=== block 1 ===
==> block_1/registers.png <==
Bar = 20 um.
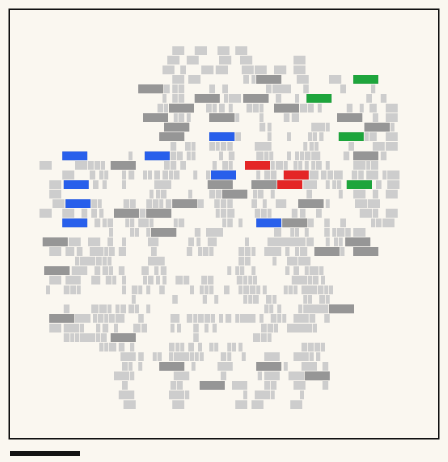
==> block_1/gate_families.png <==
Bar = 20 um.
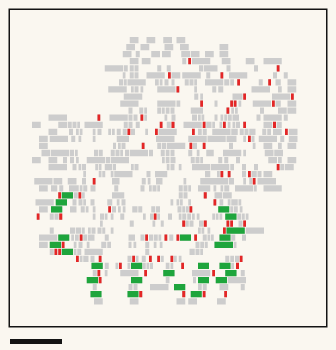
$ cat config.mk
export PLATFORM = sky130hd
export DESIGN_NAME = reg_op_sequencer
export DESIGN_NICKNAME = d
export VERILOG_FILES = /design/src/rtl/softcore_pkg.sv /design/src/rtl/reg_op_alu.sv /design/src/rtl/reg_op_sequencer.sv
export SDC_FILE = /design/constraint.sdc
export NUM_CORES = 1
export LEC_CHECK = 0
export ABC_AREA = 1
export CAP_MARGIN = 20
export CORE_MARGIN = 8
export CORE_UTILIZATION = 30
export DETAILED_ROUTE_END_ITERATION = 16
export SETUP_SLACK_MARGIN = 0.1
export SLEW_MARGIN = 20
export SYNTH_ARGS = -nofsm -noshare
export SYNTH_HDL_FRONTEND = slang
export SYNTH_SLANG_ARGS = --single-unit
$ cat constraint.sdc
create_clock -name i_clk -period 7 [get_ports i_clk]
set_input_delay 2.1 -clock i_clk [delete_from_list [all_inputs] [get_ports i_clk]]
set_output_delay 2.1 -clock i_clk [all_outputs]
set_load 0.01 [all_outputs]
$ cat src/rtl/softcore_pkg.sv
// Shared definitions for the softcore register-file control path:
// opcodes, sequencer FSM encoding, constant selects and register count.
package softcore_pkg;

  // Number of writable registers (selects 0..NUM_REGS-1).
  localparam int NUM_REGS = 4;

  // Opcode map; 9..15 are illegal.
  localparam logic [3:0] OP_NOP = 4'd0;
  localparam logic [3:0] OP_LDI = 4'd1;
  localparam logic [3:0] OP_MOV = 4'd2;
  localparam logic [3:0] OP_ADD = 4'd3;
  localparam logic [3:0] OP_SUB = 4'd4;
  localparam logic [3:0] OP_AND = 4'd5;
  localparam logic [3:0] OP_OR  = 4'd6;
  localparam logic [3:0] OP_XOR = 4'd7;
  localparam logic [3:0] OP_RD  = 4'd8;

  // Read-only constant selects served by the register file.
  localparam logic [3:0] SEL_CONST_00 = 4'h8;
  localparam logic [3:0] SEL_CONST_01 = 4'h9;
  localparam logic [3:0] SEL_CONST_FF = 4'hA;

  // Sequencer states.
  typedef enum logic [2:0] {
    ST_IDLE = 3'd0,
    ST_RD_A = 3'd1,
    ST_RD_B = 3'd2,
    ST_CAP  = 3'd3,
    ST_WR   = 3'd4,
    ST_DONE = 3'd5
  } state_t;

  // True for the two-operand ops that update the flags.
  function automatic logic is_alu_op(input logic [3:0] op);
    return (op >= OP_ADD) && (op <= OP_XOR);
  endfunction

endpackage

$ cat src/rtl/reg_op_alu.sv
// Combinational ALU for the sequencer: ADD/SUB/AND/OR/XOR on A and B,
// with B passed through for every other op (MOV, RD).
module reg_op_alu
  import softcore_pkg::*;
#(
  parameter int REG_WIDTH = 8
) (
  input  logic [3:0]           op,
  input  logic [REG_WIDTH-1:0] a,
  input  logic [REG_WIDTH-1:0] b,
  output logic [REG_WIDTH-1:0] result,
  output logic                 zero,
  output logic                 carry
);

  logic [REG_WIDTH:0] sum;
  logic [REG_WIDTH:0] diff;

  // One extra bit so the MSB is carry for ADD and borrow for SUB.
  assign sum  = {1'b0, a} + {1'b0, b};
  assign diff = {1'b0, a} - {1'b0, b};

  // Operation select; logic ops clear carry.
  always_comb begin
    result = b;
    carry  = 1'b0;
    case (op)
      OP_ADD: begin
        result = sum[REG_WIDTH-1:0];
        carry  = sum[REG_WIDTH];
      end
      OP_SUB: begin
        result = diff[REG_WIDTH-1:0];
        carry  = diff[REG_WIDTH];
      end
      OP_AND:  result = a & b;
      OP_OR:   result = a | b;
      OP_XOR:  result = a ^ b;
      default: result = b;
    endcase
  end

  assign zero = (result == '0);

endmodule

$ cat src/rtl/reg_op_sequencer.sv
// Register-file access sequencer: accepts one decoded instruction, walks
// read A / read B / compute / write-back against a register file with a
// one-cycle registered read, and reports completion, result and flags.
module reg_op_sequencer
  import softcore_pkg::*;
#(
  parameter int SELECT_WIDTH = 4,
  parameter int REG_WIDTH    = 8,
  parameter int NUM_REGS     = softcore_pkg::NUM_REGS
) (
  input  logic                    i_clk,
  input  logic                    i_rst,
  input  logic                    i_instValid,
  output logic                    o_instReady,
  input  logic [3:0]              i_opcode,
  input  logic [SELECT_WIDTH-1:0] i_dstSel,
  input  logic [SELECT_WIDTH-1:0] i_srcSel,
  input  logic [REG_WIDTH-1:0]    i_imm,
  output logic                    o_rfLdSig,
  output logic [SELECT_WIDTH-1:0] o_rfSel,
  output logic [REG_WIDTH-1:0]    o_rfData,
  input  logic [REG_WIDTH-1:0]    i_rfData,
  output logic                    o_done,
  output logic                    o_err,
  output logic [REG_WIDTH-1:0]    o_result,
  output logic                    o_zero,
  output logic                    o_carry,
  output logic                    o_busy
);

  state_t state_reg;
  state_t state_next;

  logic [3:0]              op_reg;
  logic [SELECT_WIDTH-1:0] dst_reg;
  logic [SELECT_WIDTH-1:0] src_reg;
  logic [REG_WIDTH-1:0]    imm_reg;
  logic [REG_WIDTH-1:0]    a_reg;
  logic [REG_WIDTH-1:0]    calc_reg;
  logic [REG_WIDTH-1:0]    result_reg;
  logic                    zero_reg;
  logic                    carry_reg;
  logic                    err_reg;

  logic                    accept;
  logic                    illegal_in;
  logic [REG_WIDTH-1:0]    alu_result;
  logic                    alu_zero;
  logic                    alu_carry;
  logic [REG_WIDTH-1:0]    wr_data;

  // B is whatever the register file returns during CAP.
  reg_op_alu #(
    .REG_WIDTH(REG_WIDTH)
  ) u_alu (
    .op    (op_reg),
    .a     (a_reg),
    .b     (i_rfData),
    .result(alu_result),
    .zero  (alu_zero),
    .carry (alu_carry)
  );

  assign accept = i_instValid && (state_reg == ST_IDLE);

  // Illegal opcode, or a writing op aimed at a constant / unmapped select.
  assign illegal_in = (i_opcode > OP_RD) ||
                      ((i_opcode >= OP_LDI) && (i_opcode <= OP_XOR) &&
                       (int'(i_dstSel) >= NUM_REGS));

  assign wr_data = (op_reg == OP_LDI) ? imm_reg : calc_reg;

  // State register.
  always_ff @(posedge i_clk) begin
    if (i_rst) begin
      state_reg <= ST_IDLE;
    end else begin
      state_reg <= state_next;
    end
  end

  // Next-state decode and register-file port drive.
  always_comb begin
    state_next = state_reg;
    o_rfLdSig  = 1'b0;
    o_rfSel    = '0;
    o_rfData   = '0;
    case (state_reg)
      ST_IDLE: begin
        if (i_instValid) begin
          if (illegal_in) begin
            state_next = ST_DONE;
          end else begin
            case (i_opcode)
              OP_NOP:         state_next = ST_DONE;
              OP_LDI:         state_next = ST_WR;
              OP_MOV, OP_RD:  state_next = ST_RD_B;
              default:        state_next = ST_RD_A;
            endcase
          end
        end
      end
      ST_RD_A: begin
        o_rfSel    = dst_reg;
        state_next = ST_RD_B;
      end
      ST_RD_B: begin
        o_rfSel    = src_reg;
        state_next = ST_CAP;
      end
      ST_CAP: begin
        o_rfSel    = src_reg;
        state_next = (op_reg == OP_RD) ? ST_DONE : ST_WR;
      end
      ST_WR: begin
        o_rfLdSig  = 1'b1;
        o_rfSel    = dst_reg;
        o_rfData   = wr_data;
        state_next = ST_DONE;
      end
      ST_DONE: begin
        state_next = ST_IDLE;
      end
      default: begin
        state_next = ST_IDLE;
      end
    endcase
  end

  // Instruction latch, operand capture, result and flag registers.
  always_ff @(posedge i_clk) begin
    if (i_rst) begin
      op_reg     <= '0;
      dst_reg    <= '0;
      src_reg    <= '0;
      imm_reg    <= '0;
      a_reg      <= '0;
      calc_reg   <= '0;
      result_reg <= '0;
      zero_reg   <= 1'b0;
      carry_reg  <= 1'b0;
      err_reg    <= 1'b0;
    end else begin
      if (accept) begin
        op_reg  <= i_opcode;
        dst_reg <= i_dstSel;
        src_reg <= i_srcSel;
        imm_reg <= i_imm;
        err_reg <= illegal_in;
      end
      // Data for the RD_A select arrives during RD_B.
      if (state_reg == ST_RD_B) begin
        a_reg <= i_rfData;
      end
      if (state_reg == ST_CAP) begin
        calc_reg <= alu_result;
        if (is_alu_op(op_reg)) begin
          zero_reg  <= alu_zero;
          carry_reg <= alu_carry;
        end
        // RD skips write-back, so its result is published straight from CAP.
        if (op_reg == OP_RD) begin
          result_reg <= alu_result;
        end
      end
      if (state_reg == ST_WR) begin
        result_reg <= wr_data;
      end
    end
  end

  assign o_instReady = (state_reg == ST_IDLE);
  assign o_busy      = (state_reg != ST_IDLE);
  assign o_done      = (state_reg == ST_DONE);
  assign o_err       = (state_reg == ST_DONE) && err_reg;
  assign o_result    = result_reg;
  assign o_zero      = zero_reg;
  assign o_carry     = carry_reg;

endmodule

==> design notes <==
Before placement the cells fill 30.8% of the core. The tapcell count was 140. The fraction of registers with async set/reset was 0%. The count of routing violations after the opening detailed-route iteration is 216, and the sequential cell area fraction in the yosys report is 29.9%. The run gives 0 as the number of antenna-violating nets in the routed design. The tools report the start point of the critical path as op_reg[0]$_SDFFE_PP0P_. The net count of the finished layout is 622. The via count is 3,533. From synthesis to final layout, the design area changed by 23.7%. End point of the critical path: o_rfData[3]. The routed wire length per instance is 15.1 um. Warnings reported by Yosys during synthesis add up to 0. By startpoint and endpoint, the worst setup path is classified as register to output pin. The flow ran to the end, and the final reports show no timing, DRC or antenna violations.

After detailed routing, no signal wire sits above met4. The total non-filler cell area in the finished layout came out at 0.00415 mm2.
Notes on block_1/registers.png above:
[`state_reg`] red | sequential cells: 3
[`dst_reg`] green | sequential cells: 4 | where: upper right
[`o_result`] blue | sequential cells: 8
flip-flop and latch area: 0.00100 mm2
power in sequential cells: 0.000414 W
sequential fraction of total cell area: 24.1%
share of the core filled with cells: 38.1%

Notes on block_1/gate_families.png above:
[adder and majority cells] green | cells: 26
[inverters] red | cells: 77
Post-Layout Cell Count: 706
most instantiated logic cell after routing: sky130_fd_sc_hd__nand2_1
multi-input gate share of total cell area: 47.7%


=== block 2 ===
==> block_2/registers.png <==
Bar = 20 um.
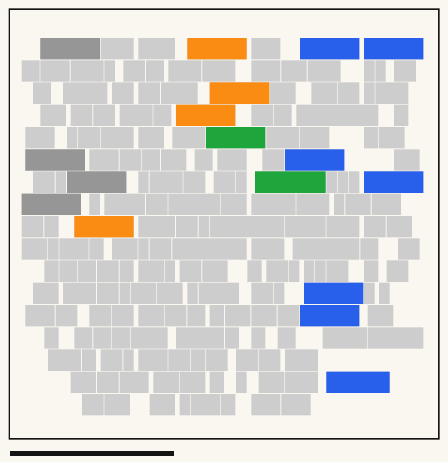
==> block_2/zoom.png <==
Bar = 5 um. Window x 16 to 36, y 27 to 47 um. Cells in grey, sequential cells in the stronger grey; small squares are vias.
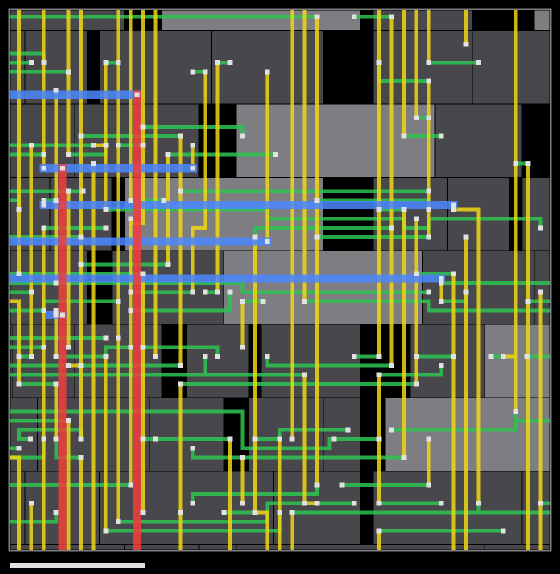
==> block_2/metal_stack.png <==
Bar = 20 um.
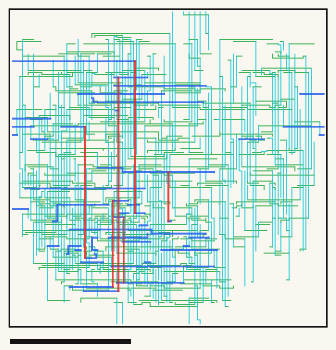
<file path="src/rtl/snoop_arbiter.sv">
// Round-robin snoop bus arbiter: issues a one-cycle grant, then holds bus ownership
// until the owner signals done or the watchdog releases the bus.
module snoop_arbiter #(
    parameter int NUM_CACHE = 4,
    parameter int NUM_NODES = NUM_CACHE,
    parameter int MAX_HOLD  = 64,
    localparam int IW = $clog2(NUM_NODES),
    localparam int CW = (MAX_HOLD > 0) ? $clog2(MAX_HOLD + 1) : 1
) (
    input  logic                 clk,
    input  logic                 rst,
    input  logic [NUM_NODES-1:0] req,
    input  logic [NUM_NODES-1:0] done,
    output logic [NUM_NODES-1:0] gnt,
    output logic [IW-1:0]        owner,
    output logic                 owner_valid,
    output logic                 timeout
);

    typedef enum logic [1:0] {IDLE, GRANT, BUSY} state_t;

    state_t               state_q, state_d;
    logic [IW-1:0]        ptr_q, ptr_d;
    logic [IW-1:0]        owner_q, owner_d;
    logic [CW-1:0]        hold_cnt_q, hold_cnt_d;
    logic [NUM_NODES-1:0] gnt_q;
    logic                 owner_done, at_limit, rel;
    logic [IW-1:0]        rel_ptr;

    // First requester at or after p, wrapping explicitly for non-power-of-2 counts.
    function automatic logic [IW-1:0] pick(input logic [NUM_NODES-1:0] r, input logic [IW-1:0] p);
        logic [IW-1:0] w;
        logic          found;
        int            idx;
        w     = p;
        found = 1'b0;
        for (int k = 0; k < NUM_NODES; k++) begin
            idx = int'(p) + k;
            if (idx >= NUM_NODES) idx = idx - NUM_NODES;
            if (!found && r[idx]) begin
                found = 1'b1;
                w     = IW'(idx);
            end
        end
        return w;
    endfunction

    assign owner_done = done[owner_q];
    assign at_limit   = (MAX_HOLD > 0) && (hold_cnt_q == CW'(MAX_HOLD - 1));
    assign rel        = (state_q == BUSY) && (owner_done || at_limit);
    assign rel_ptr    = (owner_q == IW'(NUM_NODES - 1)) ? '0 : owner_q + 1'b1;

    always_ff @(posedge clk) begin
        if (rst) begin
            state_q    <= IDLE;
            ptr_q      <= '0;
            owner_q    <= '0;
            hold_cnt_q <= '0;
            gnt_q      <= '0;
        end else begin
            state_q    <= state_d;
            ptr_q      <= ptr_d;
            owner_q    <= owner_d;
            hold_cnt_q <= hold_cnt_d;
            gnt_q      <= (state_d == GRANT) ? (NUM_NODES'(1) << owner_d) : '0;
        end
    end

    always_comb begin
        state_d    = state_q;
        ptr_d      = ptr_q;
        owner_d    = owner_q;
        hold_cnt_d = '0;
        case (state_q)
            IDLE: if (|req) begin
                owner_d = pick(req, ptr_q);
                state_d = GRANT;
            end
            GRANT: state_d = BUSY;
            BUSY: begin
                if (rel) begin
                    ptr_d = rel_ptr;
                    if (|req) begin
                        owner_d = pick(req, rel_ptr);
                        state_d = GRANT;
                    end else begin
                        state_d = IDLE;
                    end
                end else if (MAX_HOLD > 0) begin
                    hold_cnt_d = hold_cnt_q + 1'b1;
                end
            end
            default: state_d = IDLE;
        endcase
    end

    always_comb begin
        gnt         = gnt_q;
        owner       = owner_q;
        owner_valid = (state_q != IDLE);
        // done on the limit cycle wins over the watchdog; reset abandons without a pulse
        timeout     = (state_q == BUSY) && at_limit && !owner_done && !rst;
    end

`ifndef SYNTHESIS
    a_gnt_onehot0: assert property (@(posedge clk) disable iff (rst) $onehot0(gnt));
    a_gnt_pulse:   assert property (@(posedge clk) disable iff (rst) (|gnt) |=> (gnt == '0));
    a_to_busy:     assert property (@(posedge clk) disable iff (rst) timeout |-> (state_q == BUSY));
    c_fast_path:   cover property (@(posedge clk) disable iff (rst) rel && (state_d == GRANT));
    c_timeout:     cover property (@(posedge clk) disable iff (rst) timeout);
    c_done_limit:  cover property (@(posedge clk) disable iff (rst) (state_q == BUSY) && at_limit && owner_done);
    for (genvar i = 0; i < NUM_NODES; i++) begin : g_cov
        c_gnt: cover property (@(posedge clk) disable iff (rst) gnt[i]);
    end
`endif

endmodule

</file>
<file path="config.mk">
export PLATFORM = sky130hd
export DESIGN_NAME = snoop_arbiter
export DESIGN_NICKNAME = d
export VERILOG_FILES = /design/src/rtl/snoop_arbiter.sv
export SDC_FILE = /design/constraint.sdc
export NUM_CORES = 1
export LEC_CHECK = 0
export CORE_UTILIZATION = 45
export CTS_BUF_LIST = sky130_fd_sc_hd__clkbuf_8
export DETAILED_ROUTE_END_ITERATION = 7
export PLACE_DENSITY = 0.8
export SETUP_SLACK_MARGIN = 0.15
export SLEW_MARGIN = 20
export SYNTH_ARGS = -nofsm -noshare
export SYNTH_HDL_FRONTEND = slang
export SYNTH_SLANG_ARGS = --single-unit
</file>
<file path="constraint.sdc">
create_clock -name clk -period 1.9 [get_ports clk]
set_input_delay 0.38 -clock clk [delete_from_list [all_inputs] [get_ports clk]]
set_output_delay 0.38 -clock clk [all_outputs]
set_load 0.01 [all_outputs]
</file>
==> design notes <==
The flow ran to the end, but the final reports show violations. The final reports fail on negative setup slack. The final timing summary puts the cycle share of the worst path at 122%. For reference, the critical path is captured by gnt[2]$_SDFF_PP0_. The run gives 10 as the final tally of setup violations. The delay contributed by the slowest stage of the critical path works out to 0.35 ns. STA classifies the critical path endpoint as a register. Per the detailed placement report, the placed cell area equals 0.00160 mm2. The post-CTS clock slew at the launch and capture registers of the worst setup and hold paths was 0.07 ns; the global-route wire length before repair was 6230 um.

The run gives 0 for the initial antenna violation count. Entering global routing, the biggest net connects 25 pins. The setup slack after layout was -0.411 ns. The Yosys chip area is 0.00114 mm2, and the number of slew-limit violations in the final report is 0. The category of the worst setup path launch point is a register.

The number of buffer and inverter instances along the worst setup path was 1; the distinct cell type count of the synthesized netlist was 50. The run gives 345 um2 for the area occupied by registers. In this run, synthesis inferred 0 flip-flops with an integrated enable.

The uppermost signal routing layer after detailed routing was met4. IR analysis of the VDD net gives a maximum drop of 0.734 mV. Setup repair after global routing could not meet its margin everywhere.

The endpoint of the worst hold path is reported as hold_cnt_q[0]$_SDFF_PP0_.
Notes on block_2/registers.png above:
[`hold_cnt_q`] blue | sequential cells: 7
[`owner`] green | sequential cells: 2
[`gnt`] orange | sequential cells: 4 | where: top centre
not coloured: 4
sequential fraction of total cell area: 18.8%
power in sequential cells: 0.000394 W

Notes on block_2/zoom.png above:
[met2] yellow
[met1] green
[met4] red
[met3] blue
netlist names of flops here include: `gnt` (2), `owner` (2)
most frequent: buf_4 (5), dfxtp_1 (3), buf_6 (3)
sequential cells in the window: 4
cells with their middle in the window: 32

Notes on block_2/metal_stack.png above:
[met3] blue | wire length: 279 um
[met1] green | wire length: 1,600 um
[met2] cyan | wire length: 2,210 um
[met4] red | wire length: 116 um
combined global-route utilization of all metal layers: 32.2%
routed wirelength normalized by instance count: 19.0 um


=== block 3 ===
==> block_3/final_congestion.png <==
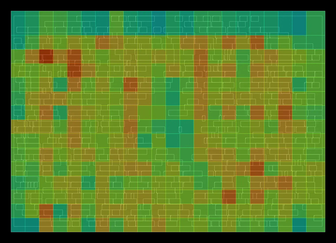
==> block_3/metal_stack.png <==
Bar = 50 um.
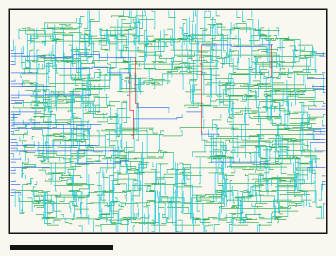
==> src/rtl/pipelined_adder_pkg.sv <==
// Shared sizing helpers for the pipelined adder.
package pipelined_adder_pkg;

    localparam int CHUNK_MAX = 64;

    function automatic int chunk_w(input int width, input int stages);
        return (stages > 0) ? width / stages : 1;
    endfunction

endpackage

==> src/rtl/adder_chunk.sv <==
// Combinational W-bit ripple adder built from a chain of full adders.
// Zero latency; no flow control.
module adder_chunk #(
    parameter int W = 8
) (
    input  logic [W-1:0] a,
    input  logic [W-1:0] b,
    input  logic         cin,
    output logic [W-1:0] s,
    output logic         cout
);

    logic [W:0] c;

    assign c[0] = cin;

    for (genvar i = 0; i < W; i++) begin : g_fa
        assign s[i]   = a[i] ^ b[i] ^ c[i];
        assign c[i+1] = (a[i] & b[i]) | (c[i] & (a[i] ^ b[i]));
    end

    assign cout = c[W];

endmodule

==> src/rtl/pipelined_adder.sv <==
// Pipelined adder: one CHUNK-bit slice per stage, carry registered between stages (PIPE_ADD_OVF_EN adds overflow).
// Latency STAGES cycles, one result per cycle; a stalled output freezes every stage and drops in_ready.
module pipelined_adder
    import pipelined_adder_pkg::*;
#(
    parameter int WIDTH  = 32,
    parameter int STAGES = 4
) (
    input  logic             clk,
    input  logic             rst_n,
    input  logic             in_valid,
    output logic             in_ready,
    input  logic [WIDTH-1:0] a,
    input  logic [WIDTH-1:0] b,
    input  logic             carry_in,
    output logic             out_valid,
    input  logic             out_ready,
    output logic [WIDTH-1:0] sum,
    output logic             carry_out
`ifdef PIPE_ADD_OVF_EN
    ,
    output logic             overflow
`endif
);

    localparam int CHUNK = chunk_w(WIDTH, STAGES);

    if (STAGES < 1 || STAGES > WIDTH || (WIDTH % STAGES) != 0 || CHUNK > CHUNK_MAX) begin : g_bad_cfg
        $error("pipelined_adder: WIDTH=%0d must be a multiple of STAGES=%0d (1..WIDTH)", WIDTH, STAGES);
    end

    logic stall;

    // Stage k holds the finished low sum bits and only the operand bits still to be added.
    for (genvar k = 0; k < STAGES; k++) begin : stg
        localparam int HI = (k + 1) * CHUNK;

        logic [CHUNK-1:0] a_c, b_c, s_c;
        logic             c_in, c_out, vld_d;
        logic [HI-1:0]    sum_d, sum_q;
        logic             vld_q, cry_q;

        if (k == 0) begin : g_src
            assign a_c   = a[CHUNK-1:0];
            assign b_c   = b[CHUNK-1:0];
            assign c_in  = carry_in;
            assign vld_d = in_valid & in_ready;
            assign sum_d = s_c;
        end else begin : g_src
            assign a_c   = stg[k-1].g_rem.a_q[CHUNK-1:0];
            assign b_c   = stg[k-1].g_rem.b_q[CHUNK-1:0];
            assign c_in  = stg[k-1].cry_q;
            assign vld_d = stg[k-1].vld_q;
            assign sum_d = {s_c, stg[k-1].sum_q};
        end

        adder_chunk #(.W(CHUNK)) u_add (
            .a    (a_c),
            .b    (b_c),
            .cin  (c_in),
            .s    (s_c),
            .cout (c_out)
        );

        always_ff @(posedge clk or negedge rst_n) begin
            if (!rst_n) begin
                vld_q <= 1'b0;
                cry_q <= 1'b0;
                sum_q <= '0;
            end else if (!stall) begin
                vld_q <= vld_d;
                cry_q <= c_out;
                sum_q <= sum_d;
            end
        end

        if (HI < WIDTH) begin : g_rem
            localparam int RW = WIDTH - HI;
            logic [RW-1:0] a_d, b_d, a_q, b_q;

            if (k == 0) begin : g_nx
                assign a_d = a[WIDTH-1:HI];
                assign b_d = b[WIDTH-1:HI];
            end else begin : g_nx
                assign a_d = stg[k-1].g_rem.a_q[RW+CHUNK-1:CHUNK];
                assign b_d = stg[k-1].g_rem.b_q[RW+CHUNK-1:CHUNK];
            end

            always_ff @(posedge clk or negedge rst_n) begin
                if (!rst_n) begin
                    a_q <= '0;
                    b_q <= '0;
                end else if (!stall) begin
                    a_q <= a_d;
                    b_q <= b_d;
                end
            end
        end
    end

    assign out_valid = stg[STAGES-1].vld_q;
    assign sum       = stg[STAGES-1].sum_q;
    assign carry_out = stg[STAGES-1].cry_q;
    assign stall     = out_valid & ~out_ready;
    assign in_ready  = ~stall;

`ifdef PIPE_ADD_OVF_EN
    // The final slice still sees the operand MSBs, so overflow is decided there.
    logic ovf_d;
    assign ovf_d = (stg[STAGES-1].a_c[CHUNK-1] == stg[STAGES-1].b_c[CHUNK-1]) &&
                   (stg[STAGES-1].s_c[CHUNK-1] != stg[STAGES-1].a_c[CHUNK-1]);

    always_ff @(posedge clk or negedge rst_n) begin
        if (!rst_n) begin
            overflow <= 1'b0;
        end else if (!stall) begin
            overflow <= ovf_d;
        end
    end
`endif

endmodule

==> config.mk <==
export PLATFORM = sky130hd
export DESIGN_NAME = pipelined_adder
export DESIGN_NICKNAME = d
export VERILOG_FILES = /design/src/rtl/pipelined_adder_pkg.sv /design/src/rtl/adder_chunk.sv /design/src/rtl/pipelined_adder.sv
export SDC_FILE = /design/constraint.sdc
export NUM_CORES = 1
export LEC_CHECK = 0
export CAP_MARGIN = 20
export CORE_ASPECT_RATIO = 0.7
export CORE_UTILIZATION = 51
export DETAILED_ROUTE_END_ITERATION = 7
export PLACE_DENSITY = 0.71
export SYNTH_ARGS = -nofsm -noshare
export SYNTH_HDL_FRONTEND = slang
export SYNTH_HIERARCHICAL = 1
export SYNTH_SLANG_ARGS = --single-unit
==> constraint.sdc <==
create_clock -name clk -period 5.4 [get_ports clk]
set_clock_uncertainty 0.2 [all_clocks]
set_input_delay 1.08 -clock clk [delete_from_list [all_inputs] [get_ports clk]]
set_output_delay 1.08 -clock clk [all_outputs]
set_load 0.005 [all_outputs]
==> design notes <==
After the last flow step, the layout net total stands at 670. In the final layout, the multi-input gates occupy 0.00325 mm2. The flow ran to the end, and the final reports show no timing, DRC or antenna violations.

The ratio of cells with drive above 1 in the final layout was 38.2%; the distinct cell type count of the synthesized netlist was 12. OpenSTA lists the critical path startpoint as a[0]. The run gives 0.700 as the final RePlAce weighted congestion. In this run the critical register-to-register path is captured at sum[31]$_DFFE_PN0N_. The internal power of the cells totals 0.00415 W. In the final layout, flip-flops and latches occupy 0.00460 mm2. The layout report gives the register share of total cell area as 46.4%. The power report attributes to the sequential group a share of 41.1%. For this design, the slowest cell found on the critical path is sky130_fd_sc_hd__clkdlybuf4s50_1. Setup repair after global routing left no endpoint under its margin.

The run gives 577 mW/mm2 for the power density of the placed cells. Leaving out fill and tap cells, the most frequent cell in the layout is sky130_fd_sc_hd__dfrtp_1. Sorting the synthesized cells by how often they occur yields sky130_fd_sc_hd__dfrtp_1 (184), sky130_fd_sc_hd__mux2_4 (140), sky130_fd_sc_hd__mux2_2 (43), sky130_fd_sc_hd__inv_1 (40), sky130_fd_sc_hd__fa_1 (32). For the met2 wire length, the log shows 5440 um. The area fraction of the largest cell type after synthesis is 55.7%. For this run, combinational gates with multiple inputs come to 217. With the count of instantiated cells in the yosys netlist at 462, the number of standard cells after synthesis is 462.

STA classifies the critical path startpoint as an input pin. Buffers outside the clock tree occupy 11.1% of the routed design's cell area. Top fanout value on the critical path: 1. The worst setup path is captured at a register.

The run gives 0 as the count of buffers added by post-CTS timing repair for setup. Post-route period utilization is reported as 86.1%.
Notes on block_3/final_congestion.png above:
combined global-route utilization of all metal layers: 16.5%
share of the core filled with cells: 63.5%
met1 track demand over resource: 23.1%

Notes on block_3/metal_stack.png above:
[met3] blue | wire length: 720 um
[met1] green | wire length: 6,180 um
[met2] cyan | wire length: 5,440 um
[met4] red | wire length: 118 um
routed wirelength normalized by instance count: 16.0 um
number of vias after detailed routing: 3,830
wirelength, routed: 12,500 um


=== block 4 ===
**config.mk**
```make
export PLATFORM = sky130hd
export DESIGN_NAME = mux_ndff_tx_arb
export DESIGN_NICKNAME = d
export VERILOG_FILES = /design/src/rtl/mux_arb_pkg.sv /design/src/rtl/rr_pick.sv /design/src/rtl/mux_ndff_tx_arb.sv
export SDC_FILE = /design/constraint.sdc
export NUM_CORES = 1
export LEC_CHECK = 0
export CAP_MARGIN = 30
export CORE_UTILIZATION = 35
export DETAILED_ROUTE_END_ITERATION = 10
export MAX_ROUTING_LAYER = met4
export PLACE_DENSITY = 0.71
export SLEW_MARGIN = 15
export SYNTH_ARGS = -nofsm -noshare
export SYNTH_HDL_FRONTEND = slang
export SYNTH_SLANG_ARGS = --single-unit
```
**constraint.sdc**
```tcl
create_clock -name clk -period 1.95 [get_ports clk]
set_clock_uncertainty 0.2 [all_clocks]
set_input_delay 0.4875 -clock clk [delete_from_list [all_inputs] [get_ports clk]]
set_output_delay 0.4875 -clock clk [all_outputs]
set_load 0.01 [all_outputs]
```
**src/rtl/mux_arb_pkg.sv**
```systemverilog
// Shared types and sizing helpers for the mux+n-flop CDC channel arbiter.
package mux_arb_pkg;

    typedef enum logic [1:0] {
        IDLE = 2'd0,
        HOLD = 2'd1,
        GAP  = 2'd2
    } arb_state_t;

    // Wide enough to hold the larger of the two preload values without wrap.
    function automatic int cnt_w(input int en_cyc, input int gap_cyc);
        int m;
        m = (en_cyc > gap_cyc) ? en_cyc : gap_cyc;
        return $clog2(m + 1);
    endfunction

    function automatic int idx_w(input int n_req);
        return (n_req < 2) ? 1 : $clog2(n_req);
    endfunction

endpackage

```
**src/rtl/rr_pick.sv**
```systemverilog
// Round-robin picker: first valid index at or after rr_ptr, wrapping.
// Latency: combinational. Backpressure: none, pure selection logic.
module rr_pick #(
    parameter int N_REQ = 4,
    parameter int IDX_W = 2
) (
    input  logic [N_REQ-1:0] valid,
    input  logic [IDX_W-1:0] rr_ptr,
    output logic [N_REQ-1:0] grant,
    output logic [IDX_W-1:0] winner,
    output logic             any_valid
);

    logic [IDX_W:0] sum;

    // Walk offsets from farthest to nearest so the nearest valid index wins.
    always_comb begin
        grant     = '0;
        winner    = '0;
        sum       = '0;
        any_valid = |valid;
        for (int k = N_REQ - 1; k >= 0; k--) begin
            sum = {1'b0, rr_ptr} + (IDX_W + 1)'(k);
            if (sum >= (IDX_W + 1)'(N_REQ)) begin
                sum = sum - (IDX_W + 1)'(N_REQ);
            end
            if (valid[sum[IDX_W-1:0]]) begin
                winner = sum[IDX_W-1:0];
            end
        end
        if (any_valid) begin
            grant[winner] = 1'b1;
        end
    end

endmodule

```
**src/rtl/mux_ndff_tx_arb.sv**
```systemverilog
// Round-robin arbiter feeding one mux+n-flop CDC channel; MUX_ARB_TAG_EN prepends the winner index.
// Latency: accept to cdc_en high is 1 cycle; en held EN_CYC cycles, then low GAP_CYC cycles.
// Backpressure: req_ready only in IDLE; requesters hold valid/data until granted.
module mux_ndff_tx_arb
    import mux_arb_pkg::*;
#(
    parameter  int N_REQ   = 4,
    parameter  int DATA_W  = 8,
    parameter  int EN_CYC  = 3,
    parameter  int GAP_CYC = 4,
    localparam int IDX_W   = idx_w(N_REQ),
`ifdef MUX_ARB_TAG_EN
    localparam int OUT_W   = DATA_W + IDX_W
`else
    localparam int OUT_W   = DATA_W
`endif
) (
    input  logic                      clk,
    input  logic                      rst,
    input  logic [N_REQ-1:0]          req_valid,
    input  logic [N_REQ*DATA_W-1:0]   req_data,
    output logic [N_REQ-1:0]          req_ready,
    output logic [OUT_W-1:0]          cdc_data,
    output logic                      cdc_en,
    output logic                      busy,
    output logic [IDX_W-1:0]          grant_idx
);

    localparam int CW = cnt_w(EN_CYC, GAP_CYC);

    if (N_REQ < 2 || EN_CYC < 1 || GAP_CYC < 1) begin : g_bad_cfg
        $fatal(1, "mux_ndff_tx_arb: need N_REQ>=2, EN_CYC>=1, GAP_CYC>=1");
    end

    arb_state_t         state;
    logic [CW-1:0]      cnt;
    logic [IDX_W-1:0]   rr_ptr;
    logic [IDX_W-1:0]   nxt_ptr;
    logic [N_REQ-1:0]   grant;
    logic [IDX_W-1:0]   winner;
    logic               any_valid;
    logic [DATA_W-1:0]  slices [N_REQ];
    logic [OUT_W-1:0]   win_word;

    for (genvar i = 0; i < N_REQ; i++) begin : g_slice
        assign slices[i] = req_data[i*DATA_W +: DATA_W];
    end

    rr_pick #(
        .N_REQ (N_REQ),
        .IDX_W (IDX_W)
    ) u_pick (
        .valid     (req_valid),
        .rr_ptr    (rr_ptr),
        .grant     (grant),
        .winner    (winner),
        .any_valid (any_valid)
    );

    always_comb begin
        nxt_ptr = (winner == IDX_W'(N_REQ - 1)) ? '0 : winner + 1'b1;
`ifdef MUX_ARB_TAG_EN
        win_word = {winner, slices[winner]};
`else
        win_word = slices[winner];
`endif
    end

    // Gated by rst so no handshake completes while reset is asserted.
    assign req_ready = (state == IDLE && !rst) ? grant : '0;
    assign busy      = (state != IDLE);

    always_ff @(posedge clk or posedge rst) begin
        if (rst) begin
            state     <= IDLE;
            cnt       <= '0;
            rr_ptr    <= '0;
            grant_idx <= '0;
            cdc_en    <= 1'b0;
            cdc_data  <= '0;
        end else begin
            case (state)
                IDLE: begin
                    if (any_valid) begin
                        cdc_data  <= win_word;
                        grant_idx <= winner;
                        rr_ptr    <= nxt_ptr;
                        cdc_en    <= 1'b1;
                        cnt       <= CW'(EN_CYC - 1);
                        state     <= HOLD;
                    end
                end
                HOLD: begin
                    if (cnt == '0) begin
                        cdc_en <= 1'b0;
                        cnt    <= CW'(GAP_CYC - 1);
                        state  <= GAP;
                    end else begin
                        cnt <= cnt - 1'b1;
                    end
                end
                GAP: begin
                    if (cnt == '0) begin
                        state <= IDLE;
                    end else begin
                        cnt <= cnt - 1'b1;
                    end
                end
                default: begin
                    state  <= IDLE;
                    cdc_en <= 1'b0;
                    cnt    <= '0;
                end
            endcase
        end
    end

endmodule
```
==> block_4/gate_families.png <==
Bar = 20 um.
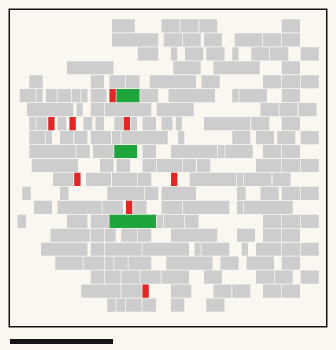
[inverters] red | cells: 8
[adder and majority cells] green | cells: 3
Post-Layout Cell Count: 238
most instantiated logic cell after routing: sky130_fd_sc_hd__clkdlybuf4s50_1
multi-input gate share of total cell area: 37.2%

==> block_4/final_congestion.png <==
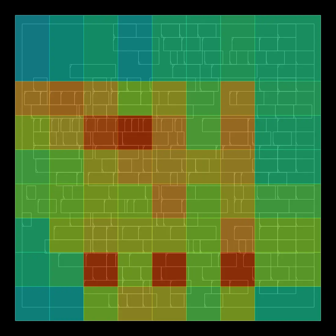
share of the core filled with cells: 63.5%
routed wirelength normalized by instance count: 14.2 um
busiest metal layer after global routing: met2
combined global-route utilization of all metal layers: 18.6%
met1 track demand over resource: 20.6%

==> block_4/registers.png <==
Bar = 20 um.
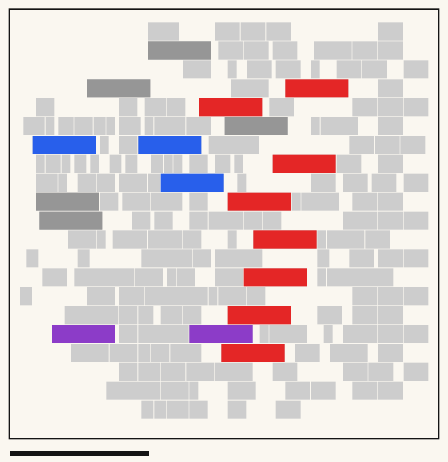
[`cdc_data`] red | sequential cells: 8
[`rr_ptr`] purple | sequential cells: 2
[`cnt`] blue | sequential cells: 3
power in sequential cells: 0.000694 W
flip-flop and latch area: 450 um2

==> design notes <==
The run finished, with violations left. The checks that failed: negative setup slack. Summed over all layers, the routed wires come to 3380 um. The critical path is of the register to output pin type. With the worst-margin pin slew at 0.319 ns, the met2 usage is 34.3%.

The synthesized netlist devotes 3.02% of its cell area to adder and majority cells. Post-CTS clock slew at the launch and capture registers of the worst setup and hold paths: 0.11 ns. The biggest combinational cell group after synthesis is AND-OR/OR-AND gates. For this configuration, the core starts out at a cell density of 36.9%. In the finished design the tool counted flip-flops and latches totalling 18. For this run, the final setup violation count is recorded as 12. Entering global routing, the biggest net connects 18 pins.

The run gives 117 as the count of instantiated cells in the yosys netlist. The tools report the setup slack after layout as -0.548 ns. Yosys mapped a number of flops with a built-in enable equal to 0.

Setup repair after global routing could not meet its margin everywhere. The endpoint of the worst hold path is reported as cdc_data[3]$_DFFE_PP0P_. The largest share of the power goes to combinational cells. Cells with a size suffix above 1 make up 34.9% of the layout. According to the floorplan report, the die height is 61.6 um.

The worst setup path is launched from a register. Power spread over the standard cell area amounts to 1340 mW/mm2. Ranked by instance count, the synthesized netlist is headed by sky130_fd_sc_hd__dfrtp_1 (18), sky130_fd_sc_hd__mux2i_1 (18), sky130_fd_sc_hd__nand2_1 (12), sky130_fd_sc_hd__inv_1 (8), sky130_fd_sc_hd__o221ai_2 (8). The run gives 286 as the number of fillers in the final layout.

After layout the signal buffers, clock cells excluded, come to 35.9% of cell area.

=== block 5 ===
==> block_5/zoom.png <==
Bar = 5 um. Window x 51 to 71, y 76 to 96 um. Cells in grey, sequential cells in the stronger grey; small squares are vias.
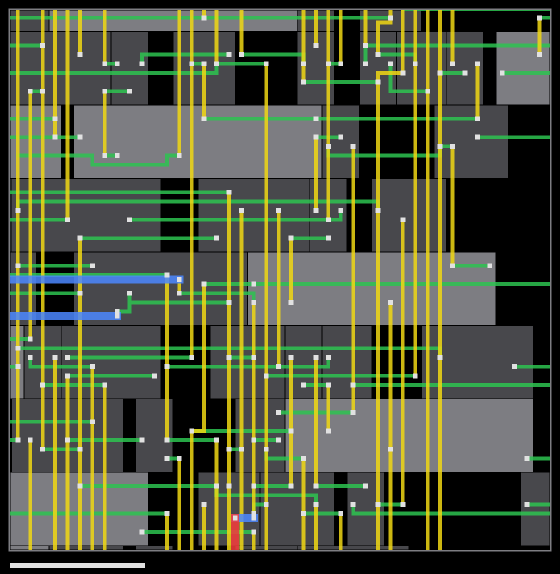
==> block_5/metal_stack.png <==
Bar = 20 um.
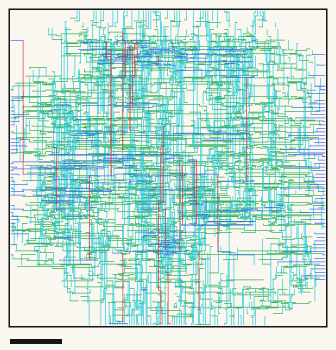
==> block_5/final_congestion.png <==
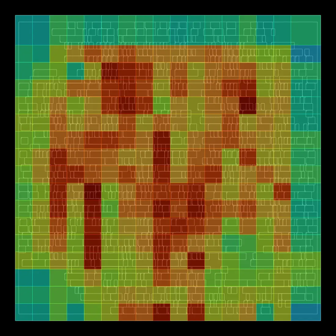
File: config.mk
export PLATFORM = sky130hd
export DESIGN_NAME = pdu_dmem_ctrl_flat
export DESIGN_NICKNAME = d
export VERILOG_FILES = /design/src/rtl/pdu_dmem_ctrl_if.sv /design/src/rtl/pdu_dmem_ctrl.sv /design/src/flat_wrapper.sv
export SDC_FILE = /design/constraint.sdc
export NUM_CORES = 1
export LEC_CHECK = 0
export ABC_AREA = 1
export CORE_UTILIZATION = 43
export CTS_CLUSTER_SIZE = 14
export DETAILED_ROUTE_END_ITERATION = 12
export GPL_TIMING_DRIVEN = 0
export PLACE_DENSITY = 0.78
export SKIP_LAST_GASP = 1
export SLEW_MARGIN = 25
export SYNTH_ARGS = -nofsm -noshare
export SYNTH_HDL_FRONTEND = slang
export SYNTH_SLANG_ARGS = --single-unit
File: constraint.sdc
create_clock -name sys_clk -period 1.3 [get_ports sys_clk]
set_input_delay 0.26 -clock sys_clk [delete_from_list [all_inputs] [get_ports sys_clk]]
set_output_delay 0.26 -clock sys_clk [all_outputs]
set_load 0.05 [all_outputs]
File: src/rtl/pdu_dmem_ctrl_if.sv
// Request/response bus between the PDU command/debug logic and the DMEM controller.
// master = requester, slave = pdu_dmem_ctrl.
interface pdu_dmem_ctrl_if;
    logic        req_valid;
    logic        req_ready;
    logic        req_we;
    logic [31:0] req_addr;
    logic [31:0] req_wdata;
    logic [3:0]  req_wstrb;
    logic        resp_valid;
    logic        resp_ready;
    logic [31:0] resp_rdata;
    logic        resp_err;

    modport master (
        output req_valid, req_we, req_addr, req_wdata, req_wstrb, resp_ready,
        input  req_ready, resp_valid, resp_rdata, resp_err
    );

    modport slave (
        input  req_valid, req_we, req_addr, req_wdata, req_wstrb, resp_ready,
        output req_ready, resp_valid, resp_rdata, resp_err
    );
endinterface

File: src/rtl/pdu_dmem_ctrl.sv
// Byte-addressed, byte-strobed single-beat front-end for the PDU data memory.
// Partial-strobe writes are done as read-modify-write because DMEM only takes full words.
module pdu_dmem_ctrl #(
    parameter int unsigned DEPTH = 12
) (
    input  logic               sys_clk,
    input  logic               sys_rstn,
    pdu_dmem_ctrl_if.slave     bus,
    output logic [DEPTH-1:0]   dmem_addr,
    output logic [31:0]        dmem_wdata,
    output logic               dmem_we,
    input  logic [31:0]        dmem_rdata
);

    typedef enum logic [2:0] {
        StIdle,
        StRdIssue,
        StRdWait,
        StRmwIssue,
        StRmwMerge,
        StWr,
        StResp
    } state_t;

    state_t      state;
    logic [31:0] wdata_q;
    logic [3:0]  wstrb_q;
    logic [31:0] merged;
    logic        addr_misaligned;
    logic        addr_oob;

    assign addr_misaligned = (bus.req_addr[1:0] != 2'b00);
    // Any bit above the word-index field means the address is past the end of DMEM.
    assign addr_oob        = ((bus.req_addr >> (DEPTH + 2)) != 32'd0);

    always_comb begin
        merged = '0;
        for (int i = 0; i < 4; i++) begin
            merged[8*i +: 8] = wstrb_q[i] ? wdata_q[8*i +: 8] : dmem_rdata[8*i +: 8];
        end
    end

    always_ff @(posedge sys_clk or negedge sys_rstn) begin
        if (!sys_rstn) begin
            state          <= StIdle;
            bus.req_ready  <= 1'b0;
            bus.resp_valid <= 1'b0;
            bus.resp_err   <= 1'b0;
            bus.resp_rdata <= '0;
            dmem_addr      <= '0;
            dmem_wdata     <= '0;
            dmem_we        <= 1'b0;
            wdata_q        <= '0;
            wstrb_q        <= '0;
        end else begin
            case (state)
                StIdle: begin
                    bus.req_ready <= 1'b1;
                    if (bus.req_valid && bus.req_ready) begin
                        bus.req_ready <= 1'b0;
                        if (addr_misaligned || addr_oob) begin
                            bus.resp_valid <= 1'b1;
                            bus.resp_err   <= 1'b1;
                            bus.resp_rdata <= '0;
                            state          <= StResp;
                        end else begin
                            dmem_addr <= bus.req_addr[DEPTH+1:2];
                            // A write with no strobes is served as a read.
                            if (!bus.req_we || (bus.req_wstrb == 4'h0)) begin
                                state <= StRdIssue;
                            end else if (bus.req_wstrb == 4'hF) begin
                                dmem_wdata <= bus.req_wdata;
                                dmem_we    <= 1'b1;
                                state      <= StWr;
                            end else begin
                                wdata_q <= bus.req_wdata;
                                wstrb_q <= bus.req_wstrb;
                                state   <= StRmwIssue;
                            end
                        end
                    end
                end
                StRdIssue: state <= StRdWait;
                StRdWait: begin
                    bus.resp_rdata <= dmem_rdata;
                    bus.resp_valid <= 1'b1;
                    state          <= StResp;
                end
                StRmwIssue: state <= StRmwMerge;
                StRmwMerge: begin
                    dmem_wdata <= merged;
                    dmem_we    <= 1'b1;
                    state      <= StWr;
                end
                StWr: begin
                    dmem_we        <= 1'b0;
                    bus.resp_rdata <= dmem_wdata;
                    bus.resp_valid <= 1'b1;
                    state          <= StResp;
                end
                StResp: begin
                    if (bus.resp_ready) begin
                        bus.resp_valid <= 1'b0;
                        bus.resp_err   <= 1'b0;
                        bus.req_ready  <= 1'b1;
                        state          <= StIdle;
                    end
                end
                default: state <= StIdle;
            endcase
        end
    end

endmodule

File: src/flat_wrapper.sv
// flat-port wrapper written by rule: the top's interface ports become plain ports
module pdu_dmem_ctrl_flat 
#(
    parameter int unsigned DEPTH = 12
)
  (sys_clk, sys_rstn, dmem_addr, dmem_wdata, dmem_we, dmem_rdata, bus_req_valid, bus_req_we, bus_req_addr, bus_req_wdata, bus_req_wstrb, bus_resp_ready, bus_req_ready, bus_resp_valid, bus_resp_rdata, bus_resp_err);
  pdu_dmem_ctrl_if bus_i ();
  input  logic sys_clk;
  input  logic sys_rstn;
  output logic [DEPTH-1:0] dmem_addr;
  output logic [31:0] dmem_wdata;
  output logic dmem_we;
  input  logic [31:0] dmem_rdata;
  input wire logic [$bits(bus_i.req_valid)-1:0] bus_req_valid;
  input wire logic [$bits(bus_i.req_we)-1:0] bus_req_we;
  input wire logic [$bits(bus_i.req_addr)-1:0] bus_req_addr;
  input wire logic [$bits(bus_i.req_wdata)-1:0] bus_req_wdata;
  input wire logic [$bits(bus_i.req_wstrb)-1:0] bus_req_wstrb;
  input wire logic [$bits(bus_i.resp_ready)-1:0] bus_resp_ready;
  output wire logic [$bits(bus_i.req_ready)-1:0] bus_req_ready;
  output wire logic [$bits(bus_i.resp_valid)-1:0] bus_resp_valid;
  output wire logic [$bits(bus_i.resp_rdata)-1:0] bus_resp_rdata;
  output wire logic [$bits(bus_i.resp_err)-1:0] bus_resp_err;
  assign bus_i.req_valid = bus_req_valid;
  assign bus_i.req_we = bus_req_we;
  assign bus_i.req_addr = bus_req_addr;
  assign bus_i.req_wdata = bus_req_wdata;
  assign bus_i.req_wstrb = bus_req_wstrb;
  assign bus_i.resp_ready = bus_resp_ready;
  assign bus_req_ready = bus_i.req_ready;
  assign bus_resp_valid = bus_i.resp_valid;
  assign bus_resp_rdata = bus_i.resp_rdata;
  assign bus_resp_err = bus_i.resp_err;
  pdu_dmem_ctrl #(.DEPTH(DEPTH)) u_core (.sys_clk(sys_clk), .sys_rstn(sys_rstn), .bus(bus_i), .dmem_addr(dmem_addr), .dmem_wdata(dmem_wdata), .dmem_we(dmem_we), .dmem_rdata(dmem_rdata));
endmodule
==> design notes <==
The flow ran to the end, but the final reports show violations. The checks that failed: negative setup slack. The run gives -0.369 ns as the setup slack after layout. Overall die area: 0.0150 mm2. TritonCTS built the clock tree. Counting flops and latches in the post-synthesis netlist gives 119. The tightest hold path in the finished design has a slack of 0.193 ns. According to the timing report, the critical path is captured at u_core.dmem_wdata[18]$_DFFE_PN0P_. The met3 track demand over resource was 5.07%. The registers reported with the highest flop counts are u_core.bus.resp_rdata: 32 flops, u_core.dmem_wdata: 32 flops, u_core.wdata_q: 32 flops. Setup violations remaining at the end of the flow were counted as 121. The summed instance area of the synthesized netlist is 0.00623 mm2, and the area occupied by registers is 0.00298 mm2. The tightest min-delay check is of the input pin to register type. The power report shows net switching accounting for 47.0% of the total.
Notes on block_5/zoom.png above:
[met4] red
[met2] yellow
[met1] green
[met3] blue
cells with their middle in the window: 29
sequential cells in the window: 4
netlist names of flops here include: `u_core.wdata_q` (2)
most frequent: nand2_1 (10), dfrtp_1 (4), buf_4 (3)

Notes on block_5/metal_stack.png above:
[met4] red | wire length: 647 um
[met1] green | wire length: 8,680 um
[met3] blue | wire length: 1,790 um
[met2] cyan | wire length: 9,730 um
wirelength, routed: 20,800 um
routed wirelength normalized by instance count: 16.2 um
combined global-route utilization of all metal layers: 27.5%
number of vias after detailed routing: 6,826

Notes on block_5/final_congestion.png above:
met1 track demand over resource: 36.1%
fraction of met2 tracks used by global routing: 44.1%
share of the core filled with cells: 68.3%


=== block 6 ===
==> src/rtl/skew_in_feeder.sv <==
// Skews one matrix row per accepted beat onto the systolic-array edge: column c
// sees its element c cycles after column 0, with a short drain phase per matrix.
module skew_in_feeder #(
   parameter int unsigned SA_SIZE         = 8,
   parameter int unsigned ACTIVATION_SIZE = 32
) (
   input  logic                                 clk,
   input  logic                                 resetn,
   input  logic                                 in_valid,
   output logic                                 in_ready,
   input  logic [SA_SIZE*ACTIVATION_SIZE-1:0]   in_data,
   input  logic                                 in_last,
   output logic [SA_SIZE*ACTIVATION_SIZE-1:0]   out,
   output logic [SA_SIZE-1:0]                   out_valid,
   output logic                                 busy,
   output logic                                 done
);

   localparam int unsigned CNT_W = $clog2(SA_SIZE);
   localparam int unsigned EW    = ACTIVATION_SIZE + 1;

   typedef enum logic [1:0] {IDLE, STREAM, DRAIN} state_t;

   state_t             state_q;
   logic [CNT_W-1:0]   drain_cnt_q;
   logic               in_ready_q;
   logic               busy_q;
   logic               done_q;
   logic               accept;

   assign accept    = in_valid & in_ready_q;
   assign in_ready  = in_ready_q;
   assign busy      = busy_q;
   assign done      = done_q;

   // Matrix framing: stream rows until in_last, then hold off input until the
   // last row's final column has reached the array edge.
   always_ff @(posedge clk) begin
      if (!resetn) begin
         state_q     <= IDLE;
         drain_cnt_q <= '0;
         in_ready_q  <= 1'b1;
         busy_q      <= 1'b0;
         done_q      <= 1'b0;
      end else begin
         done_q <= 1'b0;
         case (state_q)
            IDLE, STREAM: begin
               if (accept) begin
                  busy_q <= 1'b1;
                  if (in_last) begin
                     state_q     <= DRAIN;
                     drain_cnt_q <= CNT_W'(SA_SIZE - 2);
                     in_ready_q  <= 1'b0;
                  end else begin
                     state_q <= STREAM;
                  end
               end
            end
            DRAIN: begin
               if (drain_cnt_q == '0) begin
                  state_q    <= IDLE;
                  in_ready_q <= 1'b1;
                  busy_q     <= 1'b0;
                  done_q     <= 1'b1;
               end else begin
                  drain_cnt_q <= drain_cnt_q - CNT_W'(1);
               end
            end
            default: begin
               state_q    <= IDLE;
               in_ready_q <= 1'b1;
               busy_q     <= 1'b0;
            end
         endcase
      end
   end

   // Column c is a free-running (c+1)-deep pipe of {valid, data}; idle beats
   // enter as zero bubbles so later rows keep their diagonal alignment.
   for (genvar c = 0; c < SA_SIZE; c++) begin : g_col
      logic [EW-1:0] load;
      logic [EW-1:0] tail;

      assign load = accept ? {1'b1, in_data[c*ACTIVATION_SIZE +: ACTIVATION_SIZE]} : '0;

      if (c == 0) begin : g_one
         logic [EW-1:0] stage_q;
         always_ff @(posedge clk) begin
            if (!resetn) stage_q <= '0;
            else         stage_q <= load;
         end
         assign tail = stage_q;
      end else begin : g_multi
         logic [EW-1:0] stage_q [c+1];
         always_ff @(posedge clk) begin
            if (!resetn) begin
               for (int s = 0; s <= c; s++) stage_q[s] <= '0;
            end else begin
               stage_q[0] <= load;
               for (int s = 1; s <= c; s++) stage_q[s] <= stage_q[s-1];
            end
         end
         assign tail = stage_q[c];
      end

      assign out[c*ACTIVATION_SIZE +: ACTIVATION_SIZE] = tail[ACTIVATION_SIZE-1:0];
      assign out_valid[c]                               = tail[ACTIVATION_SIZE];
   end

endmodule

==> config.mk <==
export PLATFORM = sky130hd
export DESIGN_NAME = skew_in_feeder
export DESIGN_NICKNAME = d
export VERILOG_FILES = /design/src/rtl/skew_in_feeder.sv
export SDC_FILE = /design/constraint.sdc
export NUM_CORES = 1
export LEC_CHECK = 0
export CORE_UTILIZATION = 52
export DETAILED_ROUTE_END_ITERATION = 7
export GPL_TIMING_DRIVEN = 0
export PLACE_DENSITY = 0.78
export SYNTH_ARGS = -nofsm -noshare
export SYNTH_HDL_FRONTEND = slang
export SYNTH_SLANG_ARGS = --single-unit
==> constraint.sdc <==
create_clock -name clk -period 1.3 [get_ports clk]
set_input_delay 0.13 -clock clk [delete_from_list [all_inputs] [get_ports clk]]
set_output_delay 0.13 -clock clk [all_outputs]
set_load 0.01 [all_outputs]
==> block_6/registers.png <==
Bar = 100 um.
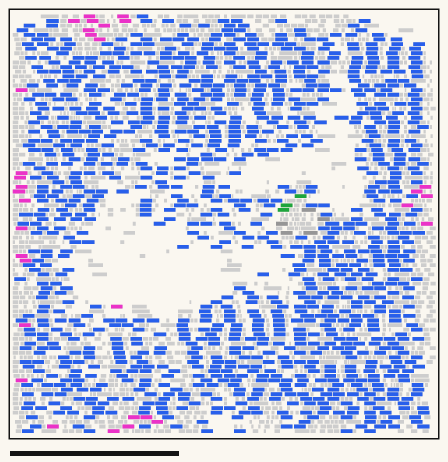
[`g_col.g_multi.stage_q`] blue | sequential cells: 1,128 | where: spread over the die
[`g_col.g_one.stage_q`] magenta | sequential cells: 32 | where: spread over the die
[`drain_cnt_q`] green | sequential cells: 3
not coloured: 5
share of the core filled with cells: 68.1%
power in sequential cells: 0.0367 W
sequential fraction of total cell area: 55.8%

==> block_6/zoom.png <==
Bar = 5 um. Window x 116 to 136, y 167 to 187 um. Cells in grey, sequential cells in the stronger grey; small squares are vias.
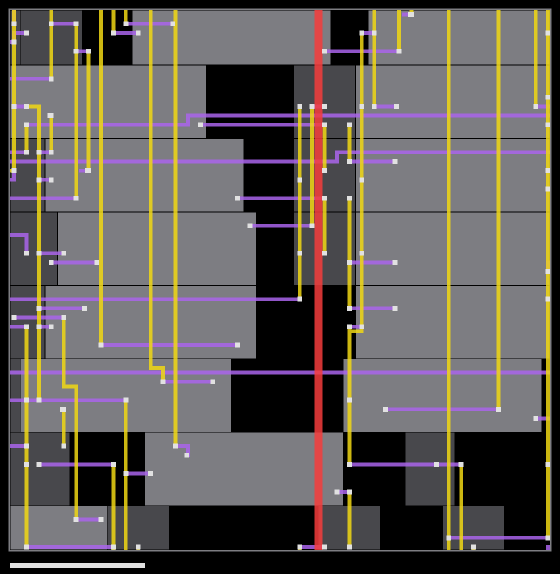
[met1] purple
[met4] red
[met2] yellow
most frequent: and2_1 (11), dfxtp_1 (8), dfxtp_2 (5)
netlist names of flops here include: `g_col.g_multi.stage_q` (13)
sequential cells in the window: 13
cells with their middle in the window: 25

==> block_6/metal_stack.png <==
Bar = 100 um.
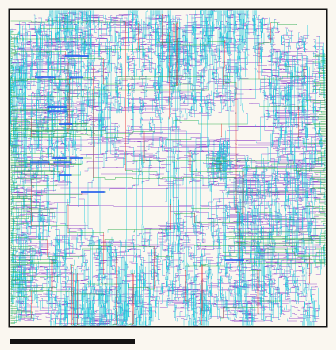
[met1] purple | wire length: 24.3 mm
[met3] green | wire length: 5,440 um
[met4] red | wire length: 1,590 um
[met5] blue | wire length: 164 um
[met2] cyan | wire length: 33.5 mm
combined global-route utilization of all metal layers: 20.5%
number of vias after detailed routing: 17,700
wirelength, routed: 65,000 um
routed wirelength normalized by instance count: 15.9 um

==> design notes <==
The flow ran to the end, and the final reports show no timing, DRC or antenna violations. Per the CTS log, the root buffer master is sky130_fd_sc_hd__clkbuf_16. The setup TNS is 0 ns. In this run, the number of DRC markers left after iteration 0 of detailed routing was 465. The tools report the power consumed by the clock network as 0.0325 W. The final timing report lists clock skew as 0.0350 ns.

The run gives 4,096 for the post-route non-filler standard cell count. The critical path crosses 5 cells after its start point. In this run the core area contains 91 standard-cell rows. The run gives 0 for the total overflow reported by the global router. Measured along the x axis, the die boundary spans 253 um. Worst slew margin relative to its limit: 62.5%. For this design the ratio of total power to cell area is 1700 mW/mm2. The tools report the setup slack after layout as 0.0276 ns.

The run gives 0.0144 W for the reported net switching power. The highest-delay cell along the critical path was sky130_fd_sc_hd__dfxtp_4.

=== block 7 ===
**config.mk**
```make
export PLATFORM = sky130hd
export DESIGN_NAME = fib_stream_fifo
export DESIGN_NICKNAME = d
export VERILOG_FILES = /design/src/rtl/fib_stream_fifo.sv
export SDC_FILE = /design/constraint.sdc
export NUM_CORES = 1
export LEC_CHECK = 0
export CORE_UTILIZATION = 59
export DETAILED_ROUTE_END_ITERATION = 16
export GPL_TIMING_DRIVEN = 0
export PLACE_DENSITY = 0.8
export REMOVE_ABC_BUFFERS = 1
export SETUP_SLACK_MARGIN = 0.4
export SYNTH_ARGS = -nofsm -noshare
export SYNTH_HDL_FRONTEND = slang
export SYNTH_SLANG_ARGS = --single-unit
```
**constraint.sdc**
```tcl
create_clock -name clk -period 5.39 [get_ports clk]
set_input_delay 1.078 -clock clk [delete_from_list [all_inputs] [get_ports clk]]
set_output_delay 1.078 -clock clk [all_outputs]
set_load 0.05 [all_outputs]
```
**src/rtl/fib_stream_fifo.sv**
```systemverilog
// Buffers Fibonacci terms from the generator in a first-word-fall-through FIFO.
// Also counts the accepted terms and flags a term smaller than its predecessor.
module fib_stream_fifo #(
  parameter int unsigned DATA_W = 32,
  parameter int unsigned DEPTH  = 8,
  parameter int unsigned CNT_W  = 16
) (
  input  logic                       clk,
  input  logic                       rst_n,
  input  logic                       clr,
  input  logic                       in_valid,
  input  logic [DATA_W-1:0]          in_data,
  output logic                       in_ready,
  output logic                       out_valid,
  output logic [DATA_W-1:0]          out_data,
  input  logic                       out_ready,
  output logic [$clog2(DEPTH):0]     level,
  output logic [CNT_W-1:0]           terms,
  output logic                       wrap_flag
);

  localparam int unsigned AW = $clog2(DEPTH);
  localparam int unsigned LW = AW + 1;
  localparam logic [LW-1:0] FULL_LVL = LW'(DEPTH);

  logic [DATA_W-1:0] r_mem [DEPTH];
  logic [AW-1:0]     r_wr_ptr;
  logic [AW-1:0]     r_rd_ptr;
  logic [LW-1:0]     r_level;
  logic [CNT_W-1:0]  r_terms;
  logic [DATA_W-1:0] r_prev;
  logic              r_seen;
  logic              r_wrap;

  logic w_full;
  logic w_empty;
  logic w_push;
  logic w_pop;

  // Handshake flags come only from the registered level, so out_ready
  // never reaches in_ready combinationally.
  always_comb begin
    w_full  = (r_level == FULL_LVL);
    w_empty = (r_level == '0);
    w_push  = in_valid & ~w_full & ~clr;
    w_pop   = ~w_empty & out_ready & ~clr;
  end

  assign in_ready  = ~w_full;
  assign out_valid = ~w_empty;
  assign out_data  = r_mem[r_rd_ptr];
  assign level     = r_level;
  assign terms     = r_terms;
  assign wrap_flag = r_wrap;

  // Storage holds no reset; stale entries are unreachable once pointers clear.
  always_ff @(posedge clk) begin
    if (w_push && rst_n) begin
      r_mem[r_wr_ptr] <= in_data;
    end
  end

  always_ff @(posedge clk) begin
    if (!rst_n || clr) begin
      r_wr_ptr <= '0;
      r_rd_ptr <= '0;
      r_level  <= '0;
    end else begin
      if (w_push) r_wr_ptr <= r_wr_ptr + 1'b1;
      if (w_pop)  r_rd_ptr <= r_rd_ptr + 1'b1;
      case ({w_push, w_pop})
        2'b10:   r_level <= r_level + 1'b1;
        2'b01:   r_level <= r_level - 1'b1;
        default: r_level <= r_level;
      endcase
    end
  end

  always_ff @(posedge clk) begin
    if (!rst_n || clr) begin
      r_terms <= '0;
      r_prev  <= '0;
      r_seen  <= 1'b0;
      r_wrap  <= 1'b0;
    end else if (w_push) begin
      if (r_terms != '1) r_terms <= r_terms + 1'b1;
      r_prev <= in_data;
      r_seen <= 1'b1;
      if (r_seen && (in_data < r_prev)) r_wrap <= 1'b1;
    end
  end

endmodule
```
==> block_7/registers.png <==
Bar = 50 um.
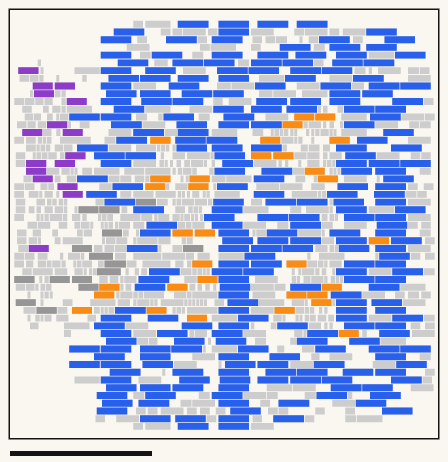
[`r_prev`] orange | sequential cells: 32
[`terms`] purple | sequential cells: 16
[`r_mem`] blue | sequential cells: 256 | where: spread over the die
not coloured: 15
share of the core filled with cells: 72.3%
flip-flop and latch area: 0.00896 mm2
power in sequential cells: 0.00269 W

==> block_7/metal_stack.png <==
Bar = 50 um.
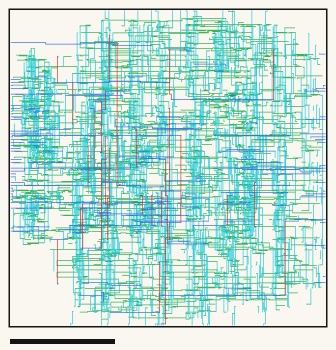
[met1] green | wire length: 10,000 um
[met3] blue | wire length: 2,050 um
[met4] red | wire length: 749 um
[met2] cyan | wire length: 13,000 um
routed wirelength normalized by instance count: 21.6 um
wirelength, routed: 25,800 um
number of vias after detailed routing: 7,254
combined global-route utilization of all metal layers: 24.0%

==> design notes <==
The flow ran to the end, and the final reports show no timing, DRC or antenna violations. The run gives 4.31 ns for the critical path required time. sky130_fd_sc_hd__edfxtp_1 takes more of the synthesized area than any other cell. Number of nets in the final layout: 970. Looking at the setup timing report, the critical path kind is register to output pin. Sequential cells were found to cover 68.8% of the synthesized design area.

STA on the placed design reports a worst setup slack of 1.12 ns. With the hold violation total from the final report at 0, the clock network contribution to total cell area is 6.51%. Across the placement rows, the number of tap cells is 275. Instance count after placement with tap cells included: 1,138. Once the clock tree was built, the setup fixing pass inserted 0 buffers. For this design, the slowest cell found on the critical path is sky130_fd_sc_hd__clkdlybuf4s50_1. The final timing report lists clock skew as 0.0142 ns. The most critical setup path has its endpoint at out_data[29]. Per the synthesis report, the number of distinct cell types is 48.

The number of warnings the tools reported was 25. The tools report the met2 usage as 41.5%. Setup repair after global routing left no endpoint under its margin.
==> block_7/gate_families.png <==
Bar = 50 um.
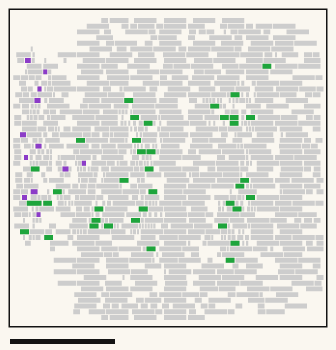
[AND and OR gates] purple | cells: 12
[adder and majority cells] green | cells: 38
Post-Layout Cell Count: 1,195
most instantiated logic cell after routing: sky130_fd_sc_hd__edfxtp_1
multi-input gate share of total cell area: 24.7%


=== block 8 ===
### config.mk
export PLATFORM = sky130hd
export DESIGN_NAME = run_match_scheduler
export DESIGN_NICKNAME = d
export VERILOG_FILES = /design/src/rtl/run_match_pkg.sv /design/src/rtl/run_match_scheduler_rr_arbiter.sv /design/src/rtl/run_match_scheduler.sv
export SDC_FILE = /design/constraint.sdc
export NUM_CORES = 1
export LEC_CHECK = 0
export ABC_AREA = 1
export CAP_MARGIN = 20
export CORE_ASPECT_RATIO = 0.5
export CORE_UTILIZATION = 54
export CTS_CLUSTER_SIZE = 25
export DETAILED_ROUTE_END_ITERATION = 8
export PLACE_DENSITY_LB_ADDON = 0.1
export REMOVE_ABC_BUFFERS = 1
export SYNTH_ARGS = -nofsm -noshare
export SYNTH_HDL_FRONTEND = slang
export SYNTH_SLANG_ARGS = --single-unit
### constraint.sdc
create_clock -name clk -period 3.77 [get_ports clk]
set_clock_uncertainty 0.15 [all_clocks]
set_input_delay 0.5655 -clock clk [delete_from_list [all_inputs] [get_ports clk]]
set_output_delay 0.5655 -clock clk [all_outputs]
set_load 0.02 [all_outputs]
### src/rtl/run_match_pkg.sv
// Shared types and default constants for the run-length match scheduler.
package run_match_pkg;

    localparam int unsigned NCH_DEF        = 4;
    localparam int unsigned CW_DEF         = 4;
    localparam int unsigned THRESH_RST_DEF = 4;

    // Per-channel match FSM encoding; 2'b11 is unused and recovers to IDLE.
    typedef logic [1:0] state_t;

    localparam state_t ST_IDLE = 2'b00;
    localparam state_t ST_RUN  = 2'b01;
    localparam state_t ST_HIT  = 2'b10;
    localparam state_t ST_ILL  = 2'b11;

endpackage

### src/rtl/run_match_scheduler_rr_arbiter.sv
// Combinational round-robin arbiter: first requester at or after ptr wins.
module rr_arbiter #(
    parameter int unsigned NCH = 4
) (
    input  logic [NCH-1:0]         req,
    input  logic [$clog2(NCH)-1:0] ptr,
    input  logic                   en,
    output logic [NCH-1:0]         gnt,
    output logic [$clog2(NCH)-1:0] gnt_idx
);

    localparam int unsigned PW = $clog2(NCH);

    int unsigned idx;
    logic        found;

    // Rotating priority search starting at ptr, wrapping modulo NCH.
    always_comb begin
        gnt     = '0;
        gnt_idx = '0;
        found   = 1'b0;
        idx     = 0;
        for (int unsigned k = 0; k < NCH; k++) begin
            idx = 32'(ptr) + k;
            if (idx >= NCH) begin
                idx = idx - NCH;
            end
            if (en && !found && req[PW'(idx)]) begin
                found           = 1'b1;
                gnt[PW'(idx)]   = 1'b1;
                gnt_idx         = PW'(idx);
            end
        end
    end

endmodule

### src/rtl/run_match_scheduler.sv
// Round-robin scheduler sharing one run-length comparator across NCH serial channels.
module run_match_scheduler
    import run_match_pkg::*;
#(
    parameter int unsigned NCH        = NCH_DEF,
    parameter int unsigned CW         = CW_DEF,
    parameter int unsigned THRESH_RST = THRESH_RST_DEF
) (
    input  logic           clk,
    input  logic           reset,
    input  logic           start,
    input  logic           cfg_we,
    input  logic [CW-1:0]  cfg_thresh,
    input  logic [NCH-1:0] ch_valid,
    input  logic [NCH-1:0] ch_x,
    output logic [NCH-1:0] ch_ready,
    output logic [NCH-1:0] match,
    output logic [NCH-1:0] match_valid,
    output logic [CW-1:0]  dp_in1,
    output logic [CW-1:0]  dp_in2,
    input  logic           dp_out,
    output logic           busy
);

    localparam int unsigned PW      = $clog2(NCH);
    localparam logic [CW-1:0] CNT_MAX = '1;
    localparam logic [PW-1:0] PTR_LAST = PW'(NCH - 1);

    logic [PW-1:0]  ptr_q;
    logic [PW-1:0]  ptr_d;
    logic [CW-1:0]  thresh_q;
    logic [CW-1:0]  count_q [NCH];
    state_t         state_q [NCH];
    logic [CW-1:0]  count_d [NCH];
    state_t         state_d [NCH];

    logic           arb_en;
    logic [NCH-1:0] gnt;
    logic [PW-1:0]  gnt_idx;
    logic           any_gnt;
    logic [CW-1:0]  cur_count;
    logic [CW-1:0]  cand;

    // Reset forces grants off immediately so nothing is consumed while held.
    assign arb_en  = start & ~reset;
    assign any_gnt = |gnt;
    assign busy    = start & ~reset & (|ch_valid);

    rr_arbiter #(
        .NCH (NCH)
    ) u_arb (
        .req     (ch_valid),
        .ptr     (ptr_q),
        .en      (arb_en),
        .gnt     (gnt),
        .gnt_idx (gnt_idx)
    );

    assign ch_ready = gnt;

    // Candidate count for the granted channel, saturating at the counter maximum.
    always_comb begin
        cur_count = count_q[gnt_idx];
        cand      = (cur_count == CNT_MAX) ? cur_count : cur_count + CW'(1);
    end

    // Comparator operands: candidate only during a grant, threshold always.
    always_comb begin
        dp_in1 = any_gnt ? cand : '0;
        dp_in2 = thresh_q;
    end

    // Next arbitration pointer: one past the granted channel.
    always_comb begin
        ptr_d = ptr_q;
        if (any_gnt) begin
            ptr_d = (gnt_idx == PTR_LAST) ? '0 : gnt_idx + PW'(1);
        end
    end

    // Pointer and threshold registers.
    always_ff @(posedge clk or posedge reset) begin
        if (reset) begin
            ptr_q    <= '0;
            thresh_q <= CW'(THRESH_RST);
        end else begin
            ptr_q <= ptr_d;
            if (cfg_we) begin
                thresh_q <= cfg_thresh;
            end
        end
    end

    for (genvar i = 0; i < NCH; i++) begin : g_ch

        // Channel FSM: x=1 extends the run and consults the comparator, x=0 or a bad encoding restarts.
        always_comb begin
            state_d[i] = state_q[i];
            count_d[i] = count_q[i];
            if (gnt[i]) begin
                if ((state_q[i] == ST_ILL) || !ch_x[i]) begin
                    state_d[i] = ST_IDLE;
                    count_d[i] = '0;
                end else begin
                    count_d[i] = cand;
                    state_d[i] = dp_out ? ST_HIT : ST_RUN;
                end
            end
        end

        // Channel state, count and registered status outputs.
        always_ff @(posedge clk or posedge reset) begin
            if (reset) begin
                state_q[i]     <= ST_IDLE;
                count_q[i]     <= '0;
                match[i]       <= 1'b0;
                match_valid[i] <= 1'b0;
            end else begin
                state_q[i]     <= state_d[i];
                count_q[i]     <= count_d[i];
                match[i]       <= (state_d[i] == ST_HIT);
                match_valid[i] <= gnt[i];
            end
        end

    end

endmodule
==> block_8/gate_families.png <==
Bar = 20 um.
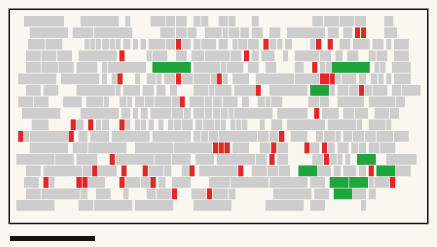
[adder and majority cells] green | cells: 9
[inverters] red | cells: 47 | where: spread over the die
multi-input gate share of total cell area: 41.7%
most instantiated logic cell after routing: sky130_fd_sc_hd__nand2_1

==> design notes <==
The flow ran to the end, and the final reports show no timing, DRC or antenna violations. For reference, XOR and XNOR gates occupy 0.348% of the area reported after synthesis. The layout report lists the combined flip-flop and latch area as 952 um2.

The area share of buffers outside the clock network works out to 20.0%. For the signal arrival time at the worst endpoint, the log shows 2.92 ns. Cell taking the most area after synthesis: sky130_fd_sc_hd__dfrtp_1. The worst register-to-register path has a depth of 22. Nets still carrying antenna violations after routing amount to 0. For the portion of total power attributed to combinational logic, the log shows 67.6%.

Hold timing on the final database bottoms out at a slack of 0.341 ns. Per the OpenROAD floorplan log, the width of the die is 98.5 um. The destination of the worst register-to-register timing path is count_q[3]$_DFFE_PP0N_. With the global-route wire length before repair at 10,300 um, the logic depth of the worst path, buffers included is 18. STA classifies the critical path endpoint as an output pin. The tools report the source of the worst hold timing path as count_q[7]$_DFFE_PP0N_. The number of nets in the final layout came out at 393. Compared with the post-synthesis result, the final layout area differs by 34.8%. The layout has 6 clock buffers.

Family of cells with the greatest summed delay on the critical path: simple AND/OR/NAND/NOR gates. The adder-cell area share of the yosys netlist came out at 4.48%. The start point of the critical path was ch_valid[1]. The wire-length estimate of the detail-placed layout is 4720 um. The final RePlAce weighted congestion is 0.952, and the maximum level of the CTS H-tree is 2.

The fraction of final cell area spent on clock buffers and inverters in this run is 2.81%. The routed layout has 2,216 vias.
==> block_8/zoom.png <==
Bar = 5 um. Window x 39 to 59, y 25 to 45 um. Cells in grey, sequential cells in the stronger grey; small squares are vias.
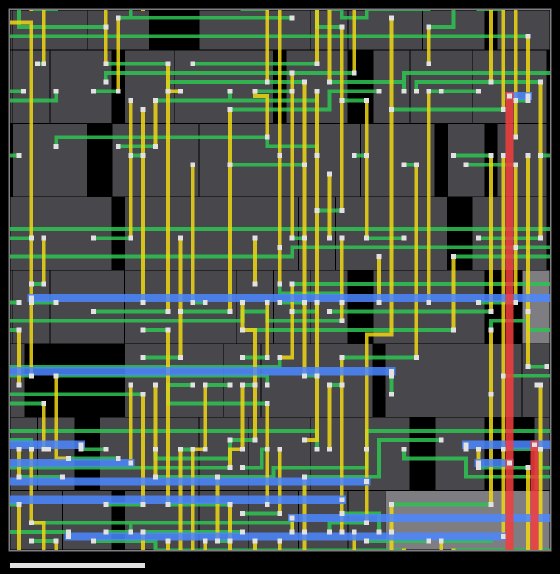
[met3] blue
[met4] red
[met1] green
[met2] yellow
cells with their middle in the window: 52
netlist names of flops here include: `count_q` (1)
sequential cells in the window: 1
most frequent: buf_4 (10), nand3_1 (9)


=== block 9 ===
--- src/rtl/pipe_stage_hs_pkg.sv ---
// Shared types for the handshaked inter-stage register and the stage payloads it carries.
package pipe_stage_hs_pkg;

    typedef enum logic [1:0] {
        PIPE_EMPTY = 2'd0,
        PIPE_BUSY  = 2'd1,
        PIPE_FULL  = 2'd2
    } pipe_state_e;

    typedef logic [31:0] rv32i_pc_word;
    typedef logic [31:0] rv32i_instr_word;
    typedef logic [15:0] rv32i_control_word;

    // Per-stage payloads; the instantiating stage sets WIDTH = $bits(<struct>).
    typedef struct packed {
        rv32i_pc_word    pc;
        rv32i_instr_word instr;
    } if_id_t;

    typedef struct packed {
        rv32i_pc_word      pc;
        rv32i_control_word ctrl;
        logic [31:0]       rs1_val;
        logic [31:0]       rs2_val;
        logic [31:0]       imm;
    } id_ex_t;

endpackage

--- src/rtl/pipe_stage_hs_sat_counter.sv ---
// Saturating up-counter with synchronous clear; clear wins over increment.
module sat_counter
    import pipe_stage_hs_pkg::*;
#(
    parameter int CNT_W = 32
) (
    input  logic             clk,
    input  logic             rst,
    input  logic             inc,
    input  logic             clr,
    output logic [CNT_W-1:0] count
);

    localparam logic [CNT_W-1:0] CNT_ONE = {{(CNT_W-1){1'b0}}, 1'b1};

    // Count up on inc, hold at all-ones, clear on request.
    always_ff @(posedge clk or negedge rst) begin
        if (!rst) begin
            count <= '0;
        end else if (clr) begin
            count <= '0;
        end else if (inc && !(&count)) begin
            count <= count + CNT_ONE;
        end
    end

endmodule

--- src/rtl/pipe_stage_hs.sv ---
// Handshaked pipeline register with optional 2-entry skid buffer, flush,
// occupancy output and a saturating stall-cycle counter.
//
// state      | meaning
// PIPE_EMPTY | nothing held, out_valid low
// PIPE_BUSY  | one beat in main register, presented downstream
// PIPE_FULL  | main presented, overflow beat parked in skid, in_ready low
module pipe_stage_hs
    import pipe_stage_hs_pkg::*;
#(
    parameter int WIDTH = 32,
    parameter int SKID  = 1,
    parameter int CNT_W = 32
) (
    input  logic             clk,
    input  logic             rst,
    input  logic             flush,
    input  logic             in_valid,
    output logic             in_ready,
    input  logic [WIDTH-1:0] in_data,
    output logic             out_valid,
    input  logic             out_ready,
    output logic [WIDTH-1:0] out_data,
    output logic [1:0]       occupancy,
    input  logic             clr_stats,
    output logic [CNT_W-1:0] stall_cycles
);

    logic in_fire;
    logic out_fire;

    assign in_fire  = in_valid & in_ready;
    assign out_fire = out_valid & out_ready;

    if (SKID != 0) begin : g_skid
        pipe_state_e      state;
        pipe_state_e      state_nxt;
        logic [WIDTH-1:0] main_q;
        logic [WIDTH-1:0] skid_q;
        logic             rdy_q;

        // State register; in_ready is registered from the next state so it
        // never depends combinationally on out_ready.
        always_ff @(posedge clk or negedge rst) begin
            if (!rst) begin
                state <= PIPE_EMPTY;
                rdy_q <= 1'b0;
            end else begin
                state <= state_nxt;
                rdy_q <= (state_nxt != PIPE_FULL);
            end
        end

        // Next-state decode; flush overrides every transition.
        always_comb begin
            state_nxt = state;
            if (flush) begin
                state_nxt = PIPE_EMPTY;
            end else begin
                case (state)
                    PIPE_EMPTY: if (in_fire) state_nxt = PIPE_BUSY;
                    PIPE_BUSY: begin
                        if (in_fire && !out_fire)      state_nxt = PIPE_FULL;
                        else if (!in_fire && out_fire) state_nxt = PIPE_EMPTY;
                    end
                    PIPE_FULL:  if (out_fire) state_nxt = PIPE_BUSY;
                    default:    state_nxt = PIPE_EMPTY;
                endcase
            end
        end

        // Payload movement; contents are left alone on flush (invalid anyway).
        always_ff @(posedge clk or negedge rst) begin
            if (!rst) begin
                main_q <= '0;
                skid_q <= '0;
            end else if (!flush) begin
                case (state)
                    PIPE_EMPTY: if (in_fire) main_q <= in_data;
                    PIPE_BUSY: begin
                        if (in_fire && out_fire) main_q <= in_data;
                        else if (in_fire)        skid_q <= in_data;
                    end
                    PIPE_FULL:  if (out_fire) main_q <= skid_q;
                    default:    ;
                endcase
            end
        end

        // Outputs decoded from state.
        always_comb begin
            in_ready  = rdy_q;
            out_data  = main_q;
            out_valid = 1'b0;
            occupancy = 2'd0;
            case (state)
                PIPE_BUSY: begin
                    out_valid = 1'b1;
                    occupancy = 2'd1;
                end
                PIPE_FULL: begin
                    out_valid = 1'b1;
                    occupancy = 2'd2;
                end
                default: ;
            endcase
        end
    end else begin : g_noskid
        logic [WIDTH-1:0] main_q;
        logic             valid_q;

        // Single register: load on accept, drop valid when taken with no refill.
        always_ff @(posedge clk or negedge rst) begin
            if (!rst) begin
                main_q  <= '0;
                valid_q <= 1'b0;
            end else if (flush) begin
                valid_q <= 1'b0;
            end else if (in_fire) begin
                main_q  <= in_data;
                valid_q <= 1'b1;
            end else if (out_fire) begin
                valid_q <= 1'b0;
            end
        end

        // Ready passes straight through from downstream in this build.
        always_comb begin
            in_ready  = !valid_q || out_ready;
            out_valid = valid_q;
            out_data  = main_q;
            occupancy = {1'b0, valid_q};
        end
    end

    sat_counter #(.CNT_W(CNT_W)) u_stall_cnt (
        .clk   (clk),
        .rst   (rst),
        .inc   (out_valid & ~out_ready),
        .clr   (clr_stats),
        .count (stall_cycles)
    );

endmodule

--- config.mk ---
export PLATFORM = sky130hd
export DESIGN_NAME = pipe_stage_hs
export DESIGN_NICKNAME = d
export VERILOG_FILES = /design/src/rtl/pipe_stage_hs_pkg.sv /design/src/rtl/pipe_stage_hs_sat_counter.sv /design/src/rtl/pipe_stage_hs.sv
export SDC_FILE = /design/constraint.sdc
export NUM_CORES = 1
export LEC_CHECK = 0
export CAP_MARGIN = 20
export CORE_UTILIZATION = 45
export DETAILED_ROUTE_END_ITERATION = 12
export PLACE_DENSITY_LB_ADDON = 0.2
export SYNTH_ARGS = -nofsm -noshare
export SYNTH_HDL_FRONTEND = slang
export SYNTH_SLANG_ARGS = --single-unit
--- constraint.sdc ---
create_clock -name clk -period 3.13 [get_ports clk]
set_input_delay 0.313 -clock clk [delete_from_list [all_inputs] [get_ports clk]]
set_output_delay 0.313 -clock clk [all_outputs]
set_load 0.01 [all_outputs]
==> block_9/gate_families.png <==
Bar = 20 um.
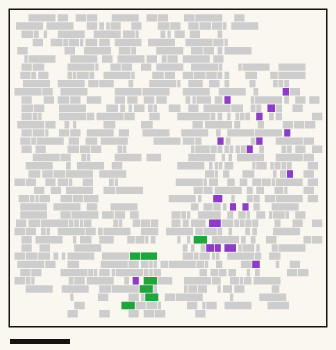
[AND and OR gates] purple | cells: 18
[adder and majority cells] green | cells: 7 | where: bottom centre
most instantiated logic cell after routing: sky130_fd_sc_hd__clkdlybuf4s50_1
Post-Layout Cell Count: 676
multi-input gate share of total cell area: 34.9%

==> design notes <==
The run finished with clean final reports. In the final design, more cell area goes to sequential cells than to any other class. Of all nets on the critical path, the largest fanout is 9.

The count of buffers added by post-CTS timing repair for setup was 0. The sequential cell area fraction in the yosys report was 52.3%. The floorplan step defined a die boundary enclosing 0.0109 mm2. After its last routability iteration, the placer logged a weighted congestion of 0.887. According to the floorplan log, the row count is 37.

Area share of the leading cell type in the synthesized netlist: 52.3%. The signal on the critical path passes through inv_1 > ha_1 > nand2b_4 > or3_4 > a2111o_1 > nor3_1 > mux2_1. TritonCTS built the clock tree. The maximum number of pins on one net before global-route repair came out at 65. For met3 alone, demand over resource in global routing was 4.80%.

The fraction of registers with async set/reset works out to 100%. For this floorplan the total number of well-tap instances is 136. Data on the critical path is required at its endpoint by 3.37 ns. The tally of yosys warning messages is 0, and the count of instances resized after the clock tree is built is 0.

In this run the mean area of a mapped cell was 10.9 um2. Per the synthesis report, the XOR/XNOR share of the synthesized area is 2.59%. For the reported net switching power, the log shows 0.00103 W.

Smallest hold slack: 0.485 ns. According to the timing report, the arrival time at the worst endpoint equals 2.86 ns.
==> block_9/registers.png <==
Bar = 20 um.
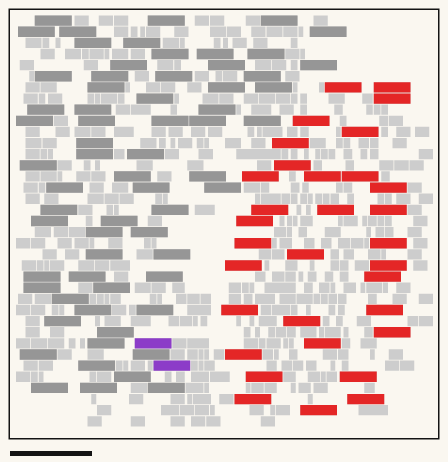
[`g_skid.state`] purple | sequential cells: 2
[`u_stall_cnt.count`] red | sequential cells: 32
not coloured: 65
flip-flop and latch area: 0.00248 mm2
sequential fraction of total cell area: 40.5%
share of the core filled with cells: 59.5%
power in sequential cells: 0.00183 W


=== block 10 ===
==> block_10/zoom.png <==
Bar = 5 um. Window x 10 to 30, y 20 to 40 um. Cells in grey, sequential cells in the stronger grey; small squares are vias.
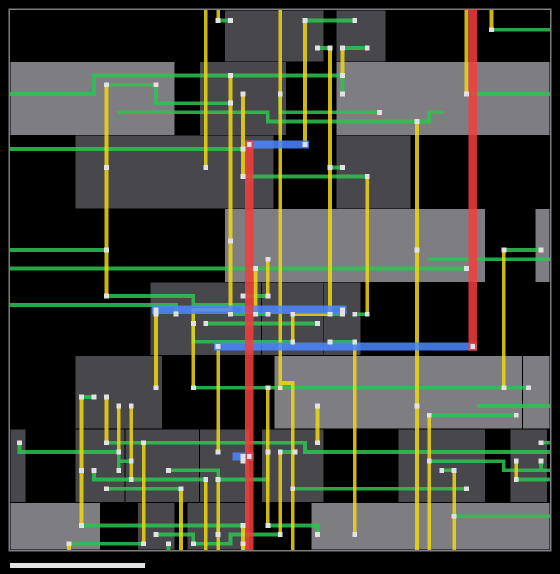
==> block_10/registers.png <==
Bar = 10 um.
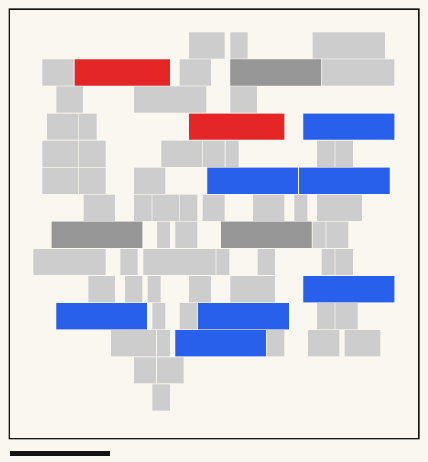
`src/rtl/stopwatch_pkg.sv`:
```
// rtl/stopwatch_pkg.sv - shared encodings and constants for the stopwatch control slice
//
// Purpose: mode encodings seen on the state output, plus the system tick
//          rate from which the default long-press length is derived.
// Ports:   none (package).
package stopwatch_pkg;

   typedef enum logic [1:0] {
      ST_IDLE  = 2'b00,
      ST_RUN   = 2'b01,
      ST_PAUSE = 2'b10,
      ST_LAP   = 2'b11
   } sw_state_e;

   // System tick rate in Hz; one second of hold is one tick-rate worth of edges.
   localparam int unsigned TICK_HZ = 100;

   localparam int unsigned HOLD_TICKS_DEFAULT = TICK_HZ;
   localparam int unsigned HOLD_W_DEFAULT     = 7;

endpackage

```
`src/rtl/long_press.sv`:
```
// rtl/long_press.sv - saturating hold counter that flags the edge completing a long press
//
// Purpose: counts consecutive clock edges on which en and level are both
//          high. fire is combinational and is high on the edge that would
//          complete the HOLD_TICKS-th consecutive high sample.
// Ports:
//   clk_100hz  in  system tick clock
//   rst        in  asynchronous active-low reset
//   en         in  counting allowed (owner is in its pause mode)
//   level      in  debounced button level
//   fire       out this edge is the qualifying long-press edge
module long_press #(
   parameter int HOLD_TICKS = 100,
   parameter int HOLD_W     = 7
) (
   input  logic clk_100hz,
   input  logic rst,
   input  logic en,
   input  logic level,
   output logic fire
);

   localparam logic [HOLD_W-1:0] HOLD_MAX = HOLD_W'(HOLD_TICKS);
   localparam logic [HOLD_W-1:0] FIRE_AT  = HOLD_W'(HOLD_TICKS - 1);

   logic [HOLD_W-1:0] h_q;
   logic [HOLD_W-1:0] h_d;

   always_comb begin
      h_d = '0;
      if (en && level) begin
         h_d = (h_q == HOLD_MAX) ? h_q : h_q + 1'b1;
      end
   end

   always_ff @(posedge clk_100hz or negedge rst) begin
      if (!rst) begin
         h_q <= '0;
      end else begin
         h_q <= h_d;
      end
   end

   // h_q counts edges already seen, so the HOLD_TICKS-th edge is when h_q == HOLD_TICKS-1.
   assign fire = en && level && (h_q == FIRE_AT);

endmodule

```
`src/rtl/stopwatch_ctrl.sv`:
```
// rtl/stopwatch_ctrl.sv - stopwatch mode FSM with lap freeze and long-press clear
//
// Purpose: decodes start/stop and lap/reset one-pulse streams into the
//          idle/run/pause/lap modes and issues a one-cycle clear to the
//          counters when lap is held long enough in pause.
// Ports:
//   clk_100hz    in   system tick clock
//   rst          in   asynchronous active-low reset
//   start_pulse  in   start/stop one-pulse
//   lap_pulse    in   lap/reset one-pulse
//   lap_level    in   debounced lap/reset level
//   state        out  current mode (IDLE/RUN/PAUSE/LAP)
//   count_en     out  counter enable (RUN or LAP)
//   freeze       out  display latch hold (LAP)
//   clear        out  one-cycle counter clear, first cycle of IDLE after a long press
module stopwatch_ctrl
   import stopwatch_pkg::*;
#(
   parameter int HOLD_TICKS = HOLD_TICKS_DEFAULT,
   parameter int HOLD_W     = HOLD_W_DEFAULT
) (
   input  logic       clk_100hz,
   input  logic       rst,
   input  logic       start_pulse,
   input  logic       lap_pulse,
   input  logic       lap_level,
   output logic [1:0] state,
   output logic       count_en,
   output logic       freeze,
   output logic       clear
);

   sw_state_e state_q, state_d;
   logic      count_en_q, count_en_d;
   logic      freeze_q, freeze_d;
   logic      clear_q, clear_d;
   logic      hold_fire;

   long_press #(
      .HOLD_TICKS (HOLD_TICKS),
      .HOLD_W     (HOLD_W)
   ) u_long_press (
      .clk_100hz (clk_100hz),
      .rst       (rst),
      .en        (state_q == ST_PAUSE),
      .level     (lap_level),
      .fire      (hold_fire)
   );

   // start_pulse is tested first in every mode, so it wins over a simultaneous
   // lap_pulse and over a long press completing on the same edge.
   always_comb begin
      state_d = state_q;
      clear_d = 1'b0;
      unique case (state_q)
         ST_IDLE: begin
            if (start_pulse) state_d = ST_RUN;
         end
         ST_RUN: begin
            if (start_pulse)    state_d = ST_PAUSE;
            else if (lap_pulse) state_d = ST_LAP;
         end
         ST_LAP: begin
            if (start_pulse)    state_d = ST_PAUSE;
            else if (lap_pulse) state_d = ST_RUN;
         end
         ST_PAUSE: begin
            if (start_pulse) begin
               state_d = ST_RUN;
            end else if (hold_fire) begin
               state_d = ST_IDLE;
               clear_d = 1'b1;
            end
         end
         default: state_d = ST_IDLE;
      endcase
      // Outputs are decoded from the next state and registered, so they change
      // on the same edge as the mode with no extra latency.
      count_en_d = (state_d == ST_RUN) || (state_d == ST_LAP);
      freeze_d   = (state_d == ST_LAP);
   end

   always_ff @(posedge clk_100hz or negedge rst) begin
      if (!rst) begin
         state_q    <= ST_IDLE;
         count_en_q <= 1'b0;
         freeze_q   <= 1'b0;
         clear_q    <= 1'b0;
      end else begin
         state_q    <= state_d;
         count_en_q <= count_en_d;
         freeze_q   <= freeze_d;
         clear_q    <= clear_d;
      end
   end

   assign state    = state_q;
   assign count_en = count_en_q;
   assign freeze   = freeze_q;
   assign clear    = clear_q;

endmodule
```
`config.mk`:
```
export PLATFORM = sky130hd
export DESIGN_NAME = stopwatch_ctrl
export DESIGN_NICKNAME = d
export VERILOG_FILES = /design/src/rtl/stopwatch_pkg.sv /design/src/rtl/long_press.sv /design/src/rtl/stopwatch_ctrl.sv
export SDC_FILE = /design/constraint.sdc
export NUM_CORES = 1
export LEC_CHECK = 0
export CORE_AREA = 2 2 39 41
export CTS_BUF_LIST = sky130_fd_sc_hd__clkbuf_2
export CTS_CLUSTER_DIAMETER = 120
export DETAILED_ROUTE_END_ITERATION = 16
export DIE_AREA = 0 0 41 43
export PLACE_DENSITY_LB_ADDON = 0.3
export SLEW_MARGIN = 20
export SYNTH_ARGS = -nofsm -noshare
export SYNTH_HDL_FRONTEND = slang
export SYNTH_SLANG_ARGS = --single-unit
```
`constraint.sdc`:
```
create_clock -name clk_100hz -period 1.49 [get_ports clk_100hz]
set_input_delay 0.149 -clock clk_100hz [delete_from_list [all_inputs] [get_ports clk_100hz]]
set_output_delay 0.149 -clock clk_100hz [all_outputs]
set_load 0.1 [all_outputs]
```
==> design notes <==
The run finished with clean final reports. The logs give 63.0% for the worst slew margin relative to its limit and 0.28 ns for the later-pin clock latency in the skew report. Routability-driven placement finished with a final weighted congestion of 0.806. Critical path required time: 1.70 ns. Number of fillers in the final layout: 133. With the portion of netlist area occupied by mux cells at 0%, the count of plain and timing-repair buffers is 11. The final layout contains routed wiring with a total length of 1160 um. The total core area is 0.00138 mm2, and the worst-margin pin slew is 0.553 ns.

TritonCTS built the clock tree. Sorting the synthesized cells by how often they occur yields sky130_fd_sc_hd__dfrtp_1 (12), sky130_fd_sc_hd__nand2_1 (4), sky130_fd_sc_hd__nand3_1 (4), sky130_fd_sc_hd__o21ai_0 (4). Post-CTS timing repair inserted 0 buffers for setup. The hold violation total from the final report came out at 0.
About block_10/zoom.png:
[met2] yellow
[met1] green
[met3] blue
[met4] red
netlist names of flops here include: `state` (2)
sequential cells in the window: 5
most frequent: dfrtp_1 (3)
cells with their middle in the window: 22

About block_10/registers.png:
[`state`] red | sequential cells: 2
[`u_long_press.h_q`] blue | sequential cells: 7
power in sequential cells: 0.000488 W
sequential fraction of total cell area: 39.2%
flip-flop and latch area: 303 um2


=== block 11 ===
==> block_11/final_congestion.png <==
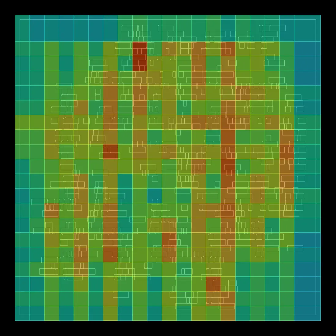
==> block_11/gate_families.png <==
Bar = 50 um.
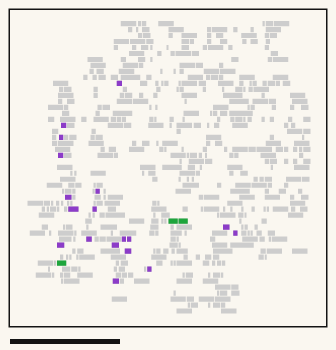
==> config.mk <==
export PLATFORM = sky130hd
export DESIGN_NAME = hex_scan_mux_flat
export DESIGN_NICKNAME = d
export VERILOG_FILES = /design/src/rtl/hex_scan_pkg.sv /design/src/rtl/hex_scan_mux_if.sv /design/src/rtl/scan_prescaler.sv /design/src/rtl/hex_scan_mux.sv /design/src/flat_wrapper.sv
export SDC_FILE = /design/constraint.sdc
export NUM_CORES = 1
export LEC_CHECK = 0
export CAP_MARGIN = 20
export CORE_MARGIN = 2
export CORE_UTILIZATION = 25
export DETAILED_ROUTE_END_ITERATION = 6
export DONT_BUFFER_PORTS = 1
export PLACE_DENSITY = 0.36
export SLEW_MARGIN = 10
export SYNTH_ARGS = -nofsm -noshare
export SYNTH_HDL_FRONTEND = slang
export SYNTH_SLANG_ARGS = --single-unit
==> constraint.sdc <==
create_clock -name clk -period 3.78 [get_ports clk]
set_input_delay 1.134 -clock clk [delete_from_list [all_inputs] [get_ports clk]]
set_output_delay 1.134 -clock clk [all_outputs]
set_load 0.01 [all_outputs]
==> src/rtl/hex_scan_pkg.sv <==
// Shared constants, FSM state type and counter-width helper for the digit scanner.
// Pure declarations: no logic, no latency.
package hex_scan_pkg;

  localparam int         NUM_DIGITS = 8;
  localparam logic [6:0] SEG_BLANK  = 7'h7F;
  localparam logic [6:0] SEG_ZERO   = 7'b0000001;

  typedef enum logic [1:0] {
    IDLE  = 2'd0,
    BLANK = 2'd1,
    DRIVE = 2'd2
  } state_e;

  // Bits needed to count 0..value-1, never less than one.
  function automatic int clog2(input int value);
    int w;
    w = 1;
    while ((1 << w) < value) w++;
    return w;
  endfunction

endpackage

==> src/rtl/hex_scan_mux_if.sv <==
// Decoded digit patterns in, multiplexed segment/anode bus out.
// Plain wires, no handshake: the scanner free-runs and never stalls.
interface hex_scan_mux_if;

  logic       enable;
  logic       lz_blank;
  logic [7:0] dp_mask;
  logic [6:0] HEX0, HEX1, HEX2, HEX3, HEX4, HEX5, HEX6, HEX7;
  logic [6:0] seg;
  logic       dp;
  logic [7:0] an;
  logic       frame_tick;

  modport master (
    output enable, lz_blank, dp_mask,
    output HEX0, HEX1, HEX2, HEX3, HEX4, HEX5, HEX6, HEX7,
    input  seg, dp, an, frame_tick
  );

  modport slave (
    input  enable, lz_blank, dp_mask,
    input  HEX0, HEX1, HEX2, HEX3, HEX4, HEX5, HEX6, HEX7,
    output seg, dp, an, frame_tick
  );

endinterface

==> src/rtl/scan_prescaler.sv <==
// Slot counter 0..SCAN_DIV-1 with end-of-blank and end-of-slot pulses decoded from the count.
// Pulses are combinational from the registered count; clear_i holds the count at zero.
module scan_prescaler
  import hex_scan_pkg::*;
#(
  parameter int SCAN_DIV     = 50000,
  parameter int BLANK_CYCLES = 500,
  localparam int CW          = clog2(SCAN_DIV)
) (
  input  logic clk,
  input  logic rst,
  input  logic clear_i,
  output logic blank_done_o,
  output logic slot_done_o
);

  logic [CW-1:0] cnt_q, cnt_d;

  assign blank_done_o = (cnt_q == CW'(BLANK_CYCLES - 1));
  assign slot_done_o  = (cnt_q == CW'(SCAN_DIV - 1));

  always_comb begin
    if (clear_i || slot_done_o) cnt_d = '0;
    else                        cnt_d = cnt_q + CW'(1);
  end

  always_ff @(posedge clk) begin
    if (rst) cnt_q <= '0;
    else     cnt_q <= cnt_d;
  end

endmodule

==> src/rtl/hex_scan_mux.sv <==
// Time-multiplexes eight snapshotted digit patterns onto one segment bus with blank time per slot.
// All outputs registered (change on the edge entering a state); no backpressure, free-running scan.
module hex_scan_mux
  import hex_scan_pkg::*;
#(
  parameter int SCAN_DIV     = 50000,
  parameter int BLANK_CYCLES = 500
) (
  input  logic           clk,
  input  logic           rst,
  hex_scan_mux_if.slave  bus
);

  logic [NUM_DIGITS-1:0][6:0] hex_in, snap_q, snap_d;
  logic [NUM_DIGITS-1:0]      snap_dp_q, snap_dp_d;
  logic [NUM_DIGITS-1:0]      blank_q, blank_d, lz_mask;
  state_e                     state_q, state_d;
  logic [2:0]                 digit_q, digit_d;
  logic [7:0]                 an_q, an_d;
  logic [6:0]                 seg_q, seg_d;
  logic                       dp_q, dp_d;
  logic                       tick_q, tick_d;
  logic                       take_snap;
  logic                       blank_done, slot_done;

  assign hex_in = {bus.HEX7, bus.HEX6, bus.HEX5, bus.HEX4,
                   bus.HEX3, bus.HEX2, bus.HEX1, bus.HEX0};

  scan_prescaler #(
    .SCAN_DIV     (SCAN_DIV),
    .BLANK_CYCLES (BLANK_CYCLES)
  ) u_prescaler (
    .clk          (clk),
    .rst          (rst),
    .clear_i      (state_q == IDLE),
    .blank_done_o (blank_done),
    .slot_done_o  (slot_done)
  );

  // A digit is a leading zero only while every digit above it is also zero; digit 0 always shows.
  always_comb begin : lz_calc
    logic run;
    run     = 1'b1;
    lz_mask = '0;
    for (int k = NUM_DIGITS - 1; k >= 1; k--) begin
      run        = run & (hex_in[k] == SEG_ZERO);
      lz_mask[k] = bus.lz_blank & run;
    end
  end

  always_comb begin
    state_d   = state_q;
    digit_d   = digit_q;
    snap_d    = snap_q;
    snap_dp_d = snap_dp_q;
    blank_d   = blank_q;
    take_snap = 1'b0;
    tick_d    = 1'b0;
    an_d      = 8'hFF;
    seg_d     = SEG_BLANK;
    dp_d      = 1'b1;

    case (state_q)
      IDLE: begin
        if (bus.enable) begin
          take_snap = 1'b1;
          digit_d   = 3'd0;
          state_d   = BLANK;
        end
      end
      BLANK: begin
        if (!bus.enable)     state_d = IDLE;
        else if (blank_done) state_d = DRIVE;
      end
      DRIVE: begin
        if (!bus.enable) begin
          state_d = IDLE;
        end else if (slot_done) begin
          state_d = BLANK;
          digit_d = digit_q + 3'd1;
          if (digit_q == 3'd7) begin
            tick_d    = 1'b1;
            take_snap = 1'b1;
          end
        end
      end
      default: state_d = IDLE;
    endcase

    if (take_snap) begin
      snap_d    = hex_in;
      snap_dp_d = bus.dp_mask;
      blank_d   = lz_mask;
    end

    // Outputs follow the next state so they switch on the same edge as the FSM.
    if (state_d == DRIVE) begin
      an_d  = blank_d[digit_d] ? 8'hFF : ~(8'd1 << digit_d);
      seg_d = snap_d[digit_d];
      dp_d  = ~snap_dp_d[digit_d];
    end
  end

  always_ff @(posedge clk) begin
    if (rst) begin
      state_q   <= IDLE;
      digit_q   <= 3'd0;
      snap_q    <= {NUM_DIGITS{SEG_BLANK}};
      snap_dp_q <= '0;
      blank_q   <= '0;
      an_q      <= 8'hFF;
      seg_q     <= SEG_BLANK;
      dp_q      <= 1'b1;
      tick_q    <= 1'b0;
    end else begin
      state_q   <= state_d;
      digit_q   <= digit_d;
      snap_q    <= snap_d;
      snap_dp_q <= snap_dp_d;
      blank_q   <= blank_d;
      an_q      <= an_d;
      seg_q     <= seg_d;
      dp_q      <= dp_d;
      tick_q    <= tick_d;
    end
  end

  assign bus.an         = an_q;
  assign bus.seg        = seg_q;
  assign bus.dp         = dp_q;
  assign bus.frame_tick = tick_q;

endmodule

==> src/flat_wrapper.sv <==
// flat-port wrapper written by rule: the top's interface ports become plain ports
module hex_scan_mux_flat import hex_scan_pkg::*;
#(
  parameter int SCAN_DIV     = 50000,
  parameter int BLANK_CYCLES = 500
)
  (clk, rst, bus_enable, bus_lz_blank, bus_dp_mask, bus_HEX0, bus_HEX1, bus_HEX2, bus_HEX3, bus_HEX4, bus_HEX5, bus_HEX6, bus_HEX7, bus_seg, bus_dp, bus_an, bus_frame_tick);
  hex_scan_mux_if bus_i ();
  input  logic clk;
  input  logic rst;
  input wire logic [$bits(bus_i.enable)-1:0] bus_enable;
  input wire logic [$bits(bus_i.lz_blank)-1:0] bus_lz_blank;
  input wire logic [$bits(bus_i.dp_mask)-1:0] bus_dp_mask;
  input wire logic [$bits(bus_i.HEX0)-1:0] bus_HEX0;
  input wire logic [$bits(bus_i.HEX1)-1:0] bus_HEX1;
  input wire logic [$bits(bus_i.HEX2)-1:0] bus_HEX2;
  input wire logic [$bits(bus_i.HEX3)-1:0] bus_HEX3;
  input wire logic [$bits(bus_i.HEX4)-1:0] bus_HEX4;
  input wire logic [$bits(bus_i.HEX5)-1:0] bus_HEX5;
  input wire logic [$bits(bus_i.HEX6)-1:0] bus_HEX6;
  input wire logic [$bits(bus_i.HEX7)-1:0] bus_HEX7;
  output wire logic [$bits(bus_i.seg)-1:0] bus_seg;
  output wire logic [$bits(bus_i.dp)-1:0] bus_dp;
  output wire logic [$bits(bus_i.an)-1:0] bus_an;
  output wire logic [$bits(bus_i.frame_tick)-1:0] bus_frame_tick;
  assign bus_i.enable = bus_enable;
  assign bus_i.lz_blank = bus_lz_blank;
  assign bus_i.dp_mask = bus_dp_mask;
  assign bus_i.HEX0 = bus_HEX0;
  assign bus_i.HEX1 = bus_HEX1;
  assign bus_i.HEX2 = bus_HEX2;
  assign bus_i.HEX3 = bus_HEX3;
  assign bus_i.HEX4 = bus_HEX4;
  assign bus_i.HEX5 = bus_HEX5;
  assign bus_i.HEX6 = bus_HEX6;
  assign bus_i.HEX7 = bus_HEX7;
  assign bus_seg = bus_i.seg;
  assign bus_dp = bus_i.dp;
  assign bus_an = bus_i.an;
  assign bus_frame_tick = bus_i.frame_tick;
  hex_scan_mux #(.SCAN_DIV(SCAN_DIV), .BLANK_CYCLES(BLANK_CYCLES)) u_core (.clk(clk), .rst(rst), .bus(bus_i));
endmodule
==> design notes <==
The flow reports power dissipated in sequential cells as 0.00121 W. Note that the worst hold path type here is register to register. The run finished with clean final reports. Power comes to 0.00243 W. The total track usage was 13.2%; the static leakage was 2.11 nW. In the synthesized netlist, mux cells make up 15.7% of the area. The number of global-route vias before repair was 3,476. The run gives 43.7% for the clock share of power.

The initial antenna violation count came out at 0. The tool flagged a number of max-cap violations equal to 0. Tapcell count: 265.

The via count is 3,417, and the overall die width is 144 um. The dominant register cell was sky130_fd_sc_hd__dfxtp_1. The area fraction of the largest cell type after synthesis is 45.3%. Signal routing reaches up to met4.

In the synthesized netlist the async set-or-reset flop fraction comes to 0%. The number of buffer and inverter instances along the worst setup path is 1, and the top fanout value on the critical path is 4. Highest-delay cell along the critical path: sky130_fd_sc_hd__nor4_1. The share of cell area taken by flip-flops and latches works out to 40.2%. The register with the most flip-flops in the final layout is u_core.snap_q.
## Picture notes: block_11/final_congestion.png
fraction of met2 tracks used by global routing: 20.5%
share of the core filled with cells: 28.4%
met1 track demand over resource: 17.7%
busiest metal layer after global routing: met2
met3 track demand over resource in global routing: 3.30%

## Picture notes: block_11/gate_families.png
[adder and majority cells] green | cells: 3
[AND and OR gates] purple | cells: 18
Post-Layout Cell Count: 766
most instantiated logic cell after routing: sky130_fd_sc_hd__dfxtp_1
multi-input gate share of total cell area: 45.3%


=== block 12 ===
<file path="src/rtl/alu_4bit_pkg.sv">
// Shared constants and operation encoding for the registered 4-bit add/subtract unit.
package alu_4bit_pkg;

    localparam int WIDTH = 4;

    typedef enum logic {
        OP_ADD = 1'b0,
        OP_SUB = 1'b1
    } op_t;

endpackage

</file>
<file path="src/rtl/alu_4bit_adder.sv">
// Combinational ripple-carry adder; also exposes the carry into the MSB for overflow detection.
module alu_4bit_adder #(
    parameter int W = 4
) (
    input  logic [W-1:0] x,
    input  logic [W-1:0] y,
    input  logic         cin,
    output logic [W-1:0] sum,
    output logic         cout,
    output logic         msb_cin
);

    logic [W:0] carry;

    assign carry[0] = cin;

    for (genvar i = 0; i < W; i++) begin : g_bit
        assign sum[i]     = x[i] ^ y[i] ^ carry[i];
        assign carry[i+1] = (x[i] & y[i]) | (carry[i] & (x[i] ^ y[i]));
    end

    assign cout    = carry[W];
    assign msb_cin = carry[W-1];

endmodule

</file>
<file path="src/rtl/alu_4bit.sv">
// Registered add/subtract with carry-out; zero/negative/overflow flags exist only when ALU_4BIT_FLAGS_EN is defined.
module alu_4bit
    import alu_4bit_pkg::*;
#(
    parameter int WIDTH = alu_4bit_pkg::WIDTH
) (
    input  logic             clk,
    input  logic             rst_n,
    input  logic             in_valid,
    input  logic [WIDTH-1:0] a,
    input  logic [WIDTH-1:0] b,
    input  logic             op_select,
`ifdef ALU_4BIT_FLAGS_EN
    output logic             zero,
    output logic             negative,
    output logic             overflow,
`endif
    output logic [WIDTH-1:0] result,
    output logic             carry_out,
    output logic             out_valid
);

    op_t              op;
    logic             is_sub;
    logic [WIDTH-1:0] y_in;
    logic [WIDTH-1:0] sum;
    logic             cout;
    logic             msb_cin;

    // Subtract reuses the adder as a + ~b + 1, so cout is already NOT borrow.
    assign op     = op_t'(op_select);
    assign is_sub = (op == OP_SUB);
    assign y_in   = is_sub ? ~b : b;

    alu_4bit_adder #(.W(WIDTH)) u_adder (
        .x       (a),
        .y       (y_in),
        .cin     (is_sub),
        .sum     (sum),
        .cout    (cout),
        .msb_cin (msb_cin)
    );

    always_ff @(posedge clk or negedge rst_n) begin
        if (!rst_n) begin
            result    <= '0;
            carry_out <= 1'b0;
            out_valid <= 1'b0;
        end else begin
            out_valid <= in_valid;
            if (in_valid) begin
                result    <= sum;
                carry_out <= cout;
            end
        end
    end

`ifdef ALU_4BIT_FLAGS_EN
    // Carry into and out of the MSB disagree exactly when the signed result overflows.
    always_ff @(posedge clk or negedge rst_n) begin
        if (!rst_n) begin
            zero     <= 1'b1;
            negative <= 1'b0;
            overflow <= 1'b0;
        end else if (in_valid) begin
            zero     <= (sum == '0);
            negative <= sum[WIDTH-1];
            overflow <= msb_cin ^ cout;
        end
    end
`else
    logic unused_msb_cin;
    assign unused_msb_cin = msb_cin;
`endif

endmodule

</file>
<file path="config.mk">
export PLATFORM = sky130hd
export DESIGN_NAME = alu_4bit
export DESIGN_NICKNAME = d
export VERILOG_FILES = /design/src/rtl/alu_4bit_pkg.sv /design/src/rtl/alu_4bit_adder.sv /design/src/rtl/alu_4bit.sv
export SDC_FILE = /design/constraint.sdc
export NUM_CORES = 1
export LEC_CHECK = 0
export CORE_AREA = 3 3 40 42
export CTS_BUF_LIST = sky130_fd_sc_hd__clkbuf_4 sky130_fd_sc_hd__clkbuf_8
export DETAILED_ROUTE_END_ITERATION = 10
export DIE_AREA = 0 0 43 45
export PLACE_DENSITY = 0.65
export SETUP_SLACK_MARGIN = 0.05
export SYNTH_ARGS = -nofsm -noshare
export SYNTH_HDL_FRONTEND = slang
export SYNTH_HIERARCHICAL = 1
export SYNTH_SLANG_ARGS = --single-unit
</file>
<file path="constraint.sdc">
create_clock -name clk -period 1.7 [get_ports clk]
set_clock_uncertainty 0.1 [all_clocks]
set_input_delay 0.255 -clock clk [delete_from_list [all_inputs] [get_ports clk]]
set_output_delay 0.255 -clock clk [all_outputs]
set_load 0.05 [all_outputs]
</file>
==> block_12/zoom.png <==
Bar = 5 um. Window x 12 to 32, y 21 to 41 um. Cells in grey, sequential cells in the stronger grey; small squares are vias.
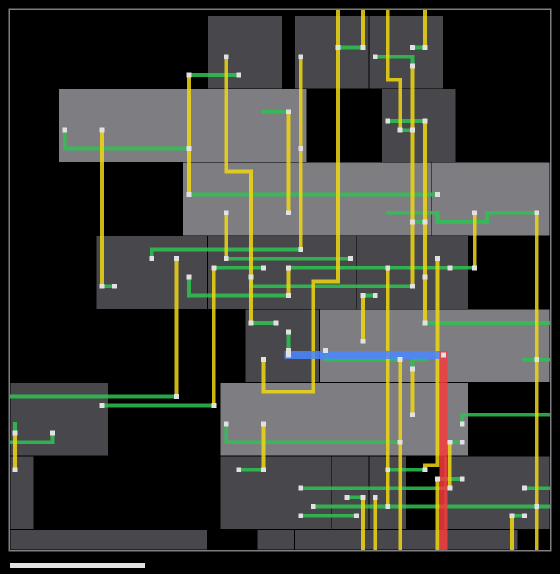
[met1] green
[met2] yellow
[met4] red
[met3] blue
netlist names of flops here include: `result` (3), `carry_out` (1)
sequential cells in the window: 4
cells with their middle in the window: 17
most frequent: mux2_2 (4), dfrtp_1 (4), buf_4 (3)

==> block_12/metal_stack.png <==
Bar = 10 um.
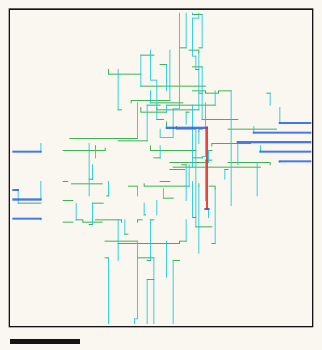
[met2] cyan | wire length: 309 um
[met4] red | wire length: 11.6 um
[met3] blue | wire length: 52.7 um
[met1] green | wire length: 203 um
combined global-route utilization of all metal layers: 7.35%
routed wirelength normalized by instance count: 8.98 um
number of vias after detailed routing: 254

==> design notes <==
Dividing the detail-routed via count by the number of cells gives 3.97. The worst setup path is launched from an input pin. The final reports fail on negative setup slack. The flow ran to the end, but the final reports show violations. The number of fillers in the final layout came out at 129. With the portion of netlist area occupied by mux cells at 16.0%, the number of synthesized flops with an enable pin is 0. Per the synthesis report, the adder-cell share of the synthesized area is 22.8%. The number of setup buffers added after CTS is 0. The run gives -0.823 ns for the setup TNS. With the ratio of cells with drive above 1 in the final layout at 53.1%, the maximum level of the CTS H-tree is 1. In this run the number of cells on the critical path is 9.

The delay contributed by the slowest stage of the critical path is 0.41 ns, and the overall die width is 43 um. According to the report, the first pass of detailed routing completed in 3 iterations. Dominant register cell: sky130_fd_sc_hd__dfrtp_1. Post-synthesis, Yosys gives the total cell area as 352 um2.

The final tally of setup violations came out at 3. The inverter count was 8. The run gives -0.418 ns for the setup slack after layout. The floorplan report gives the top-level pin count as 18. The final antenna diode tally reported by the flow is 0.

In the finished design the tool counted flip-flops and latches totalling 6. The critical path required time was 1.72 ns. Top power group: combinational cells. The internal cell power was 0.000384 W. The slew check shows that the tightest pin keeps a relative margin of 82.6%.
==> block_12/gate_families.png <==
Bar = 10 um.
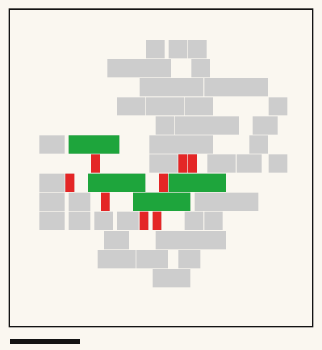
[adder and majority cells] green | cells: 4 | where: centre
[inverters] red | cells: 8 | where: centre
most instantiated logic cell after routing: sky130_fd_sc_hd__buf_4
Post-Layout Cell Count: 64
multi-input gate share of total cell area: 33.3%


=== block 13 ===
File: src/rtl/olympus_wb_pkg.sv
// Shared types for the register-file write-back arbiter: FSM states, requester IDs,
// one-hot grant encodings and the hard-wired zero register.
package olympus_wb_pkg;

  typedef enum logic {
    NORMAL = 1'b0,
    HOLD   = 1'b1
  } wbState_t;

  typedef enum logic [1:0] {
    SRC_PIPE = 2'd0,
    SRC_LD   = 2'd1,
    SRC_MDU  = 2'd2
  } wbSrc_t;

  // One-hot grant, bit position equals the requester ID
  typedef logic [2:0] wbGrant_t;

  localparam wbGrant_t GNT_NONE = 3'b000;
  localparam wbGrant_t GNT_PIPE = 3'b001;
  localparam wbGrant_t GNT_LD   = 3'b010;
  localparam wbGrant_t GNT_MDU  = 3'b100;

  localparam logic [4:0] REG_ZERO = 5'd0;

endpackage

File: src/rtl/wb_scoreboard.sv
// Busy flags for destination registers of in-flight long-latency ops, the WAW
// issue check and the two decode-side busy lookups.
module wb_scoreboard
  import olympus_wb_pkg::*;
(
  input  logic       clk,
  input  logic       rst_n,
  input  logic       iss_valid,
  input  logic [4:0] iss_rd,
  output logic       iss_ready,
  input  logic       clrEn,
  input  logic [4:0] clrRd,
  input  logic [4:0] rR1,
  input  logic [4:0] rR2,
  output logic       busy1,
  output logic       busy2
);

  logic [31:0] busyVec;
  logic        issSet;

  assign iss_ready = !busyVec[iss_rd] || (iss_rd == REG_ZERO);
  assign issSet    = iss_valid && iss_ready && (iss_rd != REG_ZERO);

  generate
    for (genvar gi = 0; gi < 32; gi++) begin : gBusy
      logic bitReg;
      logic setHit;
      logic clrHit;

      assign setHit = issSet && (iss_rd == 5'(gi));
      assign clrHit = clrEn && (clrRd == 5'(gi));

      // A new issue to the same register outranks the retiring write
      always_ff @(posedge clk or negedge rst_n) begin
        if (!rst_n)      bitReg <= 1'b0;
        else if (setHit) bitReg <= 1'b1;
        else if (clrHit) bitReg <= 1'b0;
      end

      assign busyVec[gi] = bitReg;
    end
  endgenerate

  assign busy1 = (rR1 != REG_ZERO) && busyVec[rR1];
  assign busy2 = (rR2 != REG_ZERO) && busyVec[rR2];

endmodule

File: src/rtl/rf_wb_arbiter.sv
// Register-file write-port arbiter: pipeline priority, ld/mdu round-robin, anti-starvation
// HOLD state and in-flight scoreboard. RF_WB_BYPASS_EN adds output-stage forwarding ports.
module rf_wb_arbiter
  import olympus_wb_pkg::*;
#(
  parameter int STARVE_LIMIT = 4
) (
  input  logic        clk,
  input  logic        rst_n,
  input  logic        pipe_we,
  input  logic [4:0]  pipe_rd,
  input  logic [31:0] pipe_wd,
  output logic        pipe_hold,
  input  logic        ld_valid,
  input  logic [4:0]  ld_rd,
  input  logic [31:0] ld_wd,
  output logic        ld_ready,
  input  logic        mdu_valid,
  input  logic [4:0]  mdu_rd,
  input  logic [31:0] mdu_wd,
  output logic        mdu_ready,
  input  logic        iss_valid,
  input  logic [4:0]  iss_rd,
  output logic        iss_ready,
  input  logic [4:0]  rR1,
  input  logic [4:0]  rR2,
  output logic        haz_stall,
  output logic        rf_we,
  output logic [4:0]  rf_wR,
  output logic [31:0] rf_wD
`ifdef RF_WB_BYPASS_EN
  ,
  output logic        fwd1_sel,
  output logic        fwd2_sel,
  output logic [31:0] fwd1_data,
  output logic [31:0] fwd2_data
`endif
);

  localparam logic [3:0] LIM    = 4'(STARVE_LIMIT);
  localparam logic [3:0] LIM_M1 = 4'(STARVE_LIMIT - 1);

  wbState_t   stateReg, stateNext;
  wbSrc_t     rrLastReg;
  logic [3:0] ldCntReg, mduCntReg;
  wbGrant_t   grant, rrPick;
  logic       ldStarved, mduStarved, ldHit, mduHit;
  logic       busy1, busy2;
  logic       clrEn;
  logic [4:0] clrRd;

  assign ldStarved  = (ldCntReg == LIM);
  assign mduStarved = (mduCntReg == LIM);

  always_comb begin
    rrPick = GNT_NONE;
    if (ld_valid && mdu_valid) rrPick = (rrLastReg == SRC_LD) ? GNT_MDU : GNT_LD;
    else if (ld_valid)         rrPick = GNT_LD;
    else if (mdu_valid)        rrPick = GNT_MDU;
  end

  // FSM: state register
  always_ff @(posedge clk or negedge rst_n) begin
    if (!rst_n) stateReg <= NORMAL;
    else        stateReg <= stateNext;
  end

  // FSM: next state -- enter HOLD on the edge a waiting source's counter reaches the limit
  always_comb begin
    stateNext = NORMAL;
    if (stateReg == NORMAL && (ldHit || mduHit)) stateNext = HOLD;
  end

  // FSM: outputs
  always_comb begin
    grant     = GNT_NONE;
    pipe_hold = (stateReg == HOLD);
    if (stateReg == HOLD) begin
      if (ldStarved && ld_valid)        grant = GNT_LD;
      else if (mduStarved && mdu_valid) grant = GNT_MDU;
      else                              grant = rrPick;
    end else if (pipe_we) begin
      grant = GNT_PIPE;
    end else begin
      grant = rrPick;
    end
  end

  assign ld_ready  = (grant == GNT_LD);
  assign mdu_ready = (grant == GNT_MDU);
  assign ldHit     = ld_valid && !ld_ready && (ldCntReg >= LIM_M1);
  assign mduHit    = mdu_valid && !mdu_ready && (mduCntReg >= LIM_M1);

  always_ff @(posedge clk or negedge rst_n) begin
    if (!rst_n) begin
      ldCntReg  <= '0;
      mduCntReg <= '0;
      rrLastReg <= SRC_LD;
    end else begin
      if (ld_ready)                        ldCntReg <= '0;
      else if (ld_valid && ldCntReg != LIM) ldCntReg <= ldCntReg + 4'd1;
      if (mdu_ready)                         mduCntReg <= '0;
      else if (mdu_valid && mduCntReg != LIM) mduCntReg <= mduCntReg + 4'd1;
      if (ld_ready)       rrLastReg <= SRC_LD;
      else if (mdu_ready) rrLastReg <= SRC_MDU;
    end
  end

  // Output stage; writes to r0 are accepted but never enabled
  always_ff @(posedge clk or negedge rst_n) begin
    if (!rst_n) begin
      rf_we <= 1'b0;
      rf_wR <= '0;
      rf_wD <= '0;
    end else begin
      rf_we <= 1'b0;
      case (grant)
        GNT_PIPE: begin
          rf_we <= (pipe_rd != REG_ZERO);
          rf_wR <= pipe_rd;
          rf_wD <= pipe_wd;
        end
        GNT_LD: begin
          rf_we <= (ld_rd != REG_ZERO);
          rf_wR <= ld_rd;
          rf_wD <= ld_wd;
        end
        GNT_MDU: begin
          rf_we <= (mdu_rd != REG_ZERO);
          rf_wR <= mdu_rd;
          rf_wD <= mdu_wd;
        end
        default: ;
      endcase
    end
  end

  assign clrEn = ld_ready || mdu_ready;
  assign clrRd = ld_ready ? ld_rd : mdu_rd;

  wb_scoreboard uScoreboard (
    .clk       (clk),
    .rst_n     (rst_n),
    .iss_valid (iss_valid),
    .iss_rd    (iss_rd),
    .iss_ready (iss_ready),
    .clrEn     (clrEn),
    .clrRd     (clrRd),
    .rR1       (rR1),
    .rR2       (rR2),
    .busy1     (busy1),
    .busy2     (busy2)
  );

`ifdef RF_WB_BYPASS_EN
  assign fwd1_sel  = rf_we && (rf_wR == rR1) && (rR1 != REG_ZERO);
  assign fwd2_sel  = rf_we && (rf_wR == rR2) && (rR2 != REG_ZERO);
  assign fwd1_data = rf_wD;
  assign fwd2_data = rf_wD;
  assign haz_stall = busy1 || busy2;
`else
  // The output-stage write only lands in the RF one edge later
  assign haz_stall = busy1 || busy2 ||
                     (rf_we && (rR1 != REG_ZERO) && (rf_wR == rR1)) ||
                     (rf_we && (rR2 != REG_ZERO) && (rf_wR == rR2));
`endif

endmodule
File: config.mk
export PLATFORM = sky130hd
export DESIGN_NAME = rf_wb_arbiter
export DESIGN_NICKNAME = d
export VERILOG_FILES = /design/src/rtl/olympus_wb_pkg.sv /design/src/rtl/wb_scoreboard.sv /design/src/rtl/rf_wb_arbiter.sv
export SDC_FILE = /design/constraint.sdc
export NUM_CORES = 1
export LEC_CHECK = 0
export CAP_MARGIN = 40
export CORE_MARGIN = 5
export CORE_UTILIZATION = 50
export DETAILED_ROUTE_END_ITERATION = 10
export GPL_TIMING_DRIVEN = 0
export PLACE_DENSITY = 0.87
export SYNTH_ARGS = -nofsm -noshare
export SYNTH_HDL_FRONTEND = slang
export SYNTH_SLANG_ARGS = --single-unit
File: constraint.sdc
create_clock -name clk -period 4.5 [get_ports clk]
set_input_delay 0.9 -clock clk [delete_from_list [all_inputs] [get_ports clk]]
set_output_delay 0.9 -clock clk [all_outputs]
set_load 0.01 [all_outputs]
==> block_13/registers.png <==
Bar = 20 um.
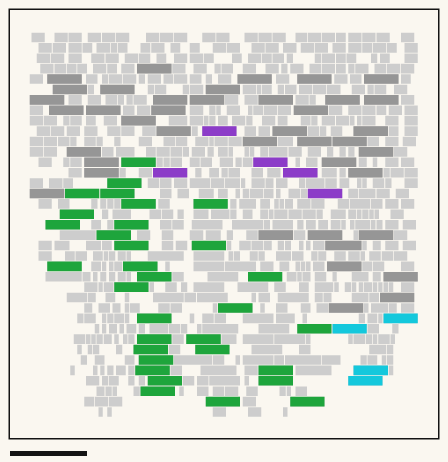
[`ldCntReg`] cyan | sequential cells: 4 | where: lower right
[`rf_wR`] purple | sequential cells: 5
[`uScoreboard.gBusy.bitReg`] green | sequential cells: 32
flip-flop and latch area: 0.00203 mm2
share of the core filled with cells: 71.4%
sequential fraction of total cell area: 27.8%
power in sequential cells: 0.00138 W

==> design notes <==
The clock share of power is 14.3%. The post-synthesis simple-gate area fraction is 10.8%. The total of buffers placed on input and output ports is 169, and the multi-input logic area is 0.00291 mm2. The total track usage was 30.1%; the count of maximum capacitance violations was 0. met1 track demand over resource after global routing is 39.3%. The flow ran to the end, and the final reports show no timing, DRC or antenna violations. The number of global-route vias before repair was 5,364; the I/O pin count was 175. The run gives 19,100 um for the routed wire length. The logic depth of the worst path, buffers included was 6. Core utilization at floorplan: 50.7%. The internal cell power is 0.00229 W.

The highest-delay cell along the critical path was sky130_fd_sc_hd__mux4_1. For reference, compound AND-OR and OR-AND cells occupy 27.5% of the area reported after synthesis. The share of power burned in registers is 36.4%, and the distinct cell type count of the synthesized netlist is 52. The post-placement worst setup slack is 0.0363 ns, and the count of instantiated cells in the yosys netlist is 501. After clock tree synthesis, the repair step resized 0 gates.


==> gallery <==
Routing congestion.
Plate I
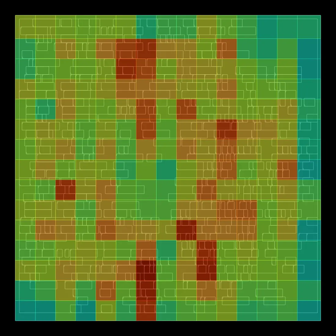
Plate II
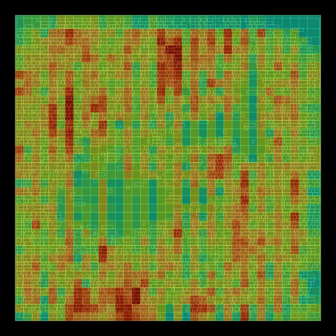
Plate III
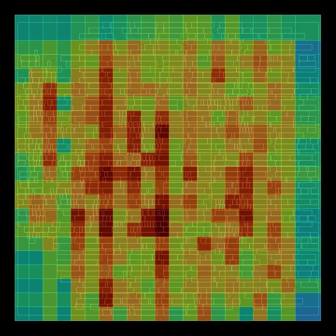
Plate IV
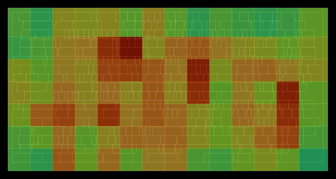
Plate V
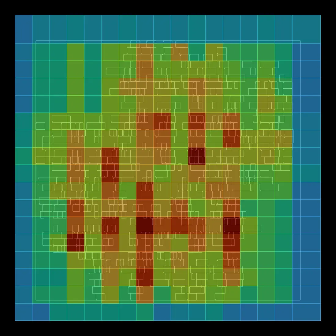
Plate VI
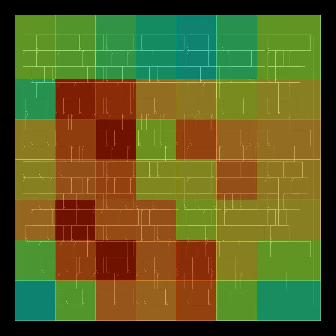
- block 8 = Plate IV
- block 2 = Plate VI
- block 9 = Plate I
- block 6 = Plate II
- block 7 = Plate III
- block 1 = Plate V


==> layout pictures side by side <==
Gate families picked out.
image #1
Bar = 10 um.
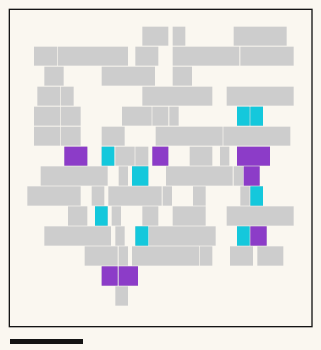
image #2
Bar = 20 um.
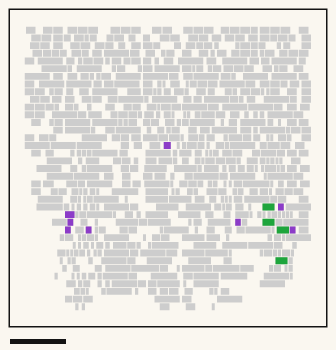
image #3
Bar = 50 um.
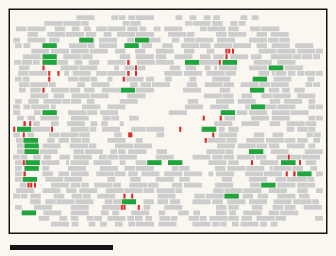
image #4
Bar = 20 um.
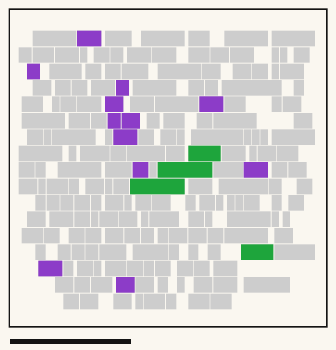
image #5
Bar = 20 um.
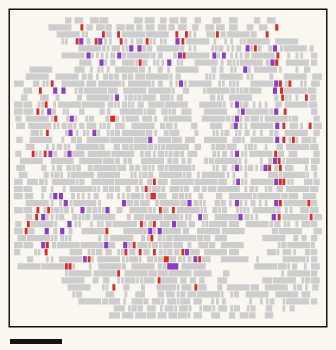
image #2 -> block 13
image #4 -> block 2
image #5 -> block 5
image #1 -> block 10
image #3 -> block 3
The one with the smallest die is image #1.

Power is estimated from default activity; no workload was simulated.
